=== muldiv_unit_flat ===
$ cat config.mk
export PLATFORM = sky130hd
export DESIGN_NAME = muldiv_unit_flat
export DESIGN_NICKNAME = d
export VERILOG_FILES = /design/src/rtl/muldiv_unit_if.sv /design/src/rtl/muldiv_unit.sv /design/src/flat_wrapper.sv
export SDC_FILE = /design/constraint.sdc
export NUM_CORES = 1
export LEC_CHECK = 0
export ABC_CLOCK_PERIOD_IN_PS = 8500
export CAP_MARGIN = 40
export CORE_AREA = 2 2 173 175
export CTS_CLUSTER_DIAMETER = 40
export DETAILED_ROUTE_END_ITERATION = 7
export DIE_AREA = 0 0 175 177
export PLACE_DENSITY = 0.68
export SLEW_MARGIN = 30
export SYNTH_ARGS = -nofsm -noshare
export SYNTH_HDL_FRONTEND = slang
export SYNTH_SLANG_ARGS = --single-unit
$ cat constraint.sdc
create_clock -name i_clk -period 8.5 [get_ports i_clk]
set_input_delay 1.7 -clock i_clk [delete_from_list [all_inputs] [get_ports i_clk]]
set_output_delay 1.7 -clock i_clk [all_outputs]
set_load 0.05 [all_outputs]
$ cat src/rtl/muldiv_unit_if.sv
// Request/response bundle for the iterative multiply/divide unit.
// The master is the issuing pipeline stage; the slave is muldiv_unit.
interface muldiv_unit_if #(
  parameter int XLEN = 32
);
  logic            flush;
  logic            in_valid;
  logic            in_ready;
  logic [2:0]      op;
  logic [XLEN-1:0] operand1;
  logic [XLEN-1:0] operand2;
  logic            out_valid;
  logic            out_ready;
  logic [XLEN-1:0] result;
  logic            div_by_zero;
  logic            overflow_flag;
  logic            busy;

  modport master (
    output flush, in_valid, op, operand1, operand2, out_ready,
    input  in_ready, out_valid, result, div_by_zero, overflow_flag, busy
  );

  modport slave (
    input  flush, in_valid, op, operand1, operand2, out_ready,
    output in_ready, out_valid, result, div_by_zero, overflow_flag, busy
  );
endinterface

$ cat src/rtl/muldiv_unit.sv
// Iterative RV32M multiply/divide: radix-2 shift-add multiply and restoring
// divide on operand magnitudes, one bit per cycle, with a sign-fix cycle.
module muldiv_unit #(
  parameter  int XLEN  = 32,
  localparam int CNT_W = $clog2(XLEN+1)
) (
  input  logic           i_clk,
  input  logic           i_rst,
  muldiv_unit_if.slave   bus
);
  typedef enum logic [1:0] {S_IDLE, S_BUSY, S_FIX, S_DONE} state_t;

  localparam logic [XLEN-1:0] MIN_NEG = {1'b1, {(XLEN-1){1'b0}}};

  state_t          r_state;
  logic [CNT_W-1:0] r_cnt;
  logic [2:0]      r_op;
  logic            r_neg;   // product / quotient needs negation
  logic            r_sa;    // dividend was negative (remainder sign)
  logic [XLEN-1:0] r_m;     // multiplicand or divisor magnitude
  logic [XLEN-1:0] r_hi;    // product high half or partial remainder
  logic [XLEN-1:0] r_lo;    // multiplier/product low half or dividend/quotient
  logic [XLEN-1:0] r_result;
  logic            r_dz;
  logic            r_ovf;

  logic            w_sa, w_sb, w_na, w_nb, w_dz, w_ovf;
  logic [XLEN-1:0] w_a_mag, w_b_mag, w_special;
  logic [XLEN:0]   w_sum, w_shift, w_diff;
  logic [2*XLEN-1:0] w_prod;
  logic [XLEN-1:0] w_quo, w_rem, w_fix;

  // Signedness: divides are signed when funct3[0]==0; MUL/MULH signed both,
  // MULHSU signed rs1 only, MULHU unsigned.
  always_comb begin
    w_sa    = bus.op[2] ? ~bus.op[0] : (bus.op[1:0] != 2'b11);
    w_sb    = bus.op[2] ? ~bus.op[0] : ~bus.op[1];
    w_na    = w_sa & bus.operand1[XLEN-1];
    w_nb    = w_sb & bus.operand2[XLEN-1];
    w_a_mag = w_na ? (~bus.operand1 + 1'b1) : bus.operand1;
    w_b_mag = w_nb ? (~bus.operand2 + 1'b1) : bus.operand2;
    w_dz    = bus.op[2] & (bus.operand2 == '0);
    w_ovf   = bus.op[2] & ~bus.op[0] & (bus.operand1 == MIN_NEG) & (bus.operand2 == '1);
    if (w_dz) w_special = bus.op[1] ? bus.operand1 : '1;
    else      w_special = bus.op[1] ? '0 : MIN_NEG;
  end

  // One iteration: add-and-shift-right for multiply, shift-subtract for divide.
  always_comb begin
    w_sum   = {1'b0, r_hi} + (r_lo[0] ? {1'b0, r_m} : '0);
    w_shift = {r_hi, r_lo[XLEN-1]};
    w_diff  = w_shift - {1'b0, r_m};
  end

  always_comb begin
    w_prod = {r_hi, r_lo};
    if (r_neg) w_prod = ~w_prod + 1'b1;
    w_quo  = r_neg ? (~r_lo + 1'b1) : r_lo;
    w_rem  = r_sa  ? (~r_hi + 1'b1) : r_hi;
    case (r_op)
      3'b000:                 w_fix = w_prod[XLEN-1:0];
      3'b001, 3'b010, 3'b011: w_fix = w_prod[2*XLEN-1:XLEN];
      3'b100, 3'b101:         w_fix = w_quo;
      default:                w_fix = w_rem;
    endcase
  end

  always_ff @(posedge i_clk) begin
    if (i_rst) begin
      r_state  <= S_IDLE;
      r_cnt    <= '0;
      r_op     <= '0;
      r_neg    <= 1'b0;
      r_sa     <= 1'b0;
      r_m      <= '0;
      r_hi     <= '0;
      r_lo     <= '0;
      r_result <= '0;
      r_dz     <= 1'b0;
      r_ovf    <= 1'b0;
    end else if (bus.flush) begin
      r_state <= S_IDLE;
      r_cnt   <= '0;
    end else begin
      case (r_state)
        S_IDLE: if (bus.in_valid) begin
          r_op  <= bus.op;
          r_neg <= w_na ^ w_nb;
          r_sa  <= w_na;
          r_hi  <= '0;
          r_cnt <= '0;
          r_m   <= bus.op[2] ? w_b_mag : w_a_mag;
          r_lo  <= bus.op[2] ? w_a_mag : w_b_mag;
          r_dz  <= w_dz;
          r_ovf <= w_ovf & ~w_dz;
          if (w_dz || w_ovf) begin
            r_result <= w_special;
            r_state  <= S_DONE;
          end else begin
            r_state  <= S_BUSY;
          end
        end
        S_BUSY: begin
          if (!r_op[2]) begin
            r_hi <= w_sum[XLEN:1];
            r_lo <= {w_sum[0], r_lo[XLEN-1:1]};
          end else if (!w_diff[XLEN]) begin
            r_hi <= w_diff[XLEN-1:0];
            r_lo <= {r_lo[XLEN-2:0], 1'b1};
          end else begin
            r_hi <= w_shift[XLEN-1:0];
            r_lo <= {r_lo[XLEN-2:0], 1'b0};
          end
          if (r_cnt == CNT_W'(XLEN-1)) begin
            r_cnt   <= '0;
            r_state <= S_FIX;
          end else begin
            r_cnt   <= r_cnt + 1'b1;
          end
        end
        S_FIX: begin
          r_result <= w_fix;
          r_state  <= S_DONE;
        end
        S_DONE: if (bus.out_ready) r_state <= S_IDLE;
        default: r_state <= S_IDLE;
      endcase
    end
  end

  assign bus.in_ready      = (r_state == S_IDLE);
  assign bus.out_valid     = (r_state == S_DONE);
  assign bus.busy          = (r_state != S_IDLE);
  assign bus.result        = r_result;
  assign bus.div_by_zero   = r_dz;
  assign bus.overflow_flag = r_ovf;
endmodule

$ cat src/flat_wrapper.sv
// flat-port wrapper written by rule: the top's interface ports become plain ports
module muldiv_unit_flat 
#(
  parameter  int XLEN  = 32,
  localparam int CNT_W = $clog2(XLEN+1)
)
  (i_clk, i_rst, bus_flush, bus_in_valid, bus_op, bus_operand1, bus_operand2, bus_out_ready, bus_in_ready, bus_out_valid, bus_result, bus_div_by_zero, bus_overflow_flag, bus_busy);
  muldiv_unit_if #(.XLEN(XLEN)) bus_i ();
  input  logic i_clk;
  input  logic i_rst;
  input wire logic [$bits(bus_i.flush)-1:0] bus_flush;
  input wire logic [$bits(bus_i.in_valid)-1:0] bus_in_valid;
  input wire logic [$bits(bus_i.op)-1:0] bus_op;
  input wire logic [$bits(bus_i.operand1)-1:0] bus_operand1;
  input wire logic [$bits(bus_i.operand2)-1:0] bus_operand2;
  input wire logic [$bits(bus_i.out_ready)-1:0] bus_out_ready;
  output wire logic [$bits(bus_i.in_ready)-1:0] bus_in_ready;
  output wire logic [$bits(bus_i.out_valid)-1:0] bus_out_valid;
  output wire logic [$bits(bus_i.result)-1:0] bus_result;
  output wire logic [$bits(bus_i.div_by_zero)-1:0] bus_div_by_zero;
  output wire logic [$bits(bus_i.overflow_flag)-1:0] bus_overflow_flag;
  output wire logic [$bits(bus_i.busy)-1:0] bus_busy;
  assign bus_i.flush = bus_flush;
  assign bus_i.in_valid = bus_in_valid;
  assign bus_i.op = bus_op;
  assign bus_i.operand1 = bus_operand1;
  assign bus_i.operand2 = bus_operand2;
  assign bus_i.out_ready = bus_out_ready;
  assign bus_in_ready = bus_i.in_ready;
  assign bus_out_valid = bus_i.out_valid;
  assign bus_result = bus_i.result;
  assign bus_div_by_zero = bus_i.div_by_zero;
  assign bus_overflow_flag = bus_i.overflow_flag;
  assign bus_busy = bus_i.busy;
  muldiv_unit #(.XLEN(XLEN)) u_core (.i_clk(i_clk), .i_rst(i_rst), .bus(bus_i));
endmodule
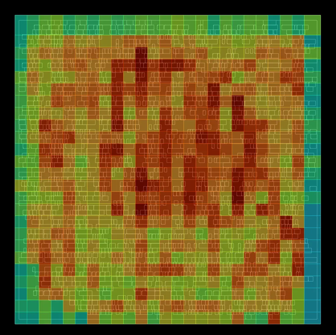
**Above:** muldiv_unit_flat (routing congestion).
Core Util, Final: 56.7%
busiest grt layer: met2
grt met2 use: 54.0%
GR Util met1: 50.3%

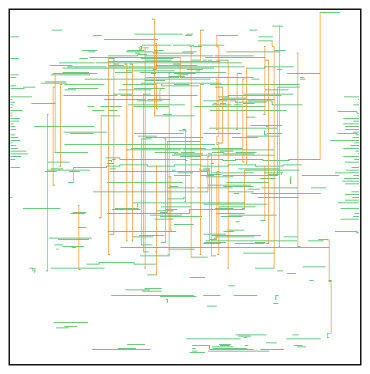
**Above:** muldiv_unit_flat (wiring by layer).
Drawn at 2 px/um. Only two layers are drawn.
- orange: met4 (wire length 2680 um)
- green: met3 (wire length 5060 um)

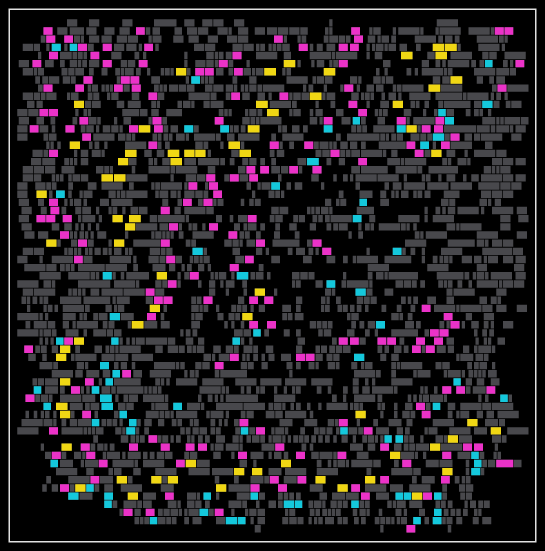
**Above:** muldiv_unit_flat (logic cells by family).
Drawn at 3 px/um.
- yellow: multiplexers (cells 69; most used mux2i_1; where all over the die)
- magenta: XOR/XNOR gates (cells 179; most used xnor2_1; where all over the die)
- cyan: AND-OR and OR-AND gates (cells 75; most used a21o_1; where all over the die)

==> summary.txt <==
Max stage delay on crit path = 700 ps
EDFF count, synth = 0
Cell total in the yosys stat output = 2063
Complex Gates by Area = 29.2%
Fin area = 16600 sq um
Status = complete, no violations
Routed WL = 56.9 mm
Gp weighted congestion = 0.976
Late-Pin Clk Latency = 450 ps
Max frequency = 174 MHz
CTS Sinks = 143
Synth Area per Inst = 7.13 sq um
Sum of negative setup slack = 0 ps
Top cell excl fill/tap = nor2_1
Gate Count Post-Synth = 2063
Adder-cell share of the synthesized area = 6.57%
Met3 WL = 5.06 mm
Maximum clock path buffer count = 2
Worst r2r path cells = 9
Router iterations before antenna repair = 8
Initial antenna violation count = 0
Seq/total area = 17.3%
## per-stage QoR
step	hold WS, ps	power (mW)	cells	worst slack [ps]
2_1_floorplan	432	1.17	2063	3900
3_3_place_gp	441	1.37	2431	2390
5_1_grt	474	2.30	2470	2570
6_report	452	2.22	2470	2760
4_1_cts	453	2.20	2467	2780
3_5_place_dp	445	1.38	2435	2330
## registers in the layout (all words and copies together) (netlist names)
register	cells
u_core.r_m	32
u_core.r_neg	1
u_core.r_lo	32
u_core.r_state	2
u_core.r_hi	32
u_core.r_cnt	6
u_core.r_sa	1
u_core.bus.div_by_zero	1
u_core.r_op	3
u_core.bus.overflow_flag	1
u_core.bus.result	32
## cell usage after synthesis (32+ instances only)
library cell,number,share of area [%]
xor2_1,78,4.6
o21ai_0,152,5.2
clkbuf_1,124,3.2
a211oi_1,87,4.4
o31ai_1,32,1.6
nand2_1,182,4.6
a21oi_1,146,5.0
dfxtp_1,143,19
xnor2_1,101,6.0
mux2i_1,45,3.1
ha_1,74,6.3
inv_1,72,1.8
nor2_1,261,6.7
nor3_1,74,2.5

=== seg_display_arbiter ===
[src/rtl/seg_pkg.sv]
// Shared definitions for the seven-segment display arbiter and other display producers:
// arbiter state encoding, segment constants and the hex-to-glyph decoder.
package seg_pkg;

    typedef enum logic [1:0] {
        IDLE  = 2'd0,
        GRANT = 2'd1,
        HOLD  = 2'd2
    } seg_arb_state_t;

    // Segment bit order is {g,f,e,d,c,b,a}, active high.
    localparam logic [6:0] SEG_DASH  = 7'b1000000;
    localparam logic [6:0] SEG_BLANK = 7'b0000000;

    function automatic logic [6:0] hex_to_seg(input logic [3:0] nib);
        logic [6:0] seg;
        case (nib)
            4'h0:    seg = 7'b0111111;
            4'h1:    seg = 7'b0000110;
            4'h2:    seg = 7'b1011011;
            4'h3:    seg = 7'b1001111;
            4'h4:    seg = 7'b1100110;
            4'h5:    seg = 7'b1101101;
            4'h6:    seg = 7'b1111101;
            4'h7:    seg = 7'b0000111;
            4'h8:    seg = 7'b1111111;
            4'h9:    seg = 7'b1101111;
            4'hA:    seg = 7'b1110111;
            4'hB:    seg = 7'b1111100;
            4'hC:    seg = 7'b0111001;
            4'hD:    seg = 7'b1011110;
            4'hE:    seg = 7'b1111001;
            4'hF:    seg = 7'b1110001;
            default: seg = SEG_DASH;
        endcase
        return seg;
    endfunction

endpackage

[src/rtl/seg_display_arbiter_rr_select.sv]
// Combinational round-robin picker: first asserted valid bit at or after ptr, wrapping.
module rr_select #(
    parameter int N_REQ = 2
) (
    input  logic [N_REQ-1:0] valid,
    input  logic [1:0]       ptr,
    output logic             any,
    output logic [1:0]       sel
);

    // Scan offsets 0..N_REQ-1 from the pointer; the first hit wins.
    always_comb begin
        any = 1'b0;
        sel = 2'd0;
        for (int i = 0; i < N_REQ; i++) begin
            if (!any && valid[(int'(ptr) + i) % N_REQ]) begin
                any = 1'b1;
                sel = 2'((int'(ptr) + i) % N_REQ);
            end else begin
                any = any;
            end
        end
    end

endmodule

[src/rtl/seg_display_arbiter.sv]
// Round-robin arbiter sharing a 4-digit seven-segment display between N_REQ requesters.
// Optional SEG_ARB_BLANK_EN: return the display to dashes when a hold expires with no request pending.
module seg_display_arbiter
    import seg_pkg::*;
#(
    parameter int N_REQ       = 2,
    parameter int HOLD_CYCLES = 100_000_000,
    parameter int CNT_W       = 27
) (
    input  logic                  clk,
    input  logic                  rst_n,
    input  logic [N_REQ-1:0]      req_valid,
    input  logic [N_REQ*16-1:0]   req_data,
    output logic [N_REQ-1:0]      req_ready,
    output logic [6:0]            digit0_segments,
    output logic [6:0]            digit1_segments,
    output logic [6:0]            digit2_segments,
    output logic [6:0]            digit3_segments,
    output logic [1:0]            owner,
    output logic                  busy
);

    localparam logic [CNT_W-1:0] HOLD_LOAD = CNT_W'(HOLD_CYCLES - 1);

    seg_arb_state_t    state_r, state_s;
    logic [1:0]        owner_r, owner_s;
    logic [1:0]        rr_ptr_r, rr_ptr_s;
    logic [CNT_W-1:0]  cnt_r, cnt_s;
    logic [N_REQ-1:0]  ready_r, ready_s;
    logic              busy_r, busy_s;
    logic              accept_s, blank_s;
    logic              owner_valid_s;
    logic [15:0]       owner_data_s;
    logic              pick_any_s;
    logic [1:0]        pick_sel_s;

    rr_select #(.N_REQ(N_REQ)) u_rr_select (
        .valid (req_valid),
        .ptr   (rr_ptr_r),
        .any   (pick_any_s),
        .sel   (pick_sel_s)
    );

    // Route the current owner's valid and data word.
    always_comb begin
        owner_valid_s = 1'b0;
        owner_data_s  = 16'h0000;
        for (int i = 0; i < N_REQ; i++) begin
            if (owner_r == 2'(i)) begin
                owner_valid_s = req_valid[i];
                owner_data_s  = req_data[i*16 +: 16];
            end else begin
                owner_valid_s = owner_valid_s;
            end
        end
    end

    // Next-state logic; an owner accept at counter zero takes priority over expiry.
    always_comb begin
        state_s  = state_r;
        owner_s  = owner_r;
        rr_ptr_s = rr_ptr_r;
        cnt_s    = cnt_r;
        accept_s = 1'b0;
        blank_s  = 1'b0;
        case (state_r)
            IDLE: begin
                if (pick_any_s) begin
                    state_s = GRANT;
                    owner_s = pick_sel_s;
                end else begin
                    state_s = IDLE;
                end
            end
            GRANT: begin
                if (owner_valid_s) begin
                    accept_s = 1'b1;
                    cnt_s    = HOLD_LOAD;
                    state_s  = HOLD;
                end else begin
                    state_s  = IDLE;
                end
            end
            HOLD: begin
                if (owner_valid_s) begin
                    accept_s = 1'b1;
                    cnt_s    = HOLD_LOAD;
                end else if (cnt_r == {CNT_W{1'b0}}) begin
                    state_s  = IDLE;
                    rr_ptr_s = (owner_r == 2'(N_REQ - 1)) ? 2'd0 : owner_r + 2'd1;
`ifdef SEG_ARB_BLANK_EN
                    blank_s  = (req_valid == {N_REQ{1'b0}});
`else
                    blank_s  = 1'b0;
`endif
                end else begin
                    cnt_s    = cnt_r - {{(CNT_W-1){1'b0}}, 1'b1};
                end
            end
            default: begin
                state_s = IDLE;
            end
        endcase
    end

    // Ready and busy are decoded from the next state so they come out of flops.
    always_comb begin
        ready_s = {N_REQ{1'b0}};
        busy_s  = (state_s != IDLE);
        for (int i = 0; i < N_REQ; i++) begin
            if ((state_s != IDLE) && (owner_s == 2'(i))) begin
                ready_s[i] = 1'b1;
            end else begin
                ready_s[i] = 1'b0;
            end
        end
    end

    // Arbiter state, owner, pointer and hold counter registers.
    always_ff @(posedge clk or negedge rst_n) begin
        if (!rst_n) begin
            state_r  <= IDLE;
            owner_r  <= 2'd0;
            rr_ptr_r <= 2'd0;
            cnt_r    <= {CNT_W{1'b0}};
            ready_r  <= {N_REQ{1'b0}};
            busy_r   <= 1'b0;
        end else begin
            state_r  <= state_s;
            owner_r  <= owner_s;
            rr_ptr_r <= rr_ptr_s;
            cnt_r    <= cnt_s;
            ready_r  <= ready_s;
            busy_r   <= busy_s;
        end
    end

    // Display registers: decode on accept, dash on reset or blanking.
    always_ff @(posedge clk or negedge rst_n) begin
        if (!rst_n) begin
            digit0_segments <= SEG_DASH;
            digit1_segments <= SEG_DASH;
            digit2_segments <= SEG_DASH;
            digit3_segments <= SEG_DASH;
        end else if (accept_s) begin
            digit0_segments <= hex_to_seg(owner_data_s[3:0]);
            digit1_segments <= hex_to_seg(owner_data_s[7:4]);
            digit2_segments <= hex_to_seg(owner_data_s[11:8]);
            digit3_segments <= hex_to_seg(owner_data_s[15:12]);
        end else if (blank_s) begin
            digit0_segments <= SEG_DASH;
            digit1_segments <= SEG_DASH;
            digit2_segments <= SEG_DASH;
            digit3_segments <= SEG_DASH;
        end else begin
            digit0_segments <= digit0_segments;
            digit1_segments <= digit1_segments;
            digit2_segments <= digit2_segments;
            digit3_segments <= digit3_segments;
        end
    end

    assign req_ready = ready_r;
    assign busy      = busy_r;
    assign owner     = owner_r;

endmodule

[config.mk]
export PLATFORM = sky130hd
export DESIGN_NAME = seg_display_arbiter
export DESIGN_NICKNAME = d
export VERILOG_FILES = /design/src/rtl/seg_pkg.sv /design/src/rtl/seg_display_arbiter_rr_select.sv /design/src/rtl/seg_display_arbiter.sv
export SDC_FILE = /design/constraint.sdc
export NUM_CORES = 1
export LEC_CHECK = 0
export ABC_AREA = 1
export CORE_AREA = 2 2 127 129
export DETAILED_ROUTE_END_ITERATION = 6
export DIE_AREA = 0 0 129 131
export PLACE_DENSITY = 0.52
export SYNTH_ARGS = -nofsm -noshare
export SYNTH_HDL_FRONTEND = slang
export SYNTH_SLANG_ARGS = --single-unit
[constraint.sdc]
create_clock -name clk -period 2.62 [get_ports clk]
set_input_delay 0.524 -clock clk [delete_from_list [all_inputs] [get_ports clk]]
set_output_delay 0.524 -clock clk [all_outputs]
set_load 0.02 [all_outputs]
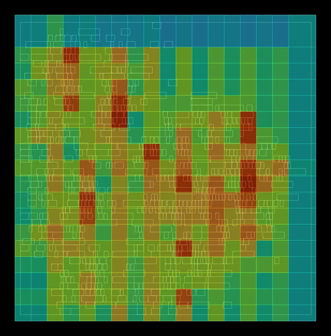
**Above:** seg_display_arbiter (routing congestion).
GR Util met1: 19.5%
M3 GR Usage: 3.95%

==> summary.txt <==
Status = complete, no violations
Seq/total area = 27.2%
Yosys simple share = 28.1%
Fin. max-slew vios = 0
Worst ir drop on vdd = 452 uV
Via count = 4307
Gp weighted congestion = 0.916
Clk power = 1.29 mW
Routed Antenna Nets = 0
Final setup fails = 0
Clk tree area frac = 5.38%
Tot Pwr = 6.52 mW
Die Y = 131 um
Max frequency = 486 MHz
Setup WS pre-CTS = 330 ps
placed cells by master, fill, tap and decap left out, drive strengths merged, types with 12 or more instances in the layout:
| cell | instances |
|---|---|
| nand4 | 18 |
| ha | 33 |
| inv | 93 |
| nand2 | 170 |
| nand3 | 34 |
| clkdlybuf4s50 | 67 |
| o22ai | 12 |
| nor2 | 70 |
| o21ai | 74 |
| dfrtp | 59 |
| a21oi | 27 |
path summary, 6_finish.rpt:
check                                   start                 end  slack (ps)  cells past startpoint
setup / recovery                     owner[1]  digit0_segments[3]         560                     10
hold / removal                          rst_n           cnt_r[25]         180                      1
setup reg to reg                     owner[1]  digit0_segments[3]         560                     10
hold reg to reg            digit0_segments[6]  digit0_segments[6]         480                      2
max in group asynchronous               rst_n  digit1_segments[6]        1810                      2
min in group clk           digit0_segments[6]  digit0_segments[6]         480                      2
synthesized netlist by cell type, types with 4 or more instances:
cell type and number:
nand3_1 33, nand4_1 18, nor2_1 65, a31oi_1 8, o21ai_1 33, o22ai_2 8
o21ai_0 38, a21oi_1 27, buf_6 5, ha_1 33, inv_2 8, dfstp_2 4
o211ai_1 7, dfrtp_1 59, nand2_2 5, buf_2 7, inv_1 85, nand2_1 164

=== traffic_request_latch ===
[config.mk]
export PLATFORM = sky130hd
export DESIGN_NAME = traffic_request_latch
export DESIGN_NICKNAME = d
export VERILOG_FILES = /design/src/rtl/traffic_request_latch.sv
export SDC_FILE = /design/constraint.sdc
export NUM_CORES = 1
export LEC_CHECK = 0
export ABC_CLOCK_PERIOD_IN_PS = 1000
export CAP_MARGIN = 10
export CORE_ASPECT_RATIO = 0.9
export CORE_MARGIN = 5
export CORE_UTILIZATION = 42
export DETAILED_ROUTE_END_ITERATION = 12
export PLACE_DENSITY_LB_ADDON = 0.25
export SKIP_CTS_REPAIR_TIMING = 1
export SLEW_MARGIN = 10
export SYNTH_ARGS = -nofsm -noshare
export SYNTH_HDL_FRONTEND = slang
export SYNTH_SLANG_ARGS = --single-unit
[constraint.sdc]
create_clock -name clk -period 1 [get_ports clk]
set_clock_uncertainty 0.1 [all_clocks]
set_input_delay 0.1 -clock clk [delete_from_list [all_inputs] [get_ports clk]]
set_output_delay 0.1 -clock clk [all_outputs]
set_load 0.01 [all_outputs]
[src/rtl/traffic_request_latch.sv]
// Sensor conditioning ahead of traffic_light_controller: sync, debounce and latch per-lane requests.
// Optional age/starvation tracking is enabled by defining TRAFFIC_STARVE_EN.
module traffic_request_latch #(
  parameter int unsigned DEB_CYCLES = 3,
  parameter int unsigned AGE_W      = 4,
  parameter int unsigned STARVE_LIM = 10
) (
  input  logic       clk,
  input  logic       sys_reset,
  input  logic [3:0] sensor_in,
  input  logic [3:0] serve,
  output logic [3:0] req_pending,
  output logic       req_any,
  output logic [3:0] new_req_pulse,
  output logic [1:0] oldest_lane,
  output logic [3:0] starve
);

  localparam int unsigned LANES = 4;
  localparam int unsigned CNT_W = $clog2(DEB_CYCLES + 1);
  localparam logic [CNT_W-1:0] CNT_LAST = CNT_W'(DEB_CYCLES - 1);

  // Elaboration guard on parameter ranges
  if (DEB_CYCLES < 1 || STARVE_LIM >= (1 << AGE_W)) begin : g_bad_cfg
    $error("traffic_request_latch: illegal DEB_CYCLES/AGE_W/STARVE_LIM");
  end

  logic [3:0]       s1;
  logic [3:0]       s2;
  logic [3:0]       deb;
  logic [3:0]       req_pending_q;
  logic [CNT_W-1:0] cnt [LANES];

  // Synchroniser, debounce, request latch and edge-detect delay flop
  always_ff @(posedge clk or negedge sys_reset) begin
    if (!sys_reset) begin
      s1            <= '0;
      s2            <= '0;
      deb           <= '0;
      req_pending   <= '0;
      req_pending_q <= '0;
      for (int i = 0; i < LANES; i++) cnt[i] <= '0;
    end else begin
      s1            <= sensor_in;
      s2            <= s1;
      req_pending   <= ~serve & (req_pending | deb);
      req_pending_q <= req_pending;
      for (int i = 0; i < LANES; i++) begin
        if (s2[i] == deb[i]) begin
          cnt[i] <= '0;
        end else if (cnt[i] == CNT_LAST) begin
          deb[i] <= s2[i];
          cnt[i] <= '0;
        end else begin
          cnt[i] <= cnt[i] + CNT_W'(1);
        end
      end
    end
  end

  assign req_any       = |req_pending;
  assign new_req_pulse = req_pending & ~req_pending_q;

`ifdef TRAFFIC_STARVE_EN
  localparam logic [AGE_W-1:0] AGE_MAX = {AGE_W{1'b1}};
  localparam logic [AGE_W-1:0] AGE_LIM = AGE_W'(STARVE_LIM);

  logic [AGE_W-1:0] age [LANES];
  logic [AGE_W-1:0] best_age;
  logic             found;

  // Saturating wait-age per lane, cleared when idle or served
  always_ff @(posedge clk or negedge sys_reset) begin
    if (!sys_reset) begin
      for (int i = 0; i < LANES; i++) age[i] <= '0;
    end else begin
      for (int i = 0; i < LANES; i++) begin
        if (!req_pending[i] || serve[i]) age[i] <= '0;
        else if (age[i] != AGE_MAX)      age[i] <= age[i] + AGE_W'(1);
      end
    end
  end

  // Oldest pending lane; strict compare keeps ties on the lowest index
  always_comb begin
    oldest_lane = '0;
    best_age    = '0;
    found       = 1'b0;
    starve      = '0;
    for (int i = 0; i < LANES; i++) begin
      starve[i] = req_pending[i] & (age[i] >= AGE_LIM);
      if (req_pending[i] && (!found || age[i] > best_age)) begin
        oldest_lane = 2'(i);
        best_age    = age[i];
        found       = 1'b1;
      end
    end
  end
`else
  // Fixed priority W > EL > NL > E
  always_comb begin
    oldest_lane = '0;
    starve      = '0;
    for (int i = LANES - 1; i >= 0; i--) begin
      if (req_pending[i]) oldest_lane = 2'(i);
    end
  end
`endif

endmodule
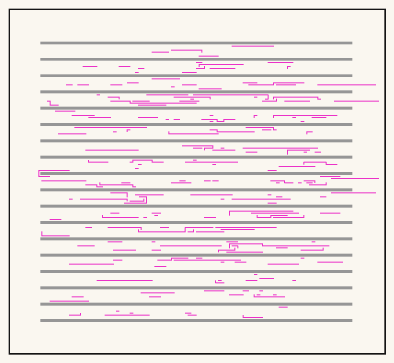
**Above:** traffic_request_latch (met1 routing).
Drawn at 6 px/um. Supply wires on this layer in gray.
- main direction: horizontal
- share of all routed wire: 41%
- nets with wire on the layer: 106

==> summary.txt <==
Core Area = 2400 sq um
Clock-pin transition on the worst setup and hold timing paths = 140 ps
H-Tree Level Count = 1
Crit end category = output pin
Comb area share = 25.0%
Final setup fails = 16
Iter 0 DRT Violations = 6
Non-CTS buffers = 39
DRC violation count after routing = 0
First-pass GRT wire length = 2.69 mm
TAP cells = 28
Clock power share = 17.1%
Pre-Place Util = 43.2%
Signal buf overhead = 23.2%
Complex Gates by Area = 0.482%
Failing checks = negative setup slack
Status = finished with violations
Final nets = 125
Fin worst setup slack = -450 ps
Min-delay src = sensor_in[0]
Int Pwr = 2.94 mW
Final min period = 1450 ps
CTS Sinks = 28
Crit path DAT = 1250 ps
Worst hold endpoint = s1[0]
Cell total in the yosys stat output = 72
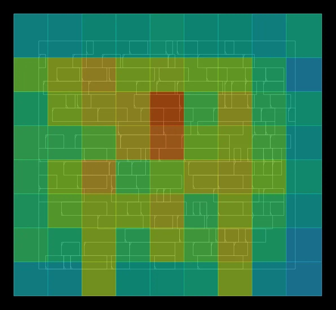
**Above:** traffic_request_latch (routing congestion).
busiest grt layer: met2
WL/cell: 11.7 um
grt met2 use: 15.1%
GRT Util Overall: 9.45%
GR Util met1: 11.3%

## power by group through the flow
stage | combinational, mW | clock (mW) | sequential (mW)
after global routing | 1.84 | 0.783 | 1.80
after floorplan | 0.699 | 0 | 1.76
after CTS | 1.47 | 0.741 | 1.71
after detailed placement | 1.46 | 0 | 1.74
after global placement | 1.41 | 0 | 1.71
final | 1.68 | 0.707 | 1.75
## Yosys cell counts (3+ instances only)
| cell | count | area share (%) |
|---|---|---|
| dfrtp_1 | 28 | 67 |
| nor2_1 | 11 | 4.0 |
| nor3_1 | 5 | 2.4 |
| buf_4 | 4 | 2.9 |
| mux2_4 | 4 | 5.8 |
| nor2b_4 | 4 | 5.3 |
| nor3b_2 | 4 | 4.8 |
| xnor2_1 | 4 | 3.4 |
| nor2b_1 | 3 | 1.8 |
## worst max-delay path, delay by kind of cell (launching register included)
family	cells	cell delay (ps)
flops	1	430
buf+inv	3	380
simple gates	2	130
## per-layer routing
layer / GRT usage [%] / vias to the layer above / part of all wire [%] / wire length, um
met5: 0 / - / 0 / 0
met4: 5.45 / 0 / 0.78 / 13
met3: 2.95 / 2 / 5.6 / 93
met2: 15.1 / 14 / 52 / 871
met1: 11.3 / 309 / 41 / 686
li1: - / 309 / - / -

=== mem_lsu ===
**mem_lsu: a small window of the routed layout**

Region (46, 71) to (76, 101) um. Cells in gray, sequential cells in the stronger gray; small squares are vias.
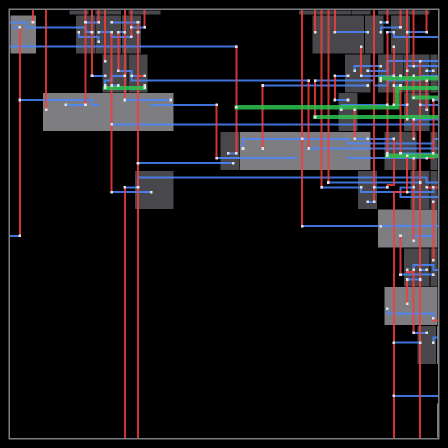
**mem_lsu: routing congestion**

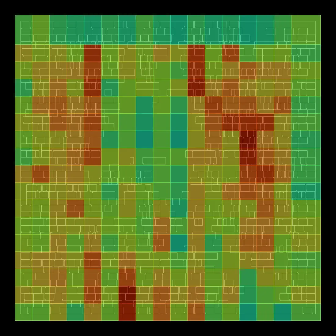
--- config.mk ---
export PLATFORM = sky130hd
export DESIGN_NAME = mem_lsu
export DESIGN_NICKNAME = d
export VERILOG_FILES = /design/src/rtl/mem_lsu.sv
export SDC_FILE = /design/constraint.sdc
export NUM_CORES = 1
export LEC_CHECK = 0
export CAP_MARGIN = 20
export CORE_MARGIN = 2
export CORE_UTILIZATION = 38
export DETAILED_ROUTE_END_ITERATION = 7
export PLACE_DENSITY = 0.76
export SLEW_MARGIN = 10
export SYNTH_ARGS = -nofsm -noshare
export SYNTH_HDL_FRONTEND = slang
export SYNTH_SLANG_ARGS = --single-unit
--- constraint.sdc ---
create_clock -name clk -period 4.2 [get_ports clk]
set_clock_uncertainty 0.05 [all_clocks]
set_input_delay 0.42 -clock clk [delete_from_list [all_inputs] [get_ports clk]]
set_output_delay 0.42 -clock clk [all_outputs]
set_load 0.01 [all_outputs]
--- src/rtl/mem_lsu.sv ---
// Memory-access stage: launches loads/stores on a req/ack bus with byte-lane alignment and load extension.
// Latency: 3 cycles for a zero-wait access (IDLE, BUSY, DONE); stallreq holds upstream until DONE.
module mem_lsu #(
    parameter int ADDR_W = 32,
    parameter int DATA_W = 32
) (
    input  logic              clk,
    input  logic              rst,
    input  logic [7:0]        aluop_i,
    input  logic [4:0]        wd_i,
    input  logic              wreg_i,
    input  logic [DATA_W-1:0] wdata_i,
    input  logic [ADDR_W-1:0] mem_addr_i,
    input  logic [DATA_W-1:0] reg2_i,
    input  logic              flush,
    output logic [4:0]        wd_o,
    output logic              wreg_o,
    output logic [DATA_W-1:0] wdata_o,
    output logic              addr_err,
    output logic              stallreq,
    output logic              data_req,
    output logic              data_we,
    output logic [ADDR_W-1:0] data_addr,
    output logic [3:0]        data_be,
    output logic [DATA_W-1:0] data_wdata,
    input  logic [DATA_W-1:0] data_rdata,
    input  logic              data_ack
);

    localparam logic [7:0] OP_LB  = 8'hE0;
    localparam logic [7:0] OP_LH  = 8'hE1;
    localparam logic [7:0] OP_LW  = 8'hE3;
    localparam logic [7:0] OP_LBU = 8'hE4;
    localparam logic [7:0] OP_LHU = 8'hE5;
    localparam logic [7:0] OP_SB  = 8'hE8;
    localparam logic [7:0] OP_SH  = 8'hE9;
    localparam logic [7:0] OP_SW  = 8'hEB;

    typedef enum logic [1:0] {IDLE, BUSY, DONE, DRAIN} state_t;

    state_t              state_q, state_d;
    logic                req_q, req_d;
    logic                we_q, we_d;
    logic [ADDR_W-1:0]   addr_q, addr_d;
    logic [3:0]          be_q, be_d;
    logic [DATA_W-1:0]   wdat_q, wdat_d;
    logic [DATA_W-1:0]   rdata_q, rdata_d;

    logic                is_load, is_store, is_mem;
    logic                sz_byte, sz_half, misaligned;
    logic [3:0]          be_c;
    logic [DATA_W-1:0]   wdata_c, lane_c, load_c;

    // Operation decode, lane selection and load extension
    always_comb begin
        is_load    = aluop_i inside {OP_LB, OP_LH, OP_LW, OP_LBU, OP_LHU};
        is_store   = aluop_i inside {OP_SB, OP_SH, OP_SW};
        is_mem     = is_load || is_store;
        sz_byte    = aluop_i inside {OP_LB, OP_LBU, OP_SB};
        sz_half    = aluop_i inside {OP_LH, OP_LHU, OP_SH};
        misaligned = (sz_half && mem_addr_i[0]) ||
                     (!sz_byte && !sz_half && is_mem && (mem_addr_i[1:0] != 2'b00));

        be_c    = 4'b1111;
        wdata_c = reg2_i;
        if (sz_byte) begin
            be_c    = 4'b0001 << mem_addr_i[1:0];
            wdata_c = {4{reg2_i[7:0]}};
        end else if (sz_half) begin
            be_c    = mem_addr_i[1] ? 4'b1100 : 4'b0011;
            wdata_c = {2{reg2_i[15:0]}};
        end

        lane_c = data_rdata >> {mem_addr_i[1:0], 3'b000};
        case (aluop_i)
            OP_LB:   load_c = {{24{lane_c[7]}}, lane_c[7:0]};
            OP_LBU:  load_c = {24'd0, lane_c[7:0]};
            OP_LH:   load_c = {{16{lane_c[15]}}, lane_c[15:0]};
            OP_LHU:  load_c = {16'd0, lane_c[15:0]};
            default: load_c = data_rdata;
        endcase
    end

    always_ff @(posedge clk or posedge rst) begin
        if (rst) begin
            state_q <= IDLE;
            req_q   <= 1'b0;
            we_q    <= 1'b0;
            addr_q  <= '0;
            be_q    <= 4'b0000;
            wdat_q  <= '0;
            rdata_q <= '0;
        end else begin
            state_q <= state_d;
            req_q   <= req_d;
            we_q    <= we_d;
            addr_q  <= addr_d;
            be_q    <= be_d;
            wdat_q  <= wdat_d;
            rdata_q <= rdata_d;
        end
    end

    always_comb begin
        state_d = state_q;
        req_d   = req_q;
        we_d    = we_q;
        addr_d  = addr_q;
        be_d    = be_q;
        wdat_d  = wdat_q;
        rdata_d = rdata_q;
        case (state_q)
            IDLE: begin
                if (is_mem && !misaligned && !flush) begin
                    req_d   = 1'b1;
                    we_d    = is_store;
                    addr_d  = {mem_addr_i[ADDR_W-1:2], 2'b00};
                    be_d    = be_c;
                    wdat_d  = wdata_c;
                    state_d = BUSY;
                end
            end
            BUSY: begin
                if (data_ack) begin
                    req_d   = 1'b0;
                    rdata_d = load_c;
                    state_d = flush ? IDLE : DONE;
                end else if (flush) begin
                    state_d = DRAIN;
                end
            end
            DRAIN: begin
                // The bus cannot be abandoned, so wait out the ack and drop the data
                if (data_ack) begin
                    req_d   = 1'b0;
                    state_d = IDLE;
                end
            end
            default: state_d = IDLE;
        endcase
    end

    always_comb begin
        wd_o     = '0;
        wreg_o   = 1'b0;
        wdata_o  = '0;
        addr_err = 1'b0;
        stallreq = 1'b0;
        if (!rst) begin
            wd_o     = wd_i;
            wreg_o   = wreg_i && !flush && (!is_mem || (is_load && state_q == DONE));
            wdata_o  = (is_load && state_q == DONE) ? rdata_q : wdata_i;
            addr_err = is_mem && misaligned && !flush;
            stallreq = is_mem && (state_q != DONE) && !flush && !misaligned;
        end
    end

    assign data_req   = req_q;
    assign data_we    = we_q;
    assign data_addr  = addr_q;
    assign data_be    = be_q;
    assign data_wdata = wdat_q;

endmodule

==> summary.txt <==
Status = complete, no violations
Clock power share = 27.6%
Buffers on Ports = 253
Total sequential power = 1.33 mW
Max stage delay on crit path = 590 ps
Pre-Place Util = 38.5%
RSZ-0062 raised after global routing = no
Placed cell areas = 8010 sq um
Int Pwr = 2.13 mW
Late-Pin Clk Latency = 360 ps
Gate Count Post-Synth = 579
Vias in the first global route = 5222
Router iterations before antenna repair = 5
Standard-cell rows = 43
Fin worst setup slack = 893 ps
Rel. slew slack = 35.0%
Critical path's top delay family = buffers and inverters
Storage cell area = 2550 sq um
Power Dens Cells = 362 nW/um^2
Top cell excl fill/tap = clkdlybuf4s50_1
Hold Path Cell Cnt = 2
Area grow syn2layout = 56.4%
Routed WL = 17.7 mm
Tot Pwr = 3.01 mW
Root buf cell = clkbuf_16
Die Y = 122 um
Fill count = 1133
Leak Pwr = 3.63 nW
Count of tool warnings = 26
Detailed placer's ending HPWL = 13.2 mm
## Picture notes: 'a small window of the routed layout' of mem_lsu
- blue: met1
- green: met3
- red: met2
- netlist names of flops here include: data_be (1), rdata_q (1)
- sequential cells in the window: 2
- cells with their middle in the window: 22
- most frequent: nor2_1 (5), a21oi_1 (4), nand2_1 (4)

## Picture notes: 'routing congestion' of mem_lsu
Core Util, Final: 60.3%
grt met2 use: 40.2%
GR Util met1: 27.7%
busiest grt layer: met2
GRT Util Overall: 23.8%

sequential cells by signal, summed over array words and instances, names as in the netlist:
register	cells
data_addr	30
data_be	4
data_req	1
data_wdata	32
data_we	1
rdata_q	32
state_q	2
layer usage:
layer | track usage [%] | routed length [um] | up-vias
li1 | - | - | 2454
met1 | 27.7 | 7040 | 2447
met2 | 40.2 | 8360 | 248
met3 | 8.29 | 1910 | 28
met4 | 9.77 | 409 | 0
met5 | 0 | 0 | -
layout make-up:
class                           instances  area share [%]
Clock buffer                           10            2.88
Multi-Input combinational cell        422            30.4
Inverter                               12           0.573
Timing Repair Buffer                  267            32.1
Sequential cell                       102            30.7
Tap cell                              180            2.71
Clock inverter                          6           0.603
logic make-up (layout without fill, tap and decap cells):
logic type | count (synthesis) | count (layout) | share of synthesized area [%]
AND-OR/OR-AND | 155 | 155 | 16.4
multiplexers | 73 | 73 | 14.9
flip-flops | 102 | 102 | 48.1
other | 1 | 2 | 0.0707
buffers and inverters | 56 | 295 | 4.60
XOR/XNOR | 1 | 1 | 0.165
AND/OR/NAND/NOR | 191 | 191 | 15.7

=== sensor_conv ===
[config.mk]
export PLATFORM = sky130hd
export DESIGN_NAME = sensor_conv
export DESIGN_NICKNAME = d
export VERILOG_FILES = /design/src/rtl/sensor_conv_pkg.sv /design/src/rtl/shift_add_mul16.sv /design/src/rtl/sensor_conv.sv
export SDC_FILE = /design/constraint.sdc
export NUM_CORES = 1
export LEC_CHECK = 0
export ABC_CLOCK_PERIOD_IN_PS = 3000
export CORE_UTILIZATION = 35
export DETAILED_ROUTE_END_ITERATION = 8
export SKIP_CTS_REPAIR_TIMING = 1
export SLEW_MARGIN = 25
export SYNTH_ARGS = -nofsm -noshare
export SYNTH_HDL_FRONTEND = slang
export SYNTH_HIERARCHICAL = 1
export SYNTH_SLANG_ARGS = --single-unit
[constraint.sdc]
create_clock -name clk -period 3 [get_ports clk]
set_input_delay 0.45 -clock clk [delete_from_list [all_inputs] [get_ports clk]]
set_output_delay 0.45 -clock clk [all_outputs]
set_load 0.02 [all_outputs]
[src/rtl/sensor_conv_pkg.sv]
// Shared types and constants for the sensor_conv raw-word to engineering-unit converter.
package sensor_conv_pkg;

  typedef enum logic [1:0] {IDLE, MUL, ADJ} state_t;

  localparam logic [14:0] COEF_T_DEF = 15'd17572;
  localparam logic [15:0] OFFS_T_DEF = 16'd4685;
  localparam logic [14:0] COEF_H_DEF = 15'd12500;
  localparam logic [15:0] OFFS_H_DEF = 16'd600;
  localparam logic [15:0] RH_MAX_DEF = 16'd10000;

  localparam int unsigned KIND_BIT    = 1;
  localparam logic [15:0] STATUS_MASK = 16'hFFFC;

  function automatic logic [15:0] raw_code(input logic [15:0] raw);
    return raw & STATUS_MASK;
  endfunction

endpackage

[src/rtl/shift_add_mul16.sv]
// 16x15 serial LSB-first shift-add multiplier; one iteration per clock, 16 iterations.
module shift_add_mul16 (
  input  logic        clk,
  input  logic        rst_n,
  input  logic        start,
  input  logic [15:0] a,
  input  logic [14:0] b,
  output logic        done,
  output logic [30:0] product
);

  logic [15:0] a_sh;
  logic [30:0] b_sh;
  logic [3:0]  cnt;
  logic        run;

  always_ff @(posedge clk or negedge rst_n) begin
    if (!rst_n) begin
      a_sh    <= '0;
      b_sh    <= '0;
      cnt     <= '0;
      run     <= 1'b0;
      product <= '0;
    end else if (start) begin
      a_sh    <= a;
      b_sh    <= {16'd0, b};
      cnt     <= '0;
      run     <= 1'b1;
      product <= '0;
    end else if (run) begin
      if (a_sh[0])
        product <= product + b_sh;
      a_sh <= a_sh >> 1;
      b_sh <= b_sh << 1;
      cnt  <= cnt + 4'd1;
      if (cnt == 4'd15)
        run <= 1'b0;
    end
  end

  // High during the final iteration, so the product is complete right after this edge.
  assign done = run && (cnt == 4'd15);

endmodule

[src/rtl/sensor_conv.sv]
// Converts raw I2C temperature/humidity words to centi-degC / centi-percent.
// Optional humidity clamp to 0..RH_MAX: define SENSOR_CONV_CLAMP_EN.
module sensor_conv
  import sensor_conv_pkg::*;
#(
  parameter logic [14:0] COEF_T = COEF_T_DEF,
  parameter logic [15:0] OFFS_T = OFFS_T_DEF,
  parameter logic [14:0] COEF_H = COEF_H_DEF,
  parameter logic [15:0] OFFS_H = OFFS_H_DEF,
  parameter logic [15:0] RH_MAX = RH_MAX_DEF
) (
  input  logic        clk,
  input  logic        rst_n,
  input  logic        measure_done,
  input  logic [15:0] i2c_data,
  output logic [15:0] temp_cdeg,
  output logic [15:0] humi_cpct,
  output logic        temp_valid,
  output logic        humi_valid,
  output logic        busy,
  output logic        overrun
);

  state_t      state, state_nxt;
  logic        kind_q;
  logic        start;
  logic [14:0] coef_sel;
  logic        mul_done;
  logic [30:0] mul_prod;
  logic [15:0] offs_sel;
  logic [16:0] diff;
  logic [15:0] humi_val;

  assign start    = (state == IDLE) && measure_done;
  assign coef_sel = i2c_data[KIND_BIT] ? COEF_H : COEF_T;
  assign busy     = (state != IDLE);

  shift_add_mul16 u_mul (
    .clk     (clk),
    .rst_n   (rst_n),
    .start   (start),
    .a       (raw_code(i2c_data)),
    .b       (coef_sel),
    .done    (mul_done),
    .product (mul_prod)
  );

  always_comb begin
    state_nxt = state;
    case (state)
      IDLE:    if (measure_done) state_nxt = MUL;
      MUL:     if (mul_done)     state_nxt = ADJ;
      ADJ:                       state_nxt = IDLE;
      default:                   state_nxt = IDLE;
    endcase
  end

  // Signed 17-bit (product >> 16) - offset; two's-complement bits match unsigned subtraction.
  always_comb begin
    offs_sel = kind_q ? OFFS_H : OFFS_T;
    diff     = 17'(mul_prod >> 16) - {1'b0, offs_sel};
`ifdef SENSOR_CONV_CLAMP_EN
    if (diff[16])
      humi_val = '0;
    else if (diff[15:0] > RH_MAX)
      humi_val = RH_MAX;
    else
      humi_val = diff[15:0];
`else
    humi_val = diff[15:0];
`endif
  end

`ifndef SENSOR_CONV_CLAMP_EN
  logic unused_clamp;
  assign unused_clamp = &{1'b0, diff[16], RH_MAX};
`endif

  always_ff @(posedge clk or negedge rst_n) begin
    if (!rst_n) begin
      state      <= IDLE;
      kind_q     <= 1'b0;
      temp_cdeg  <= '0;
      humi_cpct  <= '0;
      temp_valid <= 1'b0;
      humi_valid <= 1'b0;
      overrun    <= 1'b0;
    end else begin
      state      <= state_nxt;
      temp_valid <= 1'b0;
      humi_valid <= 1'b0;
      if (start)
        kind_q <= i2c_data[KIND_BIT];
      if (measure_done && state != IDLE)
        overrun <= 1'b1;
      if (state == ADJ) begin
        if (kind_q) begin
          humi_cpct  <= humi_val;
          humi_valid <= 1'b1;
        end else begin
          temp_cdeg  <= diff[15:0];
          temp_valid <= 1'b1;
        end
      end
    end
  end

endmodule

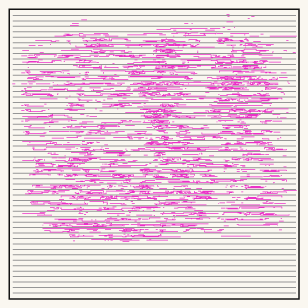
**Above:** sensor_conv (met1 routing).
Drawn at 2 px/um. Supply wires on this layer in gray.
- nets with wire on the layer: 802
- wire length on this layer: 7490 um

==> summary.txt <==
Failing checks = negative hold slack
Status = finished with violations
Max stage delay on crit path = 410 ps
# placed instances = 1072
Final hold slack = -21.2 ps
RSZ-0062 raised after global routing = yes
Core Util, Final = 43.5%
Sum of negative setup slack = 0 ps
CP max FO = 3
Yosys simple share = 17.8%
Crit path cell chain = ha_1 -> fa_1 -> a21o_1 -> a221oi_2 -> nor2_1 -> o31a_1 -> o21ai_1 -> a21boi_1 -> or3_1 -> a21oi_1
Final nets = 883
Detailed placer's ending HPWL = 10.6 mm
Cell type with the largest total area = dfrtp_1
Mux area share = 6.79%
Final Hold Fails = 33
Top cells by count, synth = nand2_1, dfrtp_1, o21ai_0
Routed WL = 15.3 mm
## placed cells by master, fill, tap and decap left out, drive strengths merged, types with 4 or more instances in the layout
cell,n
nor3,6
nand4,8
conb,10
o21a,4
and2,5
nand2,125
o31ai,8
a21oi,63
a21o,17
dfrtp,121
nor2,51
xor2,11
bufinv,4
or3,7
a211oi,6
clkdlybuf4s50,52
nor4,5
and3,9
a31oi,9
o211a,4
nand2b,6
inv,13
ha,36
xnor2,18
nand3,18
o21ai,68
buf,13
mux2i,48
clkbuf,25
or2,8
o21bai,6
or4,4
## final cells by class
cell class                 instances  area, sq um
multi-input combinational        609         3870
inverter                          13         48.8
clock inverter                     7          138
timing repair buffer              65          643
clock buffer                      25          495
tap                              265          332
fill                            1958        11100
sequential                       121         3030
## worst register-to-register path: cells and delay by family (launching register included)
kind	cells	cell delay (ps)
adder cells (fa/ha/maj)	2	640
AND-OR/OR-AND	6	1340
flip-flops	1	380
AND/OR/NAND/NOR	2	460
## report_power, final
part / switching [mW] / total [mW] / internal, mW
logic: 2.38 / 4.22 / 1.84
clock network: 0.709 / 2.19 / 1.48
registers: 0.536 / 2.78 / 2.25

=== serial_shift_left ===
`src/rtl/serial_shift_left.sv`:
```
// Multi-cycle left shifter: one bit position per clock, with sticky signed/unsigned
// overflow detection, behind valid/ready operand and result ports.
module serial_shift_left #(
  parameter int unsigned WIDTH = 32,
  parameter int unsigned SHW   = 5
) (
  input  logic             clk,
  input  logic             rst_n,
  input  logic             in_valid,
  output logic             in_ready,
  input  logic [WIDTH-1:0] in_data,
  input  logic [SHW-1:0]   in_amount,
  input  logic             in_signed,
  output logic             out_valid,
  input  logic             out_ready,
  output logic [WIDTH-1:0] out_data,
  output logic             out_overflow
);

  typedef enum logic [1:0] {
    IDLE,
    SHIFT,
    DONE
  } state_t;

  state_t           state_q, state_d;
  logic [WIDTH-1:0] acc_q, acc_d;
  logic [SHW-1:0]   cnt_q, cnt_d;
  logic             sgn_q, sgn_d;
  logic             ovf_q, ovf_d;
  logic [WIDTH-1:0] res_q, res_d;
  logic             res_ovf_q, res_ovf_d;
  logic             step_ovf;

  always_ff @(posedge clk or negedge rst_n) begin
    if (!rst_n) begin
      state_q   <= IDLE;
      acc_q     <= '0;
      cnt_q     <= '0;
      sgn_q     <= 1'b0;
      ovf_q     <= 1'b0;
      res_q     <= '0;
      res_ovf_q <= 1'b0;
    end else begin
      state_q   <= state_d;
      acc_q     <= acc_d;
      cnt_q     <= cnt_d;
      sgn_q     <= sgn_d;
      ovf_q     <= ovf_d;
      res_q     <= res_d;
      res_ovf_q <= res_ovf_d;
    end
  end

  // Overflow for this step is judged on the accumulator before it shifts.
  always_comb begin
    if (sgn_q) begin
      step_ovf = acc_q[WIDTH-1] ^ acc_q[WIDTH-2];
    end else begin
      step_ovf = acc_q[WIDTH-1];
    end
  end

  always_comb begin
    state_d   = state_q;
    acc_d     = acc_q;
    cnt_d     = cnt_q;
    sgn_d     = sgn_q;
    ovf_d     = ovf_q;
    res_d     = res_q;
    res_ovf_d = res_ovf_q;
    in_ready  = 1'b0;
    out_valid = 1'b0;

    unique case (state_q)
      IDLE: begin
        in_ready = 1'b1;
        if (in_valid) begin
          acc_d   = in_data;
          cnt_d   = in_amount;
          sgn_d   = in_signed;
          ovf_d   = 1'b0;
          state_d = (in_amount != '0) ? SHIFT : DONE;
        end
      end
      SHIFT: begin
        acc_d = {acc_q[WIDTH-2:0], 1'b0};
        cnt_d = cnt_q - SHW'(1);
        ovf_d = ovf_q | step_ovf;
        if (cnt_q == SHW'(1)) begin
          state_d = DONE;
        end
      end
      DONE: begin
        out_valid = 1'b1;
        if (out_ready) begin
          res_d     = acc_q;
          res_ovf_d = ovf_q;
          state_d   = IDLE;
        end
      end
      default: begin
        state_d = IDLE;
      end
    endcase
  end

  // Outside DONE the accumulator may be mid-shift, so show the last delivered result.
  always_comb begin
    if (state_q == DONE) begin
      out_data     = acc_q;
      out_overflow = ovf_q;
    end else begin
      out_data     = res_q;
      out_overflow = res_ovf_q;
    end
  end

endmodule

```
`config.mk`:
```
export PLATFORM = sky130hd
export DESIGN_NAME = serial_shift_left
export DESIGN_NICKNAME = d
export VERILOG_FILES = /design/src/rtl/serial_shift_left.sv
export SDC_FILE = /design/constraint.sdc
export NUM_CORES = 1
export LEC_CHECK = 0
export CORE_ASPECT_RATIO = 1.5
export CORE_MARGIN = 4
export CORE_UTILIZATION = 52
export CTS_CLUSTER_SIZE = 28
export DETAILED_ROUTE_END_ITERATION = 8
export PLACE_DENSITY = 0.86
export SYNTH_ARGS = -nofsm -noshare
export SYNTH_HDL_FRONTEND = slang
export SYNTH_SLANG_ARGS = --single-unit
```
`constraint.sdc`:
```
create_clock -name clk -period 1.8 [get_ports clk]
set_clock_uncertainty 0.2 [all_clocks]
set_input_delay 0.36 -clock clk [delete_from_list [all_inputs] [get_ports clk]]
set_output_delay 0.36 -clock clk [all_outputs]
set_load 0.02 [all_outputs]
```
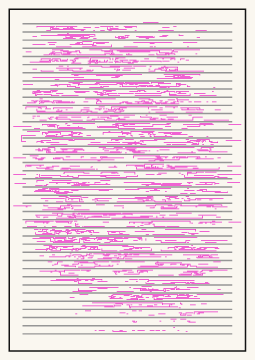
**Above:** serial_shift_left (met1 routing).
Drawn at 3 px/um. Supply wires on this layer in gray.
- nets with wire on the layer: 465
- main direction: horizontal
- wire length on this layer: 4050 um

==> summary.txt <==
Status = finished with violations
Failing checks = negative setup slack
Logic pwr share = 52.7%
Buffers on Ports = 76
Iter 0 DRT Violations = 159
Routed Antenna Nets = 0
Root buf cell = clkbuf_8
Fin worst setup slack = -241 ps
Setup WS pre-CTS = -378 ps
WL/cell = 18.5 um
Power Dens Cells = 1800 nW/um^2
Cts bufs inserted = 9
# clk buffers = 10
Clk tree area frac = 3.92%
Nets at Floorplan = 425
CP max FO = 7
Crit end category = output pin
Tot Pwr = 9.98 mW
Dominant Register Cell = dfrtp_1
Final setup fails = 34
Critical-path top delay cell = dfrtp_1
M3 GR Usage = 4.82%
RSZ-0062 raised after global routing = yes
Gate Count Post-Synth = 381
DR vias/cell = 5.60
Count of tool warnings = 30
Distinct lib cells = 40
Clock-pin transition on the worst setup and hold timing paths = 90 ps
## placed cells by master, fill, tap and decap left out, types with 2 or more instances in the layout
cell              n
a21oi_1           3
a31oi_1           2
buf_12           10
buf_16            2
buf_4            18
buf_6            34
bufinv_16         2
clkbuf_8          9
clkdlybuf4s50_1  40
dfrtp_1          74
ha_1              2
inv_1             6
inv_8             2
mux2_2            4
mux2_4           30
mux2i_1          31
nand2_1          80
nand2_2          34
nand2_4          22
nand3_1           3
nor2_1            3
nor3_1            2
nor3b_1           2
o211ai_1          2
o21ai_0          28
o21ai_1           6
or3_1             2
## Yosys cell counts (2+ instances only)
master,count
nand3_1,3
o21ai_0,28
o21ai_1,6
mux2i_1,31
nor3b_1,2
buf_2,7
clkbuf_1,8
dfrtp_1,74
buf_6,9
mux2_2,4
inv_1,6
nor3_1,2
buf_4,2
o211ai_1,2
or3_1,2
mux2_4,30
a21oi_1,3
a31oi_1,2
nor2_1,4
ha_1,2
nand2_1,135
## state kept, by name (all words and copies together) (netlist names)
name / count
state_q: 2
ovf_q: 1
res_q: 32
res_ovf_q: 1
acc_q: 32
cnt_q: 5
sgn_q: 1

=== fpu_div_seq ===
**fpu_div_seq: a small window of the routed layout**

Region (54, 82) to (84, 112) um. Cells in gray, sequential cells in the stronger gray; small squares are vias.
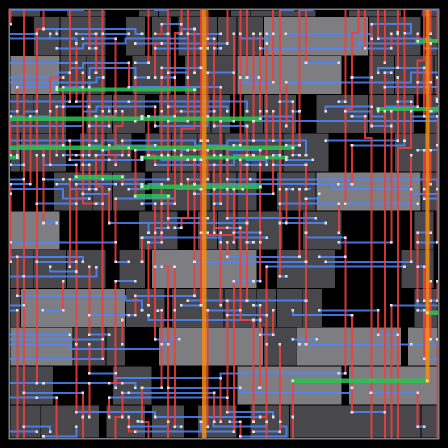
**fpu_div_seq: wiring by layer**

Drawn at 3 px/um. Only two layers are drawn.
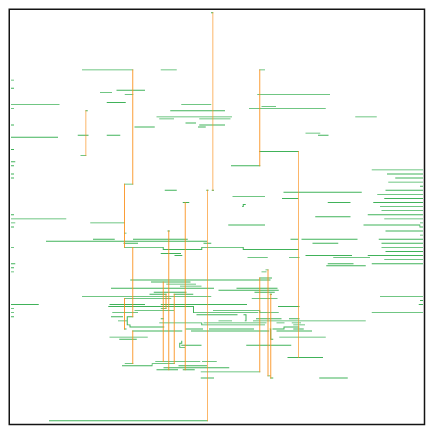
[config.mk]
export PLATFORM = sky130hd
export DESIGN_NAME = fpu_div_seq
export DESIGN_NICKNAME = d
export VERILOG_FILES = /design/src/rtl/fpu_div_pkg.sv /design/src/rtl/fpu_div_seq_iter.sv /design/src/rtl/fpu_div_seq.sv
export SDC_FILE = /design/constraint.sdc
export NUM_CORES = 1
export LEC_CHECK = 0
export ABC_CLOCK_PERIOD_IN_PS = 5300
export CORE_MARGIN = 8
export CORE_UTILIZATION = 57
export DETAILED_ROUTE_END_ITERATION = 12
export GPL_TIMING_DRIVEN = 0
export HOLD_SLACK_MARGIN = 0.03
export PLACE_DENSITY = 0.81
export SYNTH_ARGS = -nofsm -noshare
export SYNTH_HDL_FRONTEND = slang
export SYNTH_SLANG_ARGS = --single-unit
[constraint.sdc]
create_clock -name i_clk -period 5.3 [get_ports i_clk]
set_input_delay 1.06 -clock i_clk [delete_from_list [all_inputs] [get_ports i_clk]]
set_output_delay 1.06 -clock i_clk [all_outputs]
set_load 0.01 [all_outputs]
[src/rtl/fpu_div_pkg.sv]
// Shared constants and types for the sequential single-precision divider.
// Subnormals are treated as zero throughout; NaN is always the quiet pattern {s,FF,400000}.
package fpu_div_pkg;

   localparam int MAN_W = 24;
   localparam int REM_W = 25;
   localparam int BIAS  = 127;

   localparam logic [7:0]  EXP_ZERO = 8'h00;
   localparam logic [7:0]  EXP_INF  = 8'hFF;
   localparam logic [23:0] MAN_NAN  = 24'hC00000;
   localparam logic [23:0] MAN_ZERO = 24'h800000;

   typedef enum logic [1:0] {IDLE, CALC, NORM, DONE} div_state_e;

   // Plain-vector aliases of the state encoding for the register itself.
   localparam logic [1:0] ST_IDLE = IDLE;
   localparam logic [1:0] ST_CALC = CALC;
   localparam logic [1:0] ST_NORM = NORM;
   localparam logic [1:0] ST_DONE = DONE;

endpackage

[src/rtl/fpu_div_seq_iter.sv]
// One radix-2 restoring division step.
// The partial remainder never reaches 2*mb, so doubling it always fits in REM_W bits.
module DIV_MAN_iter
   import fpu_div_pkg::*;
(
   input  logic [REM_W-1:0] i_rem,
   input  logic [MAN_W-1:0] i_mb,
   output logic [REM_W-1:0] o_rem,
   output logic             o_q_bit
);

   logic [REM_W-1:0] diff;

   always_comb begin
      diff    = i_rem - {1'b0, i_mb};
      o_q_bit = (i_rem >= {1'b0, i_mb});
      o_rem   = (o_q_bit ? diff : i_rem) << 1;
   end

endmodule

[src/rtl/fpu_div_seq.sv]
// Sequential IEEE-754 single-precision divider, one quotient bit per clock.
// Special operands bypass the iteration and are answered the cycle after acceptance.
module fpu_div_seq
   import fpu_div_pkg::*;
#(
   parameter int SIZE_DATA = 32,
   parameter int SIZE_ITER = 26
)(
   input  logic                 i_clk,
   input  logic                 i_rst_n,
   input  logic                 i_valid,
   output logic                 o_ready,
   input  logic [SIZE_DATA-1:0] i_32_a,
   input  logic [SIZE_DATA-1:0] i_32_b,
   output logic                 o_valid,
   input  logic                 i_ready,
   output logic [SIZE_DATA-1:0] o_32_div,
   output logic                 o_div_by_zero
);

   localparam logic signed [9:0] BIAS_E = 10'(BIAS);
   localparam logic [4:0]        CNT_LAST = 5'(SIZE_ITER - 1);

   logic [1:0]              state_q, state_d;
   logic [4:0]              cnt_q, cnt_d;
   logic                    sign_q, sign_d;
   logic [MAN_W-1:0]        mb_q, mb_d;
   logic [REM_W-1:0]        rem_q, rem_d;
   logic [SIZE_ITER-1:0]    quo_q, quo_d;
   logic signed [9:0]       exp_q, exp_d;
   logic [SIZE_DATA-1:0]    res_q, res_d;
   logic                    dbz_q, dbz_d;

   logic [REM_W-1:0]        rem_next;
   logic                    q_bit;

   logic [7:0]              exp_a, exp_b;
   logic [22:0]             frac_a, frac_b;
   logic                    sign_n;
   logic                    a_zero, a_inf, a_nan, b_zero, b_inf, b_nan;

   logic signed [9:0]       exp_n;
   logic [22:0]             frac_n, frac_rnd;
   logic                    rb, carry;

   DIV_MAN_iter u_iter (
      .i_rem   (rem_q),
      .i_mb    (mb_q),
      .o_rem   (rem_next),
      .o_q_bit (q_bit)
   );

   always_comb begin
      exp_a  = i_32_a[30:23];
      exp_b  = i_32_b[30:23];
      frac_a = i_32_a[22:0];
      frac_b = i_32_b[22:0];
      sign_n = i_32_a[31] ^ i_32_b[31];
      a_zero = (exp_a == EXP_ZERO);
      b_zero = (exp_b == EXP_ZERO);
      a_inf  = (exp_a == EXP_INF) && (frac_a == '0);
      b_inf  = (exp_b == EXP_INF) && (frac_b == '0);
      a_nan  = (exp_a == EXP_INF) && (frac_a != '0);
      b_nan  = (exp_b == EXP_INF) && (frac_b != '0);
   end

   always_comb begin
      state_d  = state_q;
      cnt_d    = cnt_q;
      sign_d   = sign_q;
      mb_d     = mb_q;
      rem_d    = rem_q;
      quo_d    = quo_q;
      exp_d    = exp_q;
      res_d    = res_q;
      dbz_d    = dbz_q;
      exp_n    = '0;
      frac_n   = '0;
      frac_rnd = '0;
      rb       = 1'b0;
      carry    = 1'b0;

      case (state_q)
         ST_IDLE: begin
            if (i_valid) begin
               sign_d  = sign_n;
               mb_d    = {1'b1, frac_b};
               rem_d   = {2'b01, frac_a};
               exp_d   = $signed({2'b00, exp_a}) - $signed({2'b00, exp_b});
               cnt_d   = '0;
               quo_d   = '0;
               dbz_d   = 1'b0;
               state_d = ST_DONE;
               // Class priority matters: NaN-producing cases first, then infinities, then zeros.
               if (a_nan || b_nan || (a_zero && b_zero) || (a_inf && b_inf)) begin
                  res_d = {sign_n, EXP_INF, MAN_NAN[22:0]};
               end else if (a_inf) begin
                  res_d = {sign_n, EXP_INF, MAN_ZERO[22:0]};
               end else if (b_zero) begin
                  res_d = {sign_n, EXP_INF, MAN_ZERO[22:0]};
                  dbz_d = 1'b1;
               end else if (a_zero || b_inf) begin
                  res_d = {sign_n, EXP_ZERO, MAN_ZERO[22:0]};
               end else begin
                  state_d = ST_CALC;
               end
            end
         end

         ST_CALC: begin
            rem_d = rem_next;
            quo_d = {quo_q[SIZE_ITER-2:0], q_bit};
            cnt_d = cnt_q + 5'd1;
            if (cnt_q == CNT_LAST) begin
               state_d = ST_NORM;
            end
         end

         ST_NORM: begin
            // The hidden bit is always set, so a carry out of the fraction means mantissa 2.0.
            if (quo_q[25]) begin
               frac_n = quo_q[24:2];
               rb     = quo_q[1];
               exp_n  = exp_q + BIAS_E;
            end else begin
               frac_n = quo_q[23:1];
               rb     = quo_q[0];
               exp_n  = exp_q + BIAS_E - 10'sd1;
            end
            {carry, frac_rnd} = {1'b0, frac_n} + {23'd0, rb};
            if (carry) begin
               frac_rnd = MAN_ZERO[22:0];
               exp_n    = exp_n + 10'sd1;
            end
            if (exp_n >= 10'sd255) begin
               res_d = {sign_q, EXP_INF, MAN_ZERO[22:0]};
            end else if (exp_n <= 10'sd0) begin
               res_d = {sign_q, EXP_ZERO, MAN_ZERO[22:0]};
            end else begin
               res_d = {sign_q, exp_n[7:0], frac_rnd};
            end
            state_d = ST_DONE;
         end

         ST_DONE: begin
            if (i_ready) begin
               state_d = ST_IDLE;
            end
         end

         default: state_d = ST_IDLE;
      endcase
   end

   always_ff @(posedge i_clk) begin
      if (!i_rst_n) begin
         state_q <= ST_IDLE;
         cnt_q   <= '0;
         sign_q  <= 1'b0;
         mb_q    <= '0;
         rem_q   <= '0;
         quo_q   <= '0;
         exp_q   <= '0;
         res_q   <= '0;
         dbz_q   <= 1'b0;
      end else begin
         state_q <= state_d;
         cnt_q   <= cnt_d;
         sign_q  <= sign_d;
         mb_q    <= mb_d;
         rem_q   <= rem_d;
         quo_q   <= quo_d;
         exp_q   <= exp_d;
         res_q   <= res_d;
         dbz_q   <= dbz_d;
      end
   end

   assign o_ready       = (state_q == ST_IDLE);
   assign o_valid       = (state_q == ST_DONE);
   assign o_32_div      = res_q;
   assign o_div_by_zero = dbz_q;

endmodule
==> summary.txt <==
Root buf cell = clkbuf_16
Status = complete, no violations
Hold Path Cell Cnt = 2
M3 GR Usage = 5.29%
Final min period = 4580 ps
GR Util met1 = 34.0%
Detailed placer's ending HPWL = 17.9 mm
Nets at Floorplan = 1188
Fin. max-slew vios = 0
Yosys chip area = 8480 sq um
Core Area = 14500 sq um
Cts bufs inserted = 17
Busiest grt layer = met2
RSZ-0062 raised after global routing = no
WL/cell = 17.5 um
Min-delay src = mb_q[20]
Storage cell area = 2500 sq um
# placed instances = 1358
EDFF count, synth = 0
Area grow syn2layout = 21.2%
Rel. slew slack = 27.8%
Seq/total area = 24.4%
Standard-cell rows = 44
Fin area = 10300 sq um
Asr flop ratio synth = 0%
Worst hold endpoint = mb_q[20]
About 'a small window of the routed layout' of fpu_div_seq:
- blue: met1
- red: met2
- green: met3
- orange: met4
- sequential cells in the window: 10
- cells with their middle in the window: 80
- netlist names of flops here include: quo_q (6), o_32_div (3)
- most frequent: dfxtp_1 (10), nor2b_1 (8), a22oi_1 (7)

About 'wiring by layer' of fpu_div_seq:
- green: met3 (wire length 1850 um)
- orange: met4 (wire length 606 um)

==> logic make-up after synthesis <==
| kind of cell | after synthesis | synth area share [%] |
|---|---|---|
| AND/OR/NAND/NOR | 367 | 21.8 |
| AND-OR/OR-AND | 316 | 25.3 |
| flip-flops | 125 | 29.5 |
| buffers and inverters | 124 | 5.87 |
| XOR/XNOR | 61 | 6.30 |
| adder cells (fa/ha/maj) | 47 | 7.11 |
| multiplexers | 33 | 4.00 |
==> registers in the layout, indices dropped and copies added (netlist names) <==
signal / flops
sign_q: 1
o_32_div: 32
state_q: 2
rem_q: 25
o_div_by_zero: 1
exp_q: 9
mb_q: 24
cnt_q: 5
quo_q: 26
==> power by group <==
group | internal, mW | switching, mW | total [mW]
registers | 1.12 | 0.140 | 1.26
clock network | 0.708 | 0.426 | 1.13
logic | 1.22 | 1.96 | 3.19
==> critical path, cell delays in order, from the launching register on <==
cell and delay, ps:
dfxtp_1 420, buf_6 240, clkbuf_2 430, mux2_2 240, ha_1 170, nand2_1 100
a2111oi_4 610, nand4_1 340, o41ai_1 510, xor2_1 170, nand4_1 150, or3b_1 410
nor3_2 380, buf_6 210, a32o_1 150

=== qrs_feature_extractor ===
**qrs_feature_extractor: met1 routing**

Drawn at 1.5 px/um. Supply wires on this layer in gray.
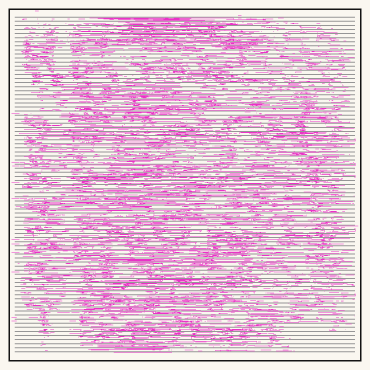
**qrs_feature_extractor: logic cells by family**

Drawn at 2 px/um.
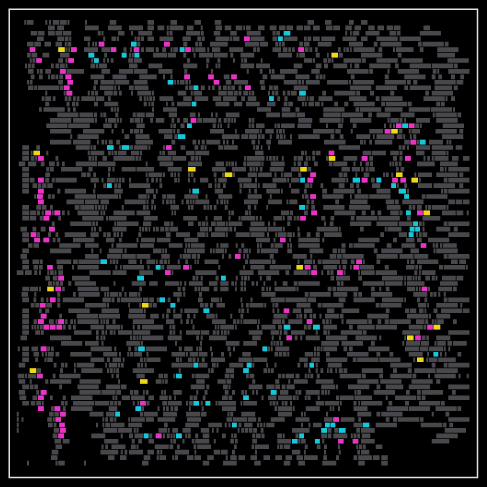
--- src/rtl/qrs_pkg.sv ---
// Shared widths, the saturating magnitude helper and window-state encoding for the
// QRS feature extractor.
package qrs_pkg;

  localparam int unsigned COEF_W = 16;
  localparam int unsigned MP_W   = 32;
  localparam int unsigned NSCALE = 4;

  typedef enum logic [0:0] {
    WARMUP,
    RUN
  } win_state_t;

  // Magnitude of a two's-complement coefficient; the most negative code clips to max positive.
  function automatic logic [COEF_W-1:0] sat_abs(input logic [COEF_W-1:0] x);
    if (x == {1'b1, {(COEF_W-1){1'b0}}}) begin
      return {1'b0, {(COEF_W-1){1'b1}}};
    end
    if (x[COEF_W-1]) begin
      return ~x + COEF_W'(1);
    end
    return x;
  endfunction

endpackage

--- src/rtl/qrs_feature_extractor_abs_peak_tracker.sv ---
// Per-scale peak tracker: holds the window peak of |d_k| and applies the 3/4 IIR
// threshold update at each window end.
module abs_peak_tracker
  import qrs_pkg::*;
#(
  parameter logic [COEF_W-1:0] VT_INIT = 16'd64
) (
  input  logic              clk,
  input  logic              rst,
  input  logic [COEF_W-1:0] a,
  input  logic              s1_valid,
  input  logic              win_end,
  output logic [COEF_W-1:0] vt
);

  logic [COEF_W-1:0] pk_q;
  logic [COEF_W-1:0] vt_q;
  logic [COEF_W-1:0] p;
  logic [COEF_W+1:0] acc;

  // Peak includes the current sample so the window's last value is not lost.
  always_comb begin
    p   = (a > pk_q) ? a : pk_q;
    acc = (COEF_W+2)'(vt_q) * (COEF_W+2)'(3) + (COEF_W+2)'(p);
  end

  always_ff @(posedge clk) begin
    if (rst) begin
      pk_q <= '0;
      vt_q <= VT_INIT;
    end else if (s1_valid) begin
      if (win_end) begin
        vt_q <= COEF_W'(acc >> 2);
        pk_q <= '0;
      end else begin
        pk_q <= p;
      end
    end
  end

  assign vt = vt_q;

endmodule

--- src/rtl/qrs_feature_extractor.sv ---
// Computes the boxcar-smoothed modulus sum MPavg every sample and the four per-scale
// adaptive thresholds once per analysis window.
module qrs_feature_extractor
  import qrs_pkg::*;
#(
  parameter int unsigned       WIN_LOG2 = 8,
  parameter int unsigned       AVG_LOG2 = 3,
  parameter logic [COEF_W-1:0] VT_INIT  = 16'd64
) (
  input  logic              clk,
  input  logic              rst,
  input  logic              in_valid,
  input  logic [COEF_W-1:0] d1,
  input  logic [COEF_W-1:0] d2,
  input  logic [COEF_W-1:0] d3,
  input  logic [COEF_W-1:0] d4,
  output logic [MP_W-1:0]   MPavg,
  output logic              mp_valid,
  output logic [COEF_W-1:0] Vt1,
  output logic [COEF_W-1:0] Vt2,
  output logic [COEF_W-1:0] Vt3,
  output logic [COEF_W-1:0] Vt4,
  output logic              thr_update,
  output logic              thr_ready
);

  localparam int unsigned DEPTH = 1 << AVG_LOG2;
  localparam int unsigned SW    = COEF_W + 2;
  localparam int unsigned RW    = AVG_LOG2 + SW;

  logic [COEF_W-1:0] d_in [NSCALE];
  logic [COEF_W-1:0] a_q  [NSCALE];
  logic [COEF_W-1:0] vt   [NSCALE];
  logic              s1_valid_q;

  logic [SW-1:0]       hist_q [DEPTH];
  logic [SW-1:0]       s_sum;
  logic [RW-1:0]       r_q;
  logic [RW-1:0]       r_new;
  logic [MP_W-1:0]     mpavg_q;
  logic                mp_valid_q;
  logic [WIN_LOG2-1:0] cnt_q;
  logic                win_end;
  logic                thr_update_q;
  win_state_t          state_q;
  win_state_t          state_d;

  assign d_in[0] = d1;
  assign d_in[1] = d2;
  assign d_in[2] = d3;
  assign d_in[3] = d4;

  always_ff @(posedge clk) begin
    if (rst) begin
      s1_valid_q <= 1'b0;
      for (int k = 0; k < NSCALE; k++) a_q[k] <= '0;
    end else begin
      s1_valid_q <= in_valid;
      if (in_valid) begin
        for (int k = 0; k < NSCALE; k++) a_q[k] <= sat_abs(d_in[k]);
      end
    end
  end

  // The running sum always contains the oldest entry, so the subtraction cannot underflow.
  always_comb begin
    s_sum = SW'(a_q[0]) + SW'(a_q[1]) + SW'(a_q[2]) + SW'(a_q[3]);
    r_new = r_q + RW'(s_sum) - RW'(hist_q[DEPTH-1]);
  end

  assign win_end = s1_valid_q && (cnt_q == {WIN_LOG2{1'b1}});

  always_ff @(posedge clk) begin
    if (rst) begin
      for (int i = 0; i < DEPTH; i++) hist_q[i] <= '0;
      r_q          <= '0;
      mpavg_q      <= '0;
      mp_valid_q   <= 1'b0;
      cnt_q        <= '0;
      thr_update_q <= 1'b0;
    end else begin
      mp_valid_q   <= s1_valid_q;
      thr_update_q <= win_end;
      if (s1_valid_q) begin
        hist_q[0] <= s_sum;
        for (int i = 1; i < DEPTH; i++) hist_q[i] <= hist_q[i-1];
        r_q     <= r_new;
        mpavg_q <= MP_W'(r_new >> AVG_LOG2);
        cnt_q   <= cnt_q + WIN_LOG2'(1);
      end
    end
  end

  always_ff @(posedge clk) begin
    if (rst) state_q <= WARMUP;
    else     state_q <= state_d;
  end

  // Transition on the window-end strobe so thr_ready rises together with thr_update.
  always_comb begin
    state_d   = state_q;
    thr_ready = 1'b0;
    unique case (state_q)
      WARMUP: if (win_end) state_d = RUN;
      RUN:    thr_ready = 1'b1;
      default: state_d = WARMUP;
    endcase
  end

  for (genvar k = 0; k < NSCALE; k++) begin : g_trk
    abs_peak_tracker #(
      .VT_INIT (VT_INIT)
    ) u_trk (
      .clk      (clk),
      .rst      (rst),
      .a        (a_q[k]),
      .s1_valid (s1_valid_q),
      .win_end  (win_end),
      .vt       (vt[k])
    );
  end

  assign MPavg      = mpavg_q;
  assign mp_valid   = mp_valid_q;
  assign thr_update = thr_update_q;
  assign Vt1        = vt[0];
  assign Vt2        = vt[1];
  assign Vt3        = vt[2];
  assign Vt4        = vt[3];

endmodule

--- config.mk ---
export PLATFORM = sky130hd
export DESIGN_NAME = qrs_feature_extractor
export DESIGN_NICKNAME = d
export VERILOG_FILES = /design/src/rtl/qrs_pkg.sv /design/src/rtl/qrs_feature_extractor_abs_peak_tracker.sv /design/src/rtl/qrs_feature_extractor.sv
export SDC_FILE = /design/constraint.sdc
export NUM_CORES = 1
export LEC_CHECK = 0
export CAP_MARGIN = 0
export CELL_PAD_IN_SITES_DETAIL_PLACEMENT = 0
export CELL_PAD_IN_SITES_GLOBAL_PLACEMENT = 1
export CORE_MARGIN = 3
export CORE_UTILIZATION = 45
export CTS_CLUSTER_SIZE = 8
export DETAILED_ROUTE_END_ITERATION = 10
export PLACE_DENSITY_LB_ADDON = 0.05
export SLEW_MARGIN = 10
export SYNTH_ARGS = -nofsm -noshare
export SYNTH_HDL_FRONTEND = slang
export SYNTH_SLANG_ARGS = --single-unit
--- constraint.sdc ---
create_clock -name clk -period 7.5 [get_ports clk]
set_input_delay 1.5 -clock clk [delete_from_list [all_inputs] [get_ports clk]]
set_output_delay 1.5 -clock clk [all_outputs]
set_load 0.03 [all_outputs]
==> summary.txt <==
Status = complete, no violations
Clock power share = 30.0%
Worst Path Buf+Inv = 3
Final Hold Fails = 0
M3 GR Usage = 2.74%
Ant diodes = 0
Signal buf overhead = 6.09%
Seq Cell Count = 369
H-Tree Level Count = 2
Die Y = 233 um
Dominant comb cell = adder cells
Fin. max-slew vios = 0
Hold Path Cell Cnt = 2
Core Util, Final = 52.8%
DR top layer = met4
Final setup skew = 20.2 ps
Initial antenna violation count = 0
Synth Area per Inst = 9.64 sq um
RR Endpoint = MPavg[17]
Share of layout cells above drive strength 1 = 3.75%
Pre-Place Util = 46.0%
Via count = 17420
Mapped Area = 23300 sq um
EDFF count, synth = 208
Asr flop ratio synth = 0%
Wl on met1 = 29.9 mm
Crit end category = flip-flop
Comb. cell area = 12300 sq um
Top cells by count, synth = nand2_1, inv_1, edfxtp_1
Notes on 'met1 routing' of qrs_feature_extractor above:
- nets with wire on the layer: 2724
- main direction: horizontal

Notes on 'logic cells by family' of qrs_feature_extractor above:
- magenta: XOR/XNOR gates (cells 94; most used xor2_1; where all over the die)
- yellow: multiplexers (cells 19; most used mux2i_1)
- cyan: AND-OR and OR-AND gates (cells 67; most used a21o_1; where all over the die)

-- per-stage QoR --
step	power (mW)	worst slack, ps	cell area, sq um	hold slack (ps)
floorplan	4.58	675	23300	460
global placement	5.23	875	25200	450
detailed placement	5.27	747	25200	459
CTS	7.55	725	26700	470
global route	8.02	136	26700	520
finish	7.50	653	26700	463
-- cells in the final DEF (no fill, tap or decap), types with 8 or more instances in the layout --
cell,n
a211oi_1,16
nor2_1,105
o22ai_1,9
o41ai_1,10
edfxtp_1,208
and3_1,103
clkbuf_16,53
buf_4,17
dfxtp_1,160
o21ai_0,188
xor2_1,54
xnor2_1,40
o31a_1,9
nand4_1,16
fa_1,114
clkdlybuf4s50_1,150
nand3_1,19
o21ai_1,30
nand2_1,262
inv_1,239
or3_1,26
nor3_1,37
a21o_1,19
a21oi_1,172
nand2b_1,11
conb_1,14
clkbuf_1,39
mux2i_1,16
nor2b_1,58
or4_1,13
and2_1,17
o21a_1,16
nor4_1,8
a21boi_0,9
ha_1,167
a31oi_1,10
o31ai_1,16
-- sequential cells by signal (all words and copies together) (netlist names), 8 cells and up --
signal and cells:
g_trk.u_trk.pk_q 64, g_trk.u_trk.vt 64, hist_q 144, a_q 64
r_q 20, cnt_q 8

=== rv_issue_sched_flat ===
**rv_issue_sched_flat: met1 routing**

Drawn at 4 px/um. Supply wires on this layer in gray.
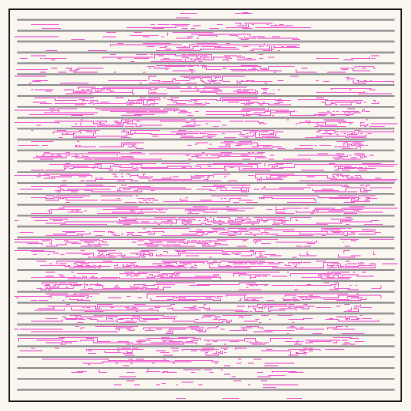
[src/rtl/rv_issue_sched_if.sv]
// Handshake bundle between the reservation-station queue, the issue scheduler and the
// execution pipe.
interface rv_issue_sched_if #(
  parameter int unsigned q_num_entries_g = 16,
  parameter int unsigned q_dat_width_g   = 7,
  parameter int unsigned q_idx_width_g   = 4
);
  logic                                     flush;
  logic                                     hold;
  logic [q_num_entries_g-1:0]               ent_rdy;
  logic [q_dat_width_g*q_num_entries_g-1:0] ent_dat;
  logic [q_num_entries_g-1:0]               ent_issued;
  logic                                     iss_v;
  logic [q_dat_width_g-1:0]                 iss_dat;
  logic [q_idx_width_g-1:0]                 iss_idx;
  logic                                     iss_take;
  logic                                     iss_stall;
  logic [15:0]                              iss_cnt;

  // Queue / execution-pipe side.
  modport master (
    output flush, hold, ent_rdy, ent_dat, iss_take,
    input  ent_issued, iss_v, iss_dat, iss_idx, iss_stall, iss_cnt
  );

  // Scheduler side.
  modport slave (
    input  flush, hold, ent_rdy, ent_dat, iss_take,
    output ent_issued, iss_v, iss_dat, iss_idx, iss_stall, iss_cnt
  );
endinterface

[src/rtl/rv_issue_sched.sv]
// Oldest-first issue scheduler: picks the highest-index ready entry and loads it into a
// registered issue stage with valid/take handshake, stall detection and a load counter.
module rv_issue_sched #(
  parameter int unsigned q_num_entries_g = 16,
  parameter int unsigned q_dat_width_g   = 7,
  parameter int unsigned q_idx_width_g   = 4,
  parameter int unsigned q_stall_limit_g = 15
) (
  input  logic              clk,
  input  logic              rst,
  rv_issue_sched_if.slave   bus_io
);

  localparam logic [7:0] StallLimit = 8'(q_stall_limit_g);

  typedef enum logic [1:0] {StEmpty, StPresented, StStalled} state_e;

  state_e                   state_q;
  logic [q_dat_width_g-1:0] dat_q;
  logic [q_idx_width_g-1:0] idx_q;
  logic [15:0]              cnt_q;
  logic [7:0]               stall_cnt_q;

  logic [q_idx_width_g-1:0] sel;
  logic [q_dat_width_g-1:0] sel_dat;
  logic                     any_rdy;
  logic                     iss_v;
  logic                     load;

  // Later (higher) indices override earlier ones, so the oldest ready entry wins.
  always_comb begin
    sel     = '0;
    any_rdy = 1'b0;
    for (int i = 0; i < int'(q_num_entries_g); i++) begin
      if (bus_io.ent_rdy[i]) begin
        sel     = q_idx_width_g'(i);
        any_rdy = 1'b1;
      end
    end
  end

  always_comb begin
    sel_dat = '0;
    for (int i = 0; i < int'(q_num_entries_g); i++) begin
      if (sel == q_idx_width_g'(i)) begin
        sel_dat = bus_io.ent_dat[i*q_dat_width_g +: q_dat_width_g];
      end
    end
  end

  assign iss_v = (state_q != StEmpty);
  assign load  = ~rst & ~bus_io.flush & ~bus_io.hold & any_rdy & (~iss_v | bus_io.iss_take);

  always_comb begin
    bus_io.ent_issued = '0;
    for (int i = 0; i < int'(q_num_entries_g); i++) begin
      bus_io.ent_issued[i] = load & (sel == q_idx_width_g'(i));
    end
  end

  always_ff @(posedge clk) begin
    if (rst) begin
      state_q     <= StEmpty;
      dat_q       <= '0;
      idx_q       <= '0;
      cnt_q       <= '0;
      stall_cnt_q <= '0;
    end else if (bus_io.flush) begin
      // Payload and index are left as they were; only validity is killed.
      state_q     <= StEmpty;
      stall_cnt_q <= '0;
    end else if (load) begin
      state_q     <= StPresented;
      dat_q       <= sel_dat;
      idx_q       <= sel;
      cnt_q       <= cnt_q + 16'd1;
      stall_cnt_q <= '0;
    end else if (iss_v) begin
      if (bus_io.iss_take) begin
        state_q     <= StEmpty;
        stall_cnt_q <= '0;
      end else if (stall_cnt_q >= StallLimit - 8'd1) begin
        // Reaching (or sitting at) the limit saturates the counter.
        state_q     <= StStalled;
        stall_cnt_q <= StallLimit;
      end else begin
        stall_cnt_q <= stall_cnt_q + 8'd1;
      end
    end
  end

  assign bus_io.iss_v     = iss_v;
  assign bus_io.iss_dat   = dat_q;
  assign bus_io.iss_idx   = idx_q;
  assign bus_io.iss_cnt   = cnt_q;
  assign bus_io.iss_stall = (state_q == StStalled);

endmodule

[src/flat_wrapper.sv]
// flat-port wrapper written by rule: the top's interface ports become plain ports
module rv_issue_sched_flat 
#(
  parameter int unsigned q_num_entries_g = 16,
  parameter int unsigned q_dat_width_g   = 7,
  parameter int unsigned q_idx_width_g   = 4,
  parameter int unsigned q_stall_limit_g = 15
)
  (clk, rst, bus_io_flush, bus_io_hold, bus_io_ent_rdy, bus_io_ent_dat, bus_io_iss_take, bus_io_ent_issued, bus_io_iss_v, bus_io_iss_dat, bus_io_iss_idx, bus_io_iss_stall, bus_io_iss_cnt);
  rv_issue_sched_if #(.q_num_entries_g(q_num_entries_g), .q_dat_width_g(q_dat_width_g), .q_idx_width_g(q_idx_width_g)) bus_io_i ();
  input  logic clk;
  input  logic rst;
  input wire logic [$bits(bus_io_i.flush)-1:0] bus_io_flush;
  input wire logic [$bits(bus_io_i.hold)-1:0] bus_io_hold;
  input wire logic [$bits(bus_io_i.ent_rdy)-1:0] bus_io_ent_rdy;
  input wire logic [$bits(bus_io_i.ent_dat)-1:0] bus_io_ent_dat;
  input wire logic [$bits(bus_io_i.iss_take)-1:0] bus_io_iss_take;
  output wire logic [$bits(bus_io_i.ent_issued)-1:0] bus_io_ent_issued;
  output wire logic [$bits(bus_io_i.iss_v)-1:0] bus_io_iss_v;
  output wire logic [$bits(bus_io_i.iss_dat)-1:0] bus_io_iss_dat;
  output wire logic [$bits(bus_io_i.iss_idx)-1:0] bus_io_iss_idx;
  output wire logic [$bits(bus_io_i.iss_stall)-1:0] bus_io_iss_stall;
  output wire logic [$bits(bus_io_i.iss_cnt)-1:0] bus_io_iss_cnt;
  assign bus_io_i.flush = bus_io_flush;
  assign bus_io_i.hold = bus_io_hold;
  assign bus_io_i.ent_rdy = bus_io_ent_rdy;
  assign bus_io_i.ent_dat = bus_io_ent_dat;
  assign bus_io_i.iss_take = bus_io_iss_take;
  assign bus_io_ent_issued = bus_io_i.ent_issued;
  assign bus_io_iss_v = bus_io_i.iss_v;
  assign bus_io_iss_dat = bus_io_i.iss_dat;
  assign bus_io_iss_idx = bus_io_i.iss_idx;
  assign bus_io_iss_stall = bus_io_i.iss_stall;
  assign bus_io_iss_cnt = bus_io_i.iss_cnt;
  rv_issue_sched #(.q_num_entries_g(q_num_entries_g), .q_dat_width_g(q_dat_width_g), .q_idx_width_g(q_idx_width_g), .q_stall_limit_g(q_stall_limit_g)) u_core (.clk(clk), .rst(rst), .bus_io(bus_io_i));
endmodule
[config.mk]
export PLATFORM = sky130hd
export DESIGN_NAME = rv_issue_sched_flat
export DESIGN_NICKNAME = d
export VERILOG_FILES = /design/src/rtl/rv_issue_sched_if.sv /design/src/rtl/rv_issue_sched.sv /design/src/flat_wrapper.sv
export SDC_FILE = /design/constraint.sdc
export NUM_CORES = 1
export LEC_CHECK = 0
export CORE_MARGIN = 1.5
export CORE_UTILIZATION = 35
export CTS_BUF_LIST = sky130_fd_sc_hd__clkbuf_16
export DETAILED_ROUTE_END_ITERATION = 10
export PLACE_DENSITY = 0.81
export REMOVE_ABC_BUFFERS = 1
export SLEW_MARGIN = 15
export SYNTH_ARGS = -nofsm -noshare
export SYNTH_HDL_FRONTEND = slang
export SYNTH_SLANG_ARGS = --single-unit
[constraint.sdc]
create_clock -name clk -period 3.3 [get_ports clk]
set_input_delay 0.66 -clock clk [delete_from_list [all_inputs] [get_ports clk]]
set_output_delay 0.66 -clock clk [all_outputs]
set_load 0.01 [all_outputs]
==> summary.txt <==
Status = complete, no violations
Rel. slew slack = 62.6%
# placed instances = 793
Met3 WL = 1.15 mm
Int Pwr = 1.06 mW
Cell total in the yosys stat output = 448
Synth top cell by count = nor2_1
Logic pwr share = 30.4%
Placed cell areas = 5560 sq um
Routed wl met2 = 7.31 mm
Top cells by count, synth = nor2_1, nand2_1, dfxtp_1
Final min period = 3240 ps
DRC violation count after routing = 0
Via count = 4654
Storage cell area = 741 sq um
Grt ovf = 0
Seq/total area = 12.7%
Slew of the pin with the lowest slew margin = 552 ps
About 'met1 routing' of rv_issue_sched_flat:
- share of all routed wire: 40%
- longest straight run: 50.1 um
- nets with wire on the layer: 737
- main direction: horizontal
- wire length on this layer: 5980 um

==> cell usage in the layout, fill, tap and decap left out, types with 4 or more instances in the layout <==
master / instances
dfxtp_1: 37
xor2_1: 9
dlygate4sd2_1: 14
a211oi_1: 14
nor4_1: 11
nand3_1: 30
nand2_1: 38
a22o_1: 7
or3_1: 5
nor2_1: 62
clkdlybuf4s50_1: 157
clkbuf_16: 5
o21ai_0: 22
and3_1: 7
xnor2_1: 5
clkbuf_2: 4
a31oi_1: 7
nor2b_1: 4
o31ai_1: 6
nand2b_1: 5
nand4_1: 5
nor3_1: 19
a21oi_1: 28
o22ai_1: 7
inv_1: 13
buf_4: 85
mux2i_1: 8
==> sequential cells by signal (all words and copies together), names as in the netlist <==
register               cells
u_core.bus_io.iss_cnt     16
u_core.bus_io.iss_dat      7
u_core.bus_io.iss_idx      4
u_core.stall_cnt_q         8
u_core.state_q             2
==> worst max-delay path: stages <==
cell             delay [ps]
clkdlybuf4s50_1         440
nand2b_1                160
a221o_1                 360
buf_4                   170
buf_4                   140
a21o_1                  200
nand2_2                 120
nor3_2                   50
dlygate4sd2_1           280

=== pulse_level_gen ===
**pulse_level_gen: wiring by layer**

Drawn at 6 px/um. Only two layers are drawn.
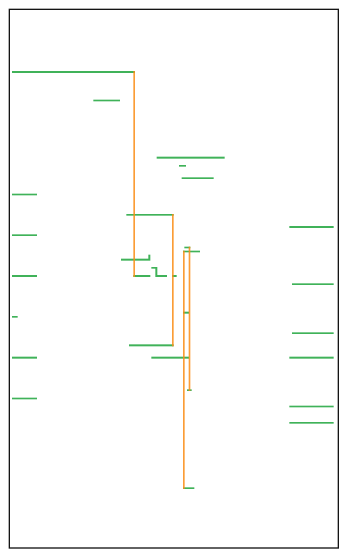
**pulse_level_gen: routing congestion**

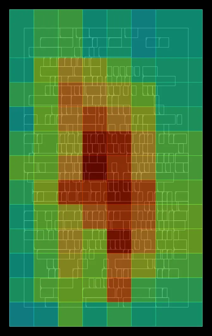
--- src/rtl/pulse_level_gen.sv ---
// pulse_level_gen
//   Turns a one-cycle start request into a clean, width-controlled level pulse.
//   The level stays high for max(high_len,1) cycles and then stays low for low_len guard cycles.
//   After that the block is ready again.
//   All outputs are registered and update on the acceptance edge, so no latency is added.
//
// Ports
//   i_clk        : clock, rising edge
//   i_rst_n      : asynchronous active-low reset
//   i_start      : request pulse
//   i_high_len   : high-phase length in cycles (0 treated as 1)
//   i_low_len    : low guard length in cycles (0 allowed)
//   o_level_out  : generated level
//   o_busy       : request in progress
//   o_done       : one-cycle pulse on request completion
//   o_drop       : one-cycle pulse when a start arrives while busy (ignored, not queued)
module pulse_level_gen #(
    parameter int unsigned WIDTH = 8
) (
    input  logic             i_clk,
    input  logic             i_rst_n,
    input  logic             i_start,
    input  logic [WIDTH-1:0] i_high_len,
    input  logic [WIDTH-1:0] i_low_len,
    output logic             o_level_out,
    output logic             o_busy,
    output logic             o_done,
    output logic             o_drop
);

    typedef enum logic [1:0] {StIdle, StHigh, StLow} state_e;

    state_e           r_state;
    logic [WIDTH-1:0] r_cnt;
    logic [WIDTH-1:0] r_low_len;
    logic             r_level;
    logic             r_busy;
    logic             r_done;
    logic             r_drop;

    // Initial count for the high phase; a zero length behaves as one cycle.
    logic [WIDTH-1:0] w_high_m1;
    assign w_high_m1 = (i_high_len == '0) ? '0 : i_high_len - 1'b1;

    always_ff @(posedge i_clk or negedge i_rst_n) begin
        if (!i_rst_n) begin
            r_state   <= StIdle;
            r_cnt     <= '0;
            r_low_len <= '0;
            r_level   <= 1'b0;
            r_busy    <= 1'b0;
            r_done    <= 1'b0;
            r_drop    <= 1'b0;
        end else begin
            r_done <= 1'b0;
            r_drop <= 1'b0;
            unique case (r_state)
                StIdle: begin
                    if (i_start) begin
                        r_cnt     <= w_high_m1;
                        r_low_len <= i_low_len;
                        r_state   <= StHigh;
                        r_level   <= 1'b1;
                        r_busy    <= 1'b1;
                    end
                end
                StHigh: begin
                    if (i_start) begin
                        r_drop <= 1'b1;
                    end
                    if (r_cnt != '0) begin
                        r_cnt <= r_cnt - 1'b1;
                    end else if (r_low_len != '0) begin
                        r_cnt   <= r_low_len - 1'b1;
                        r_state <= StLow;
                        r_level <= 1'b0;
                    end else begin
                        r_state <= StIdle;
                        r_level <= 1'b0;
                        r_busy  <= 1'b0;
                        r_done  <= 1'b1;
                    end
                end
                StLow: begin
                    if (i_start) begin
                        r_drop <= 1'b1;
                    end
                    if (r_cnt != '0) begin
                        r_cnt <= r_cnt - 1'b1;
                    end else begin
                        r_state <= StIdle;
                        r_busy  <= 1'b0;
                        r_done  <= 1'b1;
                    end
                end
                default: begin
                    r_state <= StIdle;
                    r_level <= 1'b0;
                    r_busy  <= 1'b0;
                end
            endcase
        end
    end

    assign o_level_out = r_level;
    assign o_busy      = r_busy;
    assign o_done      = r_done;
    assign o_drop      = r_drop;

endmodule

--- config.mk ---
export PLATFORM = sky130hd
export DESIGN_NAME = pulse_level_gen
export DESIGN_NICKNAME = d
export VERILOG_FILES = /design/src/rtl/pulse_level_gen.sv
export SDC_FILE = /design/constraint.sdc
export NUM_CORES = 1
export LEC_CHECK = 0
export ABC_AREA = 1
export CAP_MARGIN = 0
export CORE_ASPECT_RATIO = 1.75
export CORE_MARGIN = 4
export CORE_UTILIZATION = 45
export DETAILED_ROUTE_END_ITERATION = 10
export PLACE_DENSITY = 0.75
export SLEW_MARGIN = 15
export SYNTH_ARGS = -nofsm -noshare
export SYNTH_HDL_FRONTEND = slang
export SYNTH_SLANG_ARGS = --single-unit
--- constraint.sdc ---
create_clock -name i_clk -period 1.75 [get_ports i_clk]
set_input_delay 0.35 -clock i_clk [delete_from_list [all_inputs] [get_ports i_clk]]
set_output_delay 0.35 -clock i_clk [all_outputs]
set_load 0.01 [all_outputs]
==> summary.txt <==
Status = complete, no violations
Gate Count Post-Synth = 272
Die Span X = 54.6 um
First-pass GRT wire length = 6.86 mm
CTS tree = done
Wl on met1 = 1.57 mm
Storage cell area = 551 sq um
Tot Pwr = 3.62 mW
RR Endpoint = r_cnt[1]
Worst Setup EP = r_cnt[1]
Count of tool warnings = 30
Final setup skew = 3.93 ps
Root buf cell = clkbuf_8
Worst r2r path cells = 10
Slew of the pin with the lowest slew margin = 336 ps
Synth Area per Inst = 6.29 sq um
Cell total in the yosys stat output = 272
RR Startpoint = r_state[0]
Post-CTS setup buffer count = 0
Comb area share = 46.5%
WP data required = 1910 ps
Notes on 'wiring by layer' of pulse_level_gen above:
- green: met3 (wire length 142 um)
- orange: met4 (wire length 119 um)

Notes on 'routing congestion' of pulse_level_gen above:
busiest grt layer: met2
GRT Util Overall: 19.3%
GR Util met1: 19.1%

cells in the final DEF (no fill, tap or decap):
cell / netlist / final
nor2_4: 2 / 2
clkdlybuf4s50_1: 0 / 22
clkbuf_8: 0 / 4
nand3_1: 28 / 28
ha_1: 8 / 6
nand2_4: 1 / 1
nor3_1: 3 / 3
nand2_2: 2 / 5
nand2_1: 89 / 87
nor2_2: 2 / 4
and2_1: 1 / 1
o21ai_1: 2 / 2
o21ai_0: 14 / 14
ha_2: 0 / 1
dfrtp_1: 22 / 22
inv_2: 1 / 3
nor2_1: 39 / 37
a21oi_1: 3 / 3
xor2_1: 6 / 6
inv_1: 41 / 39
buf_4: 0 / 16
ha_4: 0 / 1
nand4_1: 5 / 5
report_power, final:
| part | switching [mW] | internal [mW] |
|---|---|---|
| logic | 1.36 | 0.890 |
| clock network | 0.167 | 0.201 |
| registers | 0.241 | 0.755 |
logic make-up after synthesis:
group	after synthesis	share of synthesized area, %
buffers and inverters	45	10.5
AND/OR/NAND/NOR	172	42.8
adder cells (fa/ha/maj)	8	5.85
XOR/XNOR	6	3.07
flip-flops	22	32.2
AND-OR/OR-AND	19	5.56

=== mem_stage ===
**mem_stage: wiring by layer**

Drawn at 2 px/um. Only two layers are drawn.
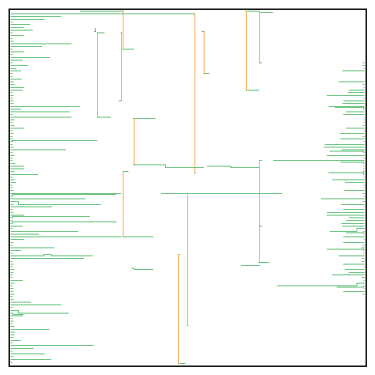
**mem_stage: a small window of the routed layout**

Region (74, 109) to (104, 139) um. Cells in gray, sequential cells in the stronger gray; small squares are vias.
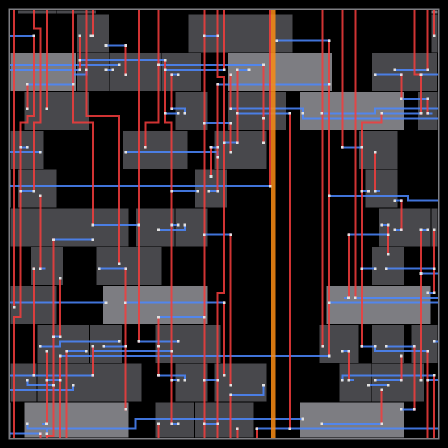
**mem_stage: routing congestion**

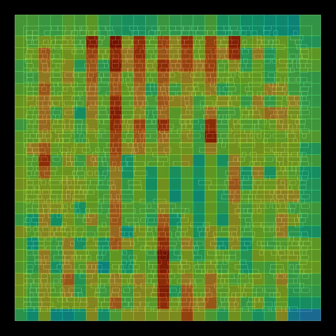
**config.mk**
```make
export PLATFORM = sky130hd
export DESIGN_NAME = mem_stage
export DESIGN_NICKNAME = d
export VERILOG_FILES = /design/src/rtl/mem_stage.sv
export SDC_FILE = /design/constraint.sdc
export NUM_CORES = 1
export LEC_CHECK = 0
export CAP_MARGIN = 20
export CELL_PAD_IN_SITES_DETAIL_PLACEMENT = 0
export CELL_PAD_IN_SITES_GLOBAL_PLACEMENT = 1
export CORE_MARGIN = 5
export CORE_UTILIZATION = 25
export CTS_BUF_LIST = sky130_fd_sc_hd__clkbuf_4 sky130_fd_sc_hd__clkbuf_8 sky130_fd_sc_hd__clkbuf_16
export DETAILED_ROUTE_END_ITERATION = 10
export MAX_ROUTING_LAYER = met4
export PLACE_DENSITY_LB_ADDON = 0.1
export SLEW_MARGIN = 20
export SYNTH_ARGS = -nofsm -noshare
export SYNTH_HDL_FRONTEND = slang
export SYNTH_SLANG_ARGS = --single-unit
```
**constraint.sdc**
```tcl
create_clock -name clk -period 1.6 [get_ports clk]
set_input_delay 0.32 -clock clk [delete_from_list [all_inputs] [get_ports clk]]
set_output_delay 0.32 -clock clk [all_outputs]
set_load 0.02 [all_outputs]
```
**src/rtl/mem_stage.sv**
```systemverilog
// ============================================================================
//  Module   : mem_stage
//  Purpose  : Memory-access pipeline stage; launches loads/stores on a req/ack
//             port, zero-extends load data and stalls upstream while waiting.
//             Optional watchdog: define MEM_STAGE_WATCHDOG_EN.
//  Revision : 1.0 - initial release
// ============================================================================
`default_nettype none

module mem_stage #(
    parameter int TIMEOUT_CYCLES = 255
) (
    input  logic        clk,
    input  logic        reset,
    input  logic        valid,
    input  logic        MemRead,
    input  logic        MemWrite,
    input  logic        RegWrite,
    input  logic [4:0]  Rd,
    input  logic [63:0] ALUResult,
    input  logic [63:0] StoreData,
    input  logic [1:0]  Size,
    output logic        mem_req,
    output logic        mem_we,
    output logic [63:0] mem_addr,
    output logic [63:0] mem_wdata,
    output logic [1:0]  mem_size,
    input  logic        mem_ack,
    input  logic [63:0] mem_rdata,
    output logic        stall,
    output logic        RegWrite_out,
    output logic [4:0]  Rd_out,
    output logic [63:0] Data_out,
    output logic        mem_fault
);

    typedef enum logic [0:0] {
        S_IDLE = 1'b0,
        S_WAIT = 1'b1
    } state_t;

    state_t      state_q, state_d;
    logic [63:0] addr_q, addr_d;
    logic [63:0] wdata_q, wdata_d;
    logic [1:0]  size_q, size_d;
    logic [4:0]  rd_q, rd_d;
    logic        regwrite_q, regwrite_d;
    logic        we_q, we_d;

    logic        w_mem_op;
    logic        w_misaligned;
    logic [63:0] w_load_data;

`ifdef MEM_STAGE_WATCHDOG_EN
    localparam int CNT_W = $clog2(TIMEOUT_CYCLES + 1);
    logic [CNT_W-1:0] cnt_q, cnt_d;
`endif

    assign w_mem_op = valid & (MemRead | MemWrite);

    always_comb begin
        w_misaligned = 1'b0;
        case (Size)
            2'b00:   w_misaligned = 1'b0;
            2'b01:   w_misaligned = ALUResult[0];
            2'b10:   w_misaligned = |ALUResult[1:0];
            default: w_misaligned = |ALUResult[2:0];
        endcase
    end

    always_comb begin
        w_load_data = 64'd0;
        case (size_q)
            2'b00:   w_load_data = {56'd0, mem_rdata[7:0]};
            2'b01:   w_load_data = {48'd0, mem_rdata[15:0]};
            2'b10:   w_load_data = {32'd0, mem_rdata[31:0]};
            default: w_load_data = mem_rdata;
        endcase
    end

    // Request signals come straight from registered state, so they are glitch-free.
    assign mem_req   = (state_q == S_WAIT);
    assign mem_we    = mem_req & we_q;
    assign stall     = mem_req;
    assign mem_addr  = addr_q;
    assign mem_wdata = wdata_q;
    assign mem_size  = size_q;

    always_comb begin
        state_d      = state_q;
        addr_d       = addr_q;
        wdata_d      = wdata_q;
        size_d       = size_q;
        rd_d         = rd_q;
        regwrite_d   = regwrite_q;
        we_d         = we_q;
        RegWrite_out = 1'b0;
        Rd_out       = 5'd0;
        Data_out     = 64'd0;
        mem_fault    = 1'b0;
`ifdef MEM_STAGE_WATCHDOG_EN
        cnt_d        = cnt_q;
`endif
        case (state_q)
            S_IDLE: begin
                if (w_mem_op) begin
                    if (w_misaligned) begin
                        mem_fault = 1'b1;
                    end else begin
                        addr_d     = ALUResult;
                        wdata_d    = StoreData;
                        size_d     = Size;
                        rd_d       = Rd;
                        regwrite_d = RegWrite;
                        we_d       = ~MemRead;   // a load wins when both flags are set
                        state_d    = S_WAIT;
`ifdef MEM_STAGE_WATCHDOG_EN
                        cnt_d      = '0;
`endif
                    end
                end else if (valid) begin
                    RegWrite_out = RegWrite;
                    Rd_out       = Rd;
                    Data_out     = ALUResult;
                end
            end
            S_WAIT: begin
                if (mem_ack) begin
                    RegWrite_out = regwrite_q;
                    Rd_out       = rd_q;
                    Data_out     = we_q ? 64'd0 : w_load_data;
                    state_d      = S_IDLE;
                end else begin
`ifdef MEM_STAGE_WATCHDOG_EN
                    if (cnt_q == CNT_W'(TIMEOUT_CYCLES - 1)) begin
                        mem_fault = 1'b1;
                        state_d   = S_IDLE;
                    end else begin
                        cnt_d = cnt_q + 1'b1;
                    end
`endif
                end
            end
            default: state_d = S_IDLE;
        endcase
    end

    always_ff @(posedge clk) begin
        if (reset) begin
            state_q    <= S_IDLE;
            addr_q     <= 64'd0;
            wdata_q    <= 64'd0;
            size_q     <= 2'd0;
            rd_q       <= 5'd0;
            regwrite_q <= 1'b0;
            we_q       <= 1'b0;
        end else begin
            state_q    <= state_d;
            addr_q     <= addr_d;
            wdata_q    <= wdata_d;
            size_q     <= size_d;
            rd_q       <= rd_d;
            regwrite_q <= regwrite_d;
            we_q       <= we_d;
        end
    end

`ifdef MEM_STAGE_WATCHDOG_EN
    always_ff @(posedge clk) begin
        if (reset) begin
            cnt_q <= '0;
        end else begin
            cnt_q <= cnt_d;
        end
    end
`endif

endmodule

`default_nettype wire

```
==> summary.txt <==
Share of layout cells above drive strength 1 = 26.3%
Crit end category = output pin
Crit-path most repeated cell = buf_6
Fin worst setup slack = -563 ps
Ant diodes = 1
Grt ovf = 0
Initial antenna violation count = 1
Max stage delay on crit path = 370 ps
Final period utilization = 135%
Gate Count Post-Synth = 696
Status = finished with violations
Tot Pwr = 10.7 mW
Late-Pin Clk Latency = 420 ps
Critical path's top delay family = buffers and inverters
Root buf cell = clkbuf_16
Synth top cell by count = nand2b_1
H-Tree Level Count = 4
Placed cell areas = 12700 sq um
Power Dens Cells = 742 nW/um^2
Worst Path Buf+Inv = 5
Final setup fails = 209
Vias in the first global route = 7191
Failing checks = negative setup slack
Detailed placer's ending HPWL = 21.0 mm
About 'wiring by layer' of mem_stage:
- orange: met4 (wire length 488 um)
- green: met3 (wire length 2220 um)

About 'a small window of the routed layout' of mem_stage:
- blue: met1
- red: met2
- orange: met4
- cells with their middle in the window: 44
- netlist names of flops here include: mem_addr (7)
- sequential cells in the window: 7
- most frequent: nand2b_1 (13), dfxtp_1 (7)

About 'routing congestion' of mem_stage:
GRT Util Overall: 17.6%
WL/cell: 17.7 um
M3 GR Usage: 6.33%
busiest grt layer: met2
grt met2 use: 28.8%

metal layers:
layer,vias up,track usage (%),routed length (um)
li1,3410,-,-
met1,3094,20.2,11800
met2,250,28.8,13900
met3,26,6.33,2220
met4,0,5.16,488
met5,-,-,0
power breakdown:
group	total, mW	switching (mW)	internal [mW]
Combinational	2.56	1.02	1.54
Sequential	3.69	0.0839	3.60
Clock	4.47	1.64	2.82
Total	10.7	2.75	7.97
logic make-up (layout without fill, tap and decap cells):
group                  after synthesis  count (layout)  synth area share (%)
buffers and inverters               61             591                  6.23
flip-flops                         138             138                  39.3
multiplexers                       137             137                  19.5
AND-OR/OR-AND                       76              76                  9.64
other                                0               1                     0
AND/OR/NAND/NOR                    284             284                  25.3
repair_timing:
action,4_1_cts,5_1_grt
pin swaps,14,4
hold buffers,0,0
gates resized,430,162
setup endpoints to repair,342,340
setup buffers,13,10
gates cloned,10,6
path summary, 6_finish.rpt:
| path | from | to | slack (ps) |
|---|---|---|---|
| max | mem_req | Data_out[2] | -560 |
| max reg2reg | mem_req | mem_addr[19] | -390 |
| min | reset | mem_req | 360 |
| min reg2reg | mem_wdata[26] | mem_wdata[26] | 470 |

=== outrow_arb_flat ===
$ cat src/rtl/outrow_arb_if.sv
// outrow_arb_if: column-write / output-stream bundle for the output-row collector.
//   master: run control (start, length), column writes (rready, in_data), out_pop
//   slave : column acks (read), FIFO head (out_valid, out_data, out_col),
//           run status (count, done, err)
interface outrow_arb_if #(
    parameter int unsigned COLS = 4,
    parameter int unsigned W    = 11,
    parameter int unsigned LW   = 6,
    parameter int unsigned CW   = 2
);
    logic                   start;
    logic [LW-1:0]          length  [0:COLS-1];
    logic [COLS-1:0]        rready;
    logic [W-1:0]           in_data [0:COLS-1];
    logic [COLS-1:0]        read;
    logic                   out_valid;
    logic [W-1:0]           out_data;
    logic [CW-1:0]          out_col;
    logic                   out_pop;
    logic [7:0]             count;
    logic                   done;
    logic                   err;

    modport master (
        output start, length, rready, in_data, out_pop,
        input  read, out_valid, out_data, out_col, count, done, err
    );

    modport slave (
        input  start, length, rready, in_data, out_pop,
        output read, out_valid, out_data, out_col, count, done, err
    );
endinterface

$ cat src/rtl/outrow_arb.sv
// outrow_arb: shares one output stream between the bottom-row column write ports.
// Grants column writes round-robin, tags accepted words with their column in a
// first-word-fall-through FIFO, counts words per column against sampled lengths
// and flags completion (done) and writes to already-complete columns (err).
//   clk : clock, rising edge
//   rst : asynchronous reset, active-low
//   bus : outrow_arb_if slave modport (see interface header)
module outrow_arb #(
    parameter int unsigned COLS  = 4,
    parameter int unsigned DEPTH = 16,
    parameter int unsigned W     = 11,
    parameter int unsigned LW    = 6
) (
    input  logic         clk,
    input  logic         rst,
    outrow_arb_if.slave  bus
);
    localparam int unsigned CW = (COLS > 1) ? $clog2(COLS) : 1;
    localparam int unsigned AW = $clog2(DEPTH);
    localparam int unsigned OW = AW + 1;
    localparam int unsigned EW = CW + W;

    typedef enum logic [1:0] {IDLE, RUN, DONE} state_e;

    state_e          state_q, state_d;
    logic [LW-1:0]   len_q [COLS];
    logic [LW-1:0]   len_d [COLS];
    logic [LW-1:0]   cnt_q [COLS];
    logic [LW-1:0]   cnt_d [COLS];
    logic [CW-1:0]   rr_q, rr_d;
    logic [COLS-1:0] read_q, read_d;
    logic [AW-1:0]   wptr_q, wptr_d, rptr_q, rptr_d;
    logic [OW-1:0]   occ_q, occ_d;
    logic            full_q, full_d;
    logic            valid_q, valid_d;
    logic [7:0]      count_q, count_d;
    logic            err_q, err_d;
    logic            done_q, done_d;
    logic [EW-1:0]   mem_q [DEPTH];

    logic [COLS-1:0] complete_c;
    logic [COLS-1:0] elig_c;
    logic [CW-1:0]   sel_c [COLS];
    logic            arb_en_c;
    logic            grant_hit_c;
    logic [CW-1:0]   grant_idx_c;
    logic            push_c;
    logic            pop_c;
    logic [EW-1:0]   push_word_c;
    logic [EW-1:0]   head_c;

    // Per-column completion and eligibility (hold off during the ack cycle)
    always_comb begin
        for (int unsigned c = 0; c < COLS; c++) begin
            complete_c[c] = (cnt_q[c] == len_q[c]);
        end
        elig_c = bus.rready & ~read_q;
    end

    // Round-robin search order starting at the rr pointer
    always_comb begin
        for (int unsigned i = 0; i < COLS; i++) begin
            sel_c[i] = CW'((32'(rr_q) + 32'(i)) % 32'(COLS));
        end
    end

    // Next-state, arbitration, counters and FIFO pointers
    always_comb begin
        state_d     = state_q;
        len_d       = len_q;
        cnt_d       = cnt_q;
        rr_d        = rr_q;
        read_d      = '0;
        wptr_d      = wptr_q;
        rptr_d      = rptr_q;
        occ_d       = occ_q;
        count_d     = count_q;
        err_d       = err_q;
        grant_hit_c = 1'b0;
        grant_idx_c = '0;
        push_c      = 1'b0;
        push_word_c = '0;

        case (state_q)
            IDLE:    if (bus.start) state_d = RUN;
            RUN:     if (bus.start) state_d = RUN;
                     else if (&complete_c) state_d = DONE;
            DONE:    if (bus.start) state_d = RUN;
            default: state_d = IDLE;
        endcase

        // Grants only while running, never on a start edge, never into a full FIFO
        arb_en_c = (state_q != IDLE) && !full_q && !bus.start;
        for (int unsigned i = 0; i < COLS; i++) begin
            if (arb_en_c && !grant_hit_c && elig_c[sel_c[i]]) begin
                grant_hit_c = 1'b1;
                grant_idx_c = sel_c[i];
            end
        end

        if (grant_hit_c) begin
            read_d[grant_idx_c] = 1'b1;
            rr_d = (32'(grant_idx_c) == COLS - 1) ? '0 : grant_idx_c + CW'(1);
            if (!complete_c[grant_idx_c]) begin
                push_c               = 1'b1;
                push_word_c          = {grant_idx_c, bus.in_data[grant_idx_c]};
                cnt_d[grant_idx_c]   = cnt_q[grant_idx_c] + LW'(1);
                if (count_q != 8'hFF) count_d = count_q + 8'd1;
            end else begin
                // Late word on a finished column: ack and drop
                err_d = 1'b1;
            end
        end

        pop_c = bus.out_pop && valid_q;
        if (push_c) wptr_d = wptr_q + AW'(1);
        if (pop_c)  rptr_d = rptr_q + AW'(1);
        occ_d = occ_q + OW'(push_c) - OW'(pop_c);

        // Start re-arms the run from any state
        if (bus.start) begin
            len_d   = bus.length;
            for (int unsigned c = 0; c < COLS; c++) cnt_d[c] = '0;
            rr_d    = '0;
            wptr_d  = '0;
            rptr_d  = '0;
            occ_d   = '0;
            count_d = '0;
            err_d   = 1'b0;
        end

        full_d  = (occ_d == OW'(DEPTH));
        valid_d = (occ_d != '0);
        done_d  = (state_d == DONE);
    end

    // State and control registers
    always_ff @(posedge clk or negedge rst) begin
        if (!rst) begin
            state_q <= IDLE;
            for (int unsigned c = 0; c < COLS; c++) begin
                len_q[c] <= '0;
                cnt_q[c] <= '0;
            end
            rr_q    <= '0;
            read_q  <= '0;
            wptr_q  <= '0;
            rptr_q  <= '0;
            occ_q   <= '0;
            full_q  <= 1'b0;
            valid_q <= 1'b0;
            count_q <= '0;
            err_q   <= 1'b0;
            done_q  <= 1'b0;
        end else begin
            state_q <= state_d;
            len_q   <= len_d;
            cnt_q   <= cnt_d;
            rr_q    <= rr_d;
            read_q  <= read_d;
            wptr_q  <= wptr_d;
            rptr_q  <= rptr_d;
            occ_q   <= occ_d;
            full_q  <= full_d;
            valid_q <= valid_d;
            count_q <= count_d;
            err_q   <= err_d;
            done_q  <= done_d;
        end
    end

    // FIFO storage
    always_ff @(posedge clk or negedge rst) begin
        if (!rst) begin
            for (int unsigned i = 0; i < DEPTH; i++) mem_q[i] <= '0;
        end else if (push_c) begin
            mem_q[wptr_q] <= push_word_c;
        end
    end

    // Head word is zero whenever the FIFO is empty
    assign head_c        = valid_q ? mem_q[rptr_q] : '0;
    assign bus.out_data  = head_c[W-1:0];
    assign bus.out_col   = head_c[EW-1:W];
    assign bus.out_valid = valid_q;
    assign bus.read      = read_q;
    assign bus.count     = count_q;
    assign bus.done      = done_q;
    assign bus.err       = err_q;
endmodule

$ cat src/flat_wrapper.sv
// flat-port wrapper written by rule: the top's interface ports become plain ports
module outrow_arb_flat 
#(
    parameter int unsigned COLS  = 4,
    parameter int unsigned DEPTH = 16,
    parameter int unsigned W     = 11,
    parameter int unsigned LW    = 6
)
  (clk, rst, bus_start, bus_length, bus_rready, bus_in_data, bus_out_pop, bus_read, bus_out_valid, bus_out_data, bus_out_col, bus_count, bus_done, bus_err);
  outrow_arb_if #(.COLS(COLS), .W(W), .LW(LW), .CW(2)) bus_i ();
  input  logic clk;
  input  logic rst;
  input wire logic [$bits(bus_i.start)-1:0] bus_start;
  input wire logic [$bits(bus_i.length)-1:0] bus_length;
  input wire logic [$bits(bus_i.rready)-1:0] bus_rready;
  input wire logic [$bits(bus_i.in_data)-1:0] bus_in_data;
  input wire logic [$bits(bus_i.out_pop)-1:0] bus_out_pop;
  output wire logic [$bits(bus_i.read)-1:0] bus_read;
  output wire logic [$bits(bus_i.out_valid)-1:0] bus_out_valid;
  output wire logic [$bits(bus_i.out_data)-1:0] bus_out_data;
  output wire logic [$bits(bus_i.out_col)-1:0] bus_out_col;
  output wire logic [$bits(bus_i.count)-1:0] bus_count;
  output wire logic [$bits(bus_i.done)-1:0] bus_done;
  output wire logic [$bits(bus_i.err)-1:0] bus_err;
  assign bus_i.start = bus_start;
  assign bus_i.length = {>>{bus_length}};
  assign bus_i.rready = bus_rready;
  assign bus_i.in_data = {>>{bus_in_data}};
  assign bus_i.out_pop = bus_out_pop;
  assign bus_read = bus_i.read;
  assign bus_out_valid = bus_i.out_valid;
  assign bus_out_data = bus_i.out_data;
  assign bus_out_col = bus_i.out_col;
  assign bus_count = bus_i.count;
  assign bus_done = bus_i.done;
  assign bus_err = bus_i.err;
  outrow_arb #(.COLS(COLS), .DEPTH(DEPTH), .W(W), .LW(LW)) u_core (.clk(clk), .rst(rst), .bus(bus_i));
endmodule
$ cat config.mk
export PLATFORM = sky130hd
export DESIGN_NAME = outrow_arb_flat
export DESIGN_NICKNAME = d
export VERILOG_FILES = /design/src/rtl/outrow_arb_if.sv /design/src/rtl/outrow_arb.sv /design/src/flat_wrapper.sv
export SDC_FILE = /design/constraint.sdc
export NUM_CORES = 1
export LEC_CHECK = 0
export ABC_AREA = 1
export ABC_CLOCK_PERIOD_IN_PS = 6250
export CAP_MARGIN = 20
export CORE_MARGIN = 2
export CORE_UTILIZATION = 30
export CTS_BUF_LIST = sky130_fd_sc_hd__clkbuf_16
export DETAILED_ROUTE_END_ITERATION = 10
export PLACE_DENSITY = 0.51
export SYNTH_ARGS = -nofsm -noshare
export SYNTH_HDL_FRONTEND = slang
export SYNTH_SLANG_ARGS = --single-unit
$ cat constraint.sdc
create_clock -name clk -period 6.25 [get_ports clk]
set_input_delay 0.9375 -clock clk [delete_from_list [all_inputs] [get_ports clk]]
set_output_delay 0.9375 -clock clk [all_outputs]
set_load 0.005 [all_outputs]
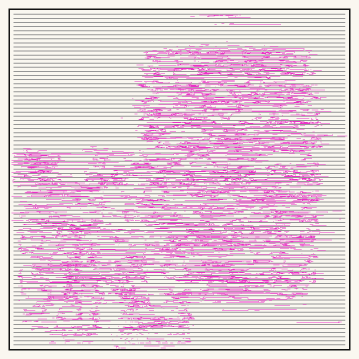
**Above:** outrow_arb_flat (met1 routing).
Drawn at 1.5 px/um. Supply wires on this layer in gray.
- nets with wire on the layer: 1731
- longest straight run: 71.3 um
- main direction: horizontal
- wire length on this layer: 20.2 mm

==> summary.txt <==
Status = complete, no violations
GR Util met1 = 24.3%
Clock-pin transition on the worst setup and hold timing paths = 60 ps
Crit end category = output pin
RR Endpoint = u_core.mem_q[146]
Post-synth regs = 289
Leak Pwr = 7.50 nW
Nets at Floorplan = 1820
Final Hold Fails = 0
Root buf cell = clkbuf_16
Combinational power = 3.11 mW
Fin. max-slew vios = 0
Top Registers = u_core.mem_q (208), u_core.cnt_q (24), u_core.len_q (24)
Top cells by area = dfrtp_1, nand2_1, o21ai_1, o21ai_0, nor2_1
Routed WL = 44.5 mm
Yosys chip area = 14800 sq um
Maximum clock path buffer count = 3
Max stage delay on crit path = 820 ps
Router iterations before antenna repair = 5
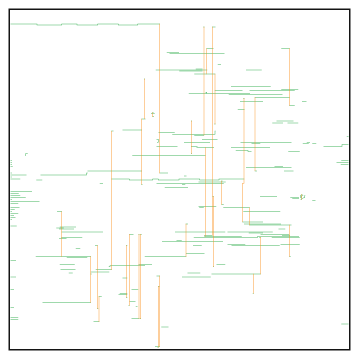
**Above:** outrow_arb_flat (wiring by layer).
Drawn at 1.5 px/um. Only two layers are drawn.
- orange: met4 (wire length 1340 um)
- green: met3 (wire length 2080 um)

[metrics by stage]
step	setup slack (ps)	power, mW
finish	1500	7.29
global placement	1370	5.44
detailed placement	1240	5.47
floorplan	2380	4.58
CTS	1430	7.37
global route	1240	7.81
[cell type report]
type | instances | area share [%]
Sequential cell | 289 | 42.3
Timing Repair Buffer | 120 | 6.84
Inverter | 99 | 2.23
Clock buffer | 35 | 5.12
Multi-Input combinational cell | 1228 | 37.9
Clock inverter | 23 | 0.804
Tap cell | 664 | 4.85
[worst max path at each step]
stage | start | end | slack [ps] | depth (start not counted)
floorplan | bus_start | u_core.bus.out_valid | 2380 | 21
global placement | bus_rready[1] | u_core.mem_q[145] | 1370 | 19
detailed placement | bus_rready[1] | u_core.mem_q[145] | 1240 | 19
CTS | u_core.rptr_q[0] | bus_out_col[0] | 1430 | 6
global route | u_core.rptr_q[0] | bus_out_col[0] | 1240 | 6
finish | u_core.rptr_q[0] | bus_out_col[0] | 1500 | 6
[worst reg2reg max path: cells and delay by family, from the launching register on]
family / cells / cell delay, ps
and+or+nand+nor: 11 / 2020
DFF: 1 / 590
buffers and inverters: 5 / 1130
AOI/OAI and AO/OA: 3 / 330


==> screenshots <==
Logic cells by family.
(a)
Drawn at 4 px/um.
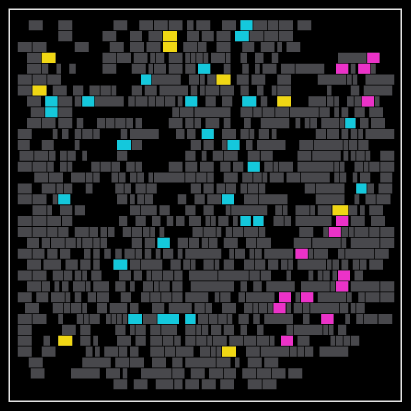
(b)
Drawn at 4 px/um.
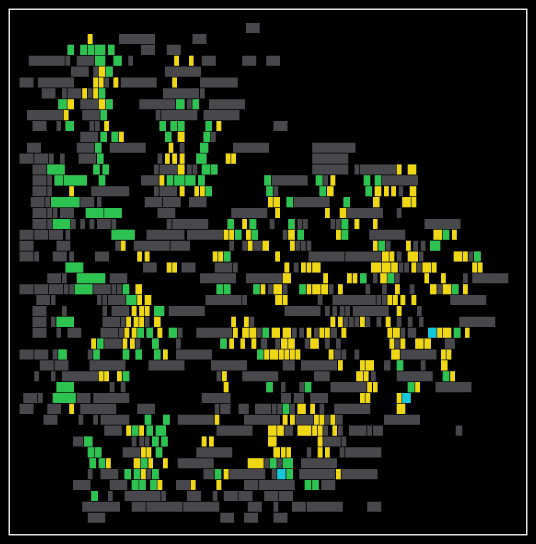
(c)
Drawn at 2 px/um.
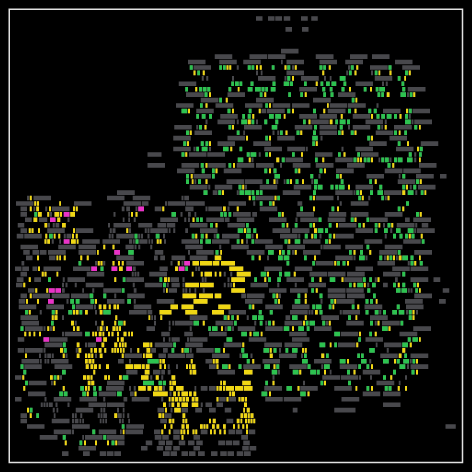
(d)
Drawn at 3 px/um.
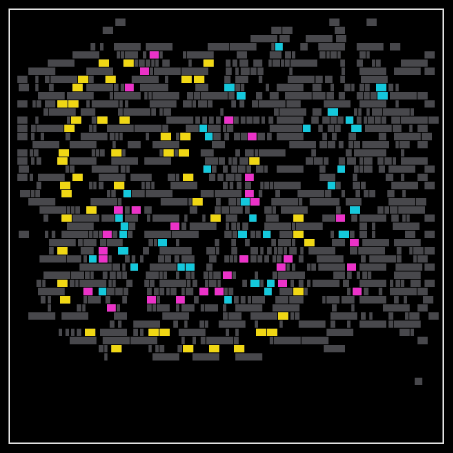
(e)
Drawn at 3 px/um.
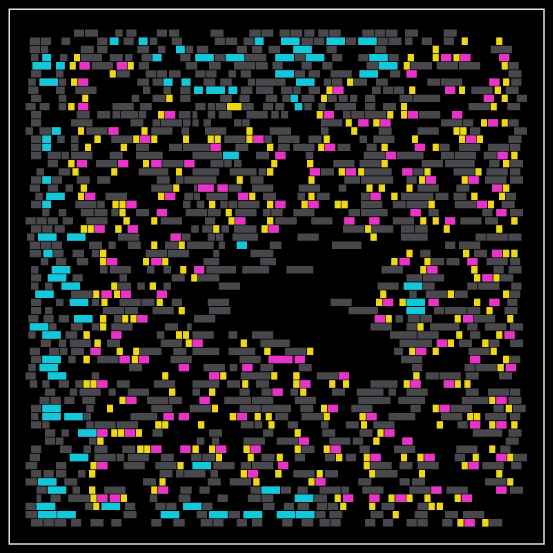
(f)
Drawn at 4 px/um.
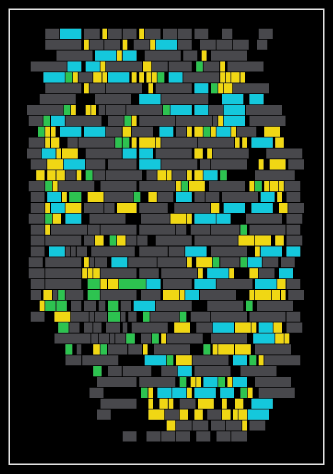
sensor_conv is (d).
serial_shift_left is (f).
rv_issue_sched_flat is (a).
seg_display_arbiter is (b).
outrow_arb_flat is (c).
mem_stage is (e).


==> screenshots <==
Logic cells by family.
panel A
Drawn at 6 px/um.
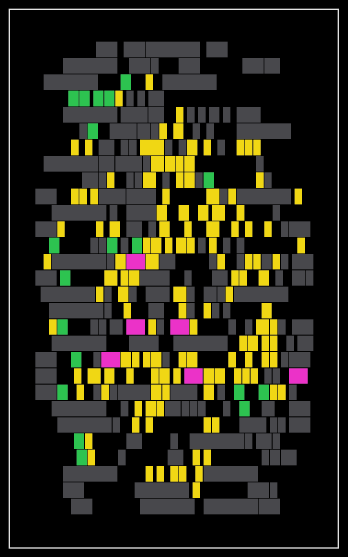
panel B
Drawn at 3 px/um.
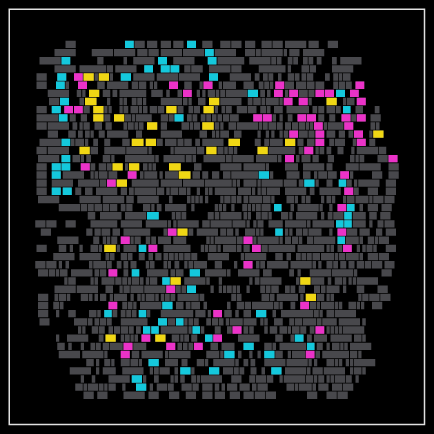
panel C
Drawn at 4 px/um.
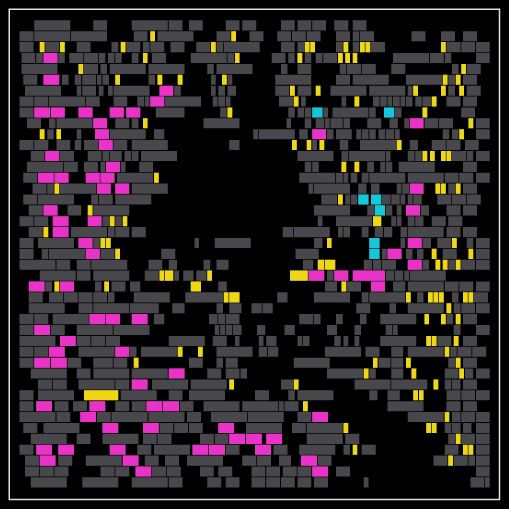
panel D
Drawn at 8 px/um.
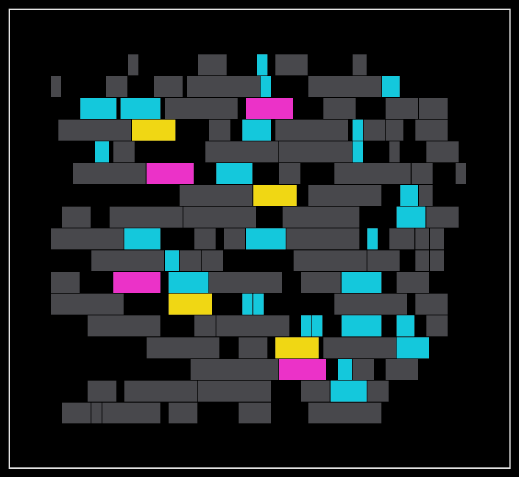
fpu_div_seq is panel B.
pulse_level_gen is panel A.
traffic_request_latch is panel D.
mem_lsu is panel C.
Of these, largest die: panel B

Key to panel B:
- yellow: multiplexers (cells 33; most used mux2i_1)
- cyan: AND-OR and OR-AND gates (cells 64; most used a22o_1; where all over the die)
- magenta: XOR/XNOR gates (cells 61; most used xnor2_1)

Power figures rest on the tool's default switching activity, not on a simulated workload.
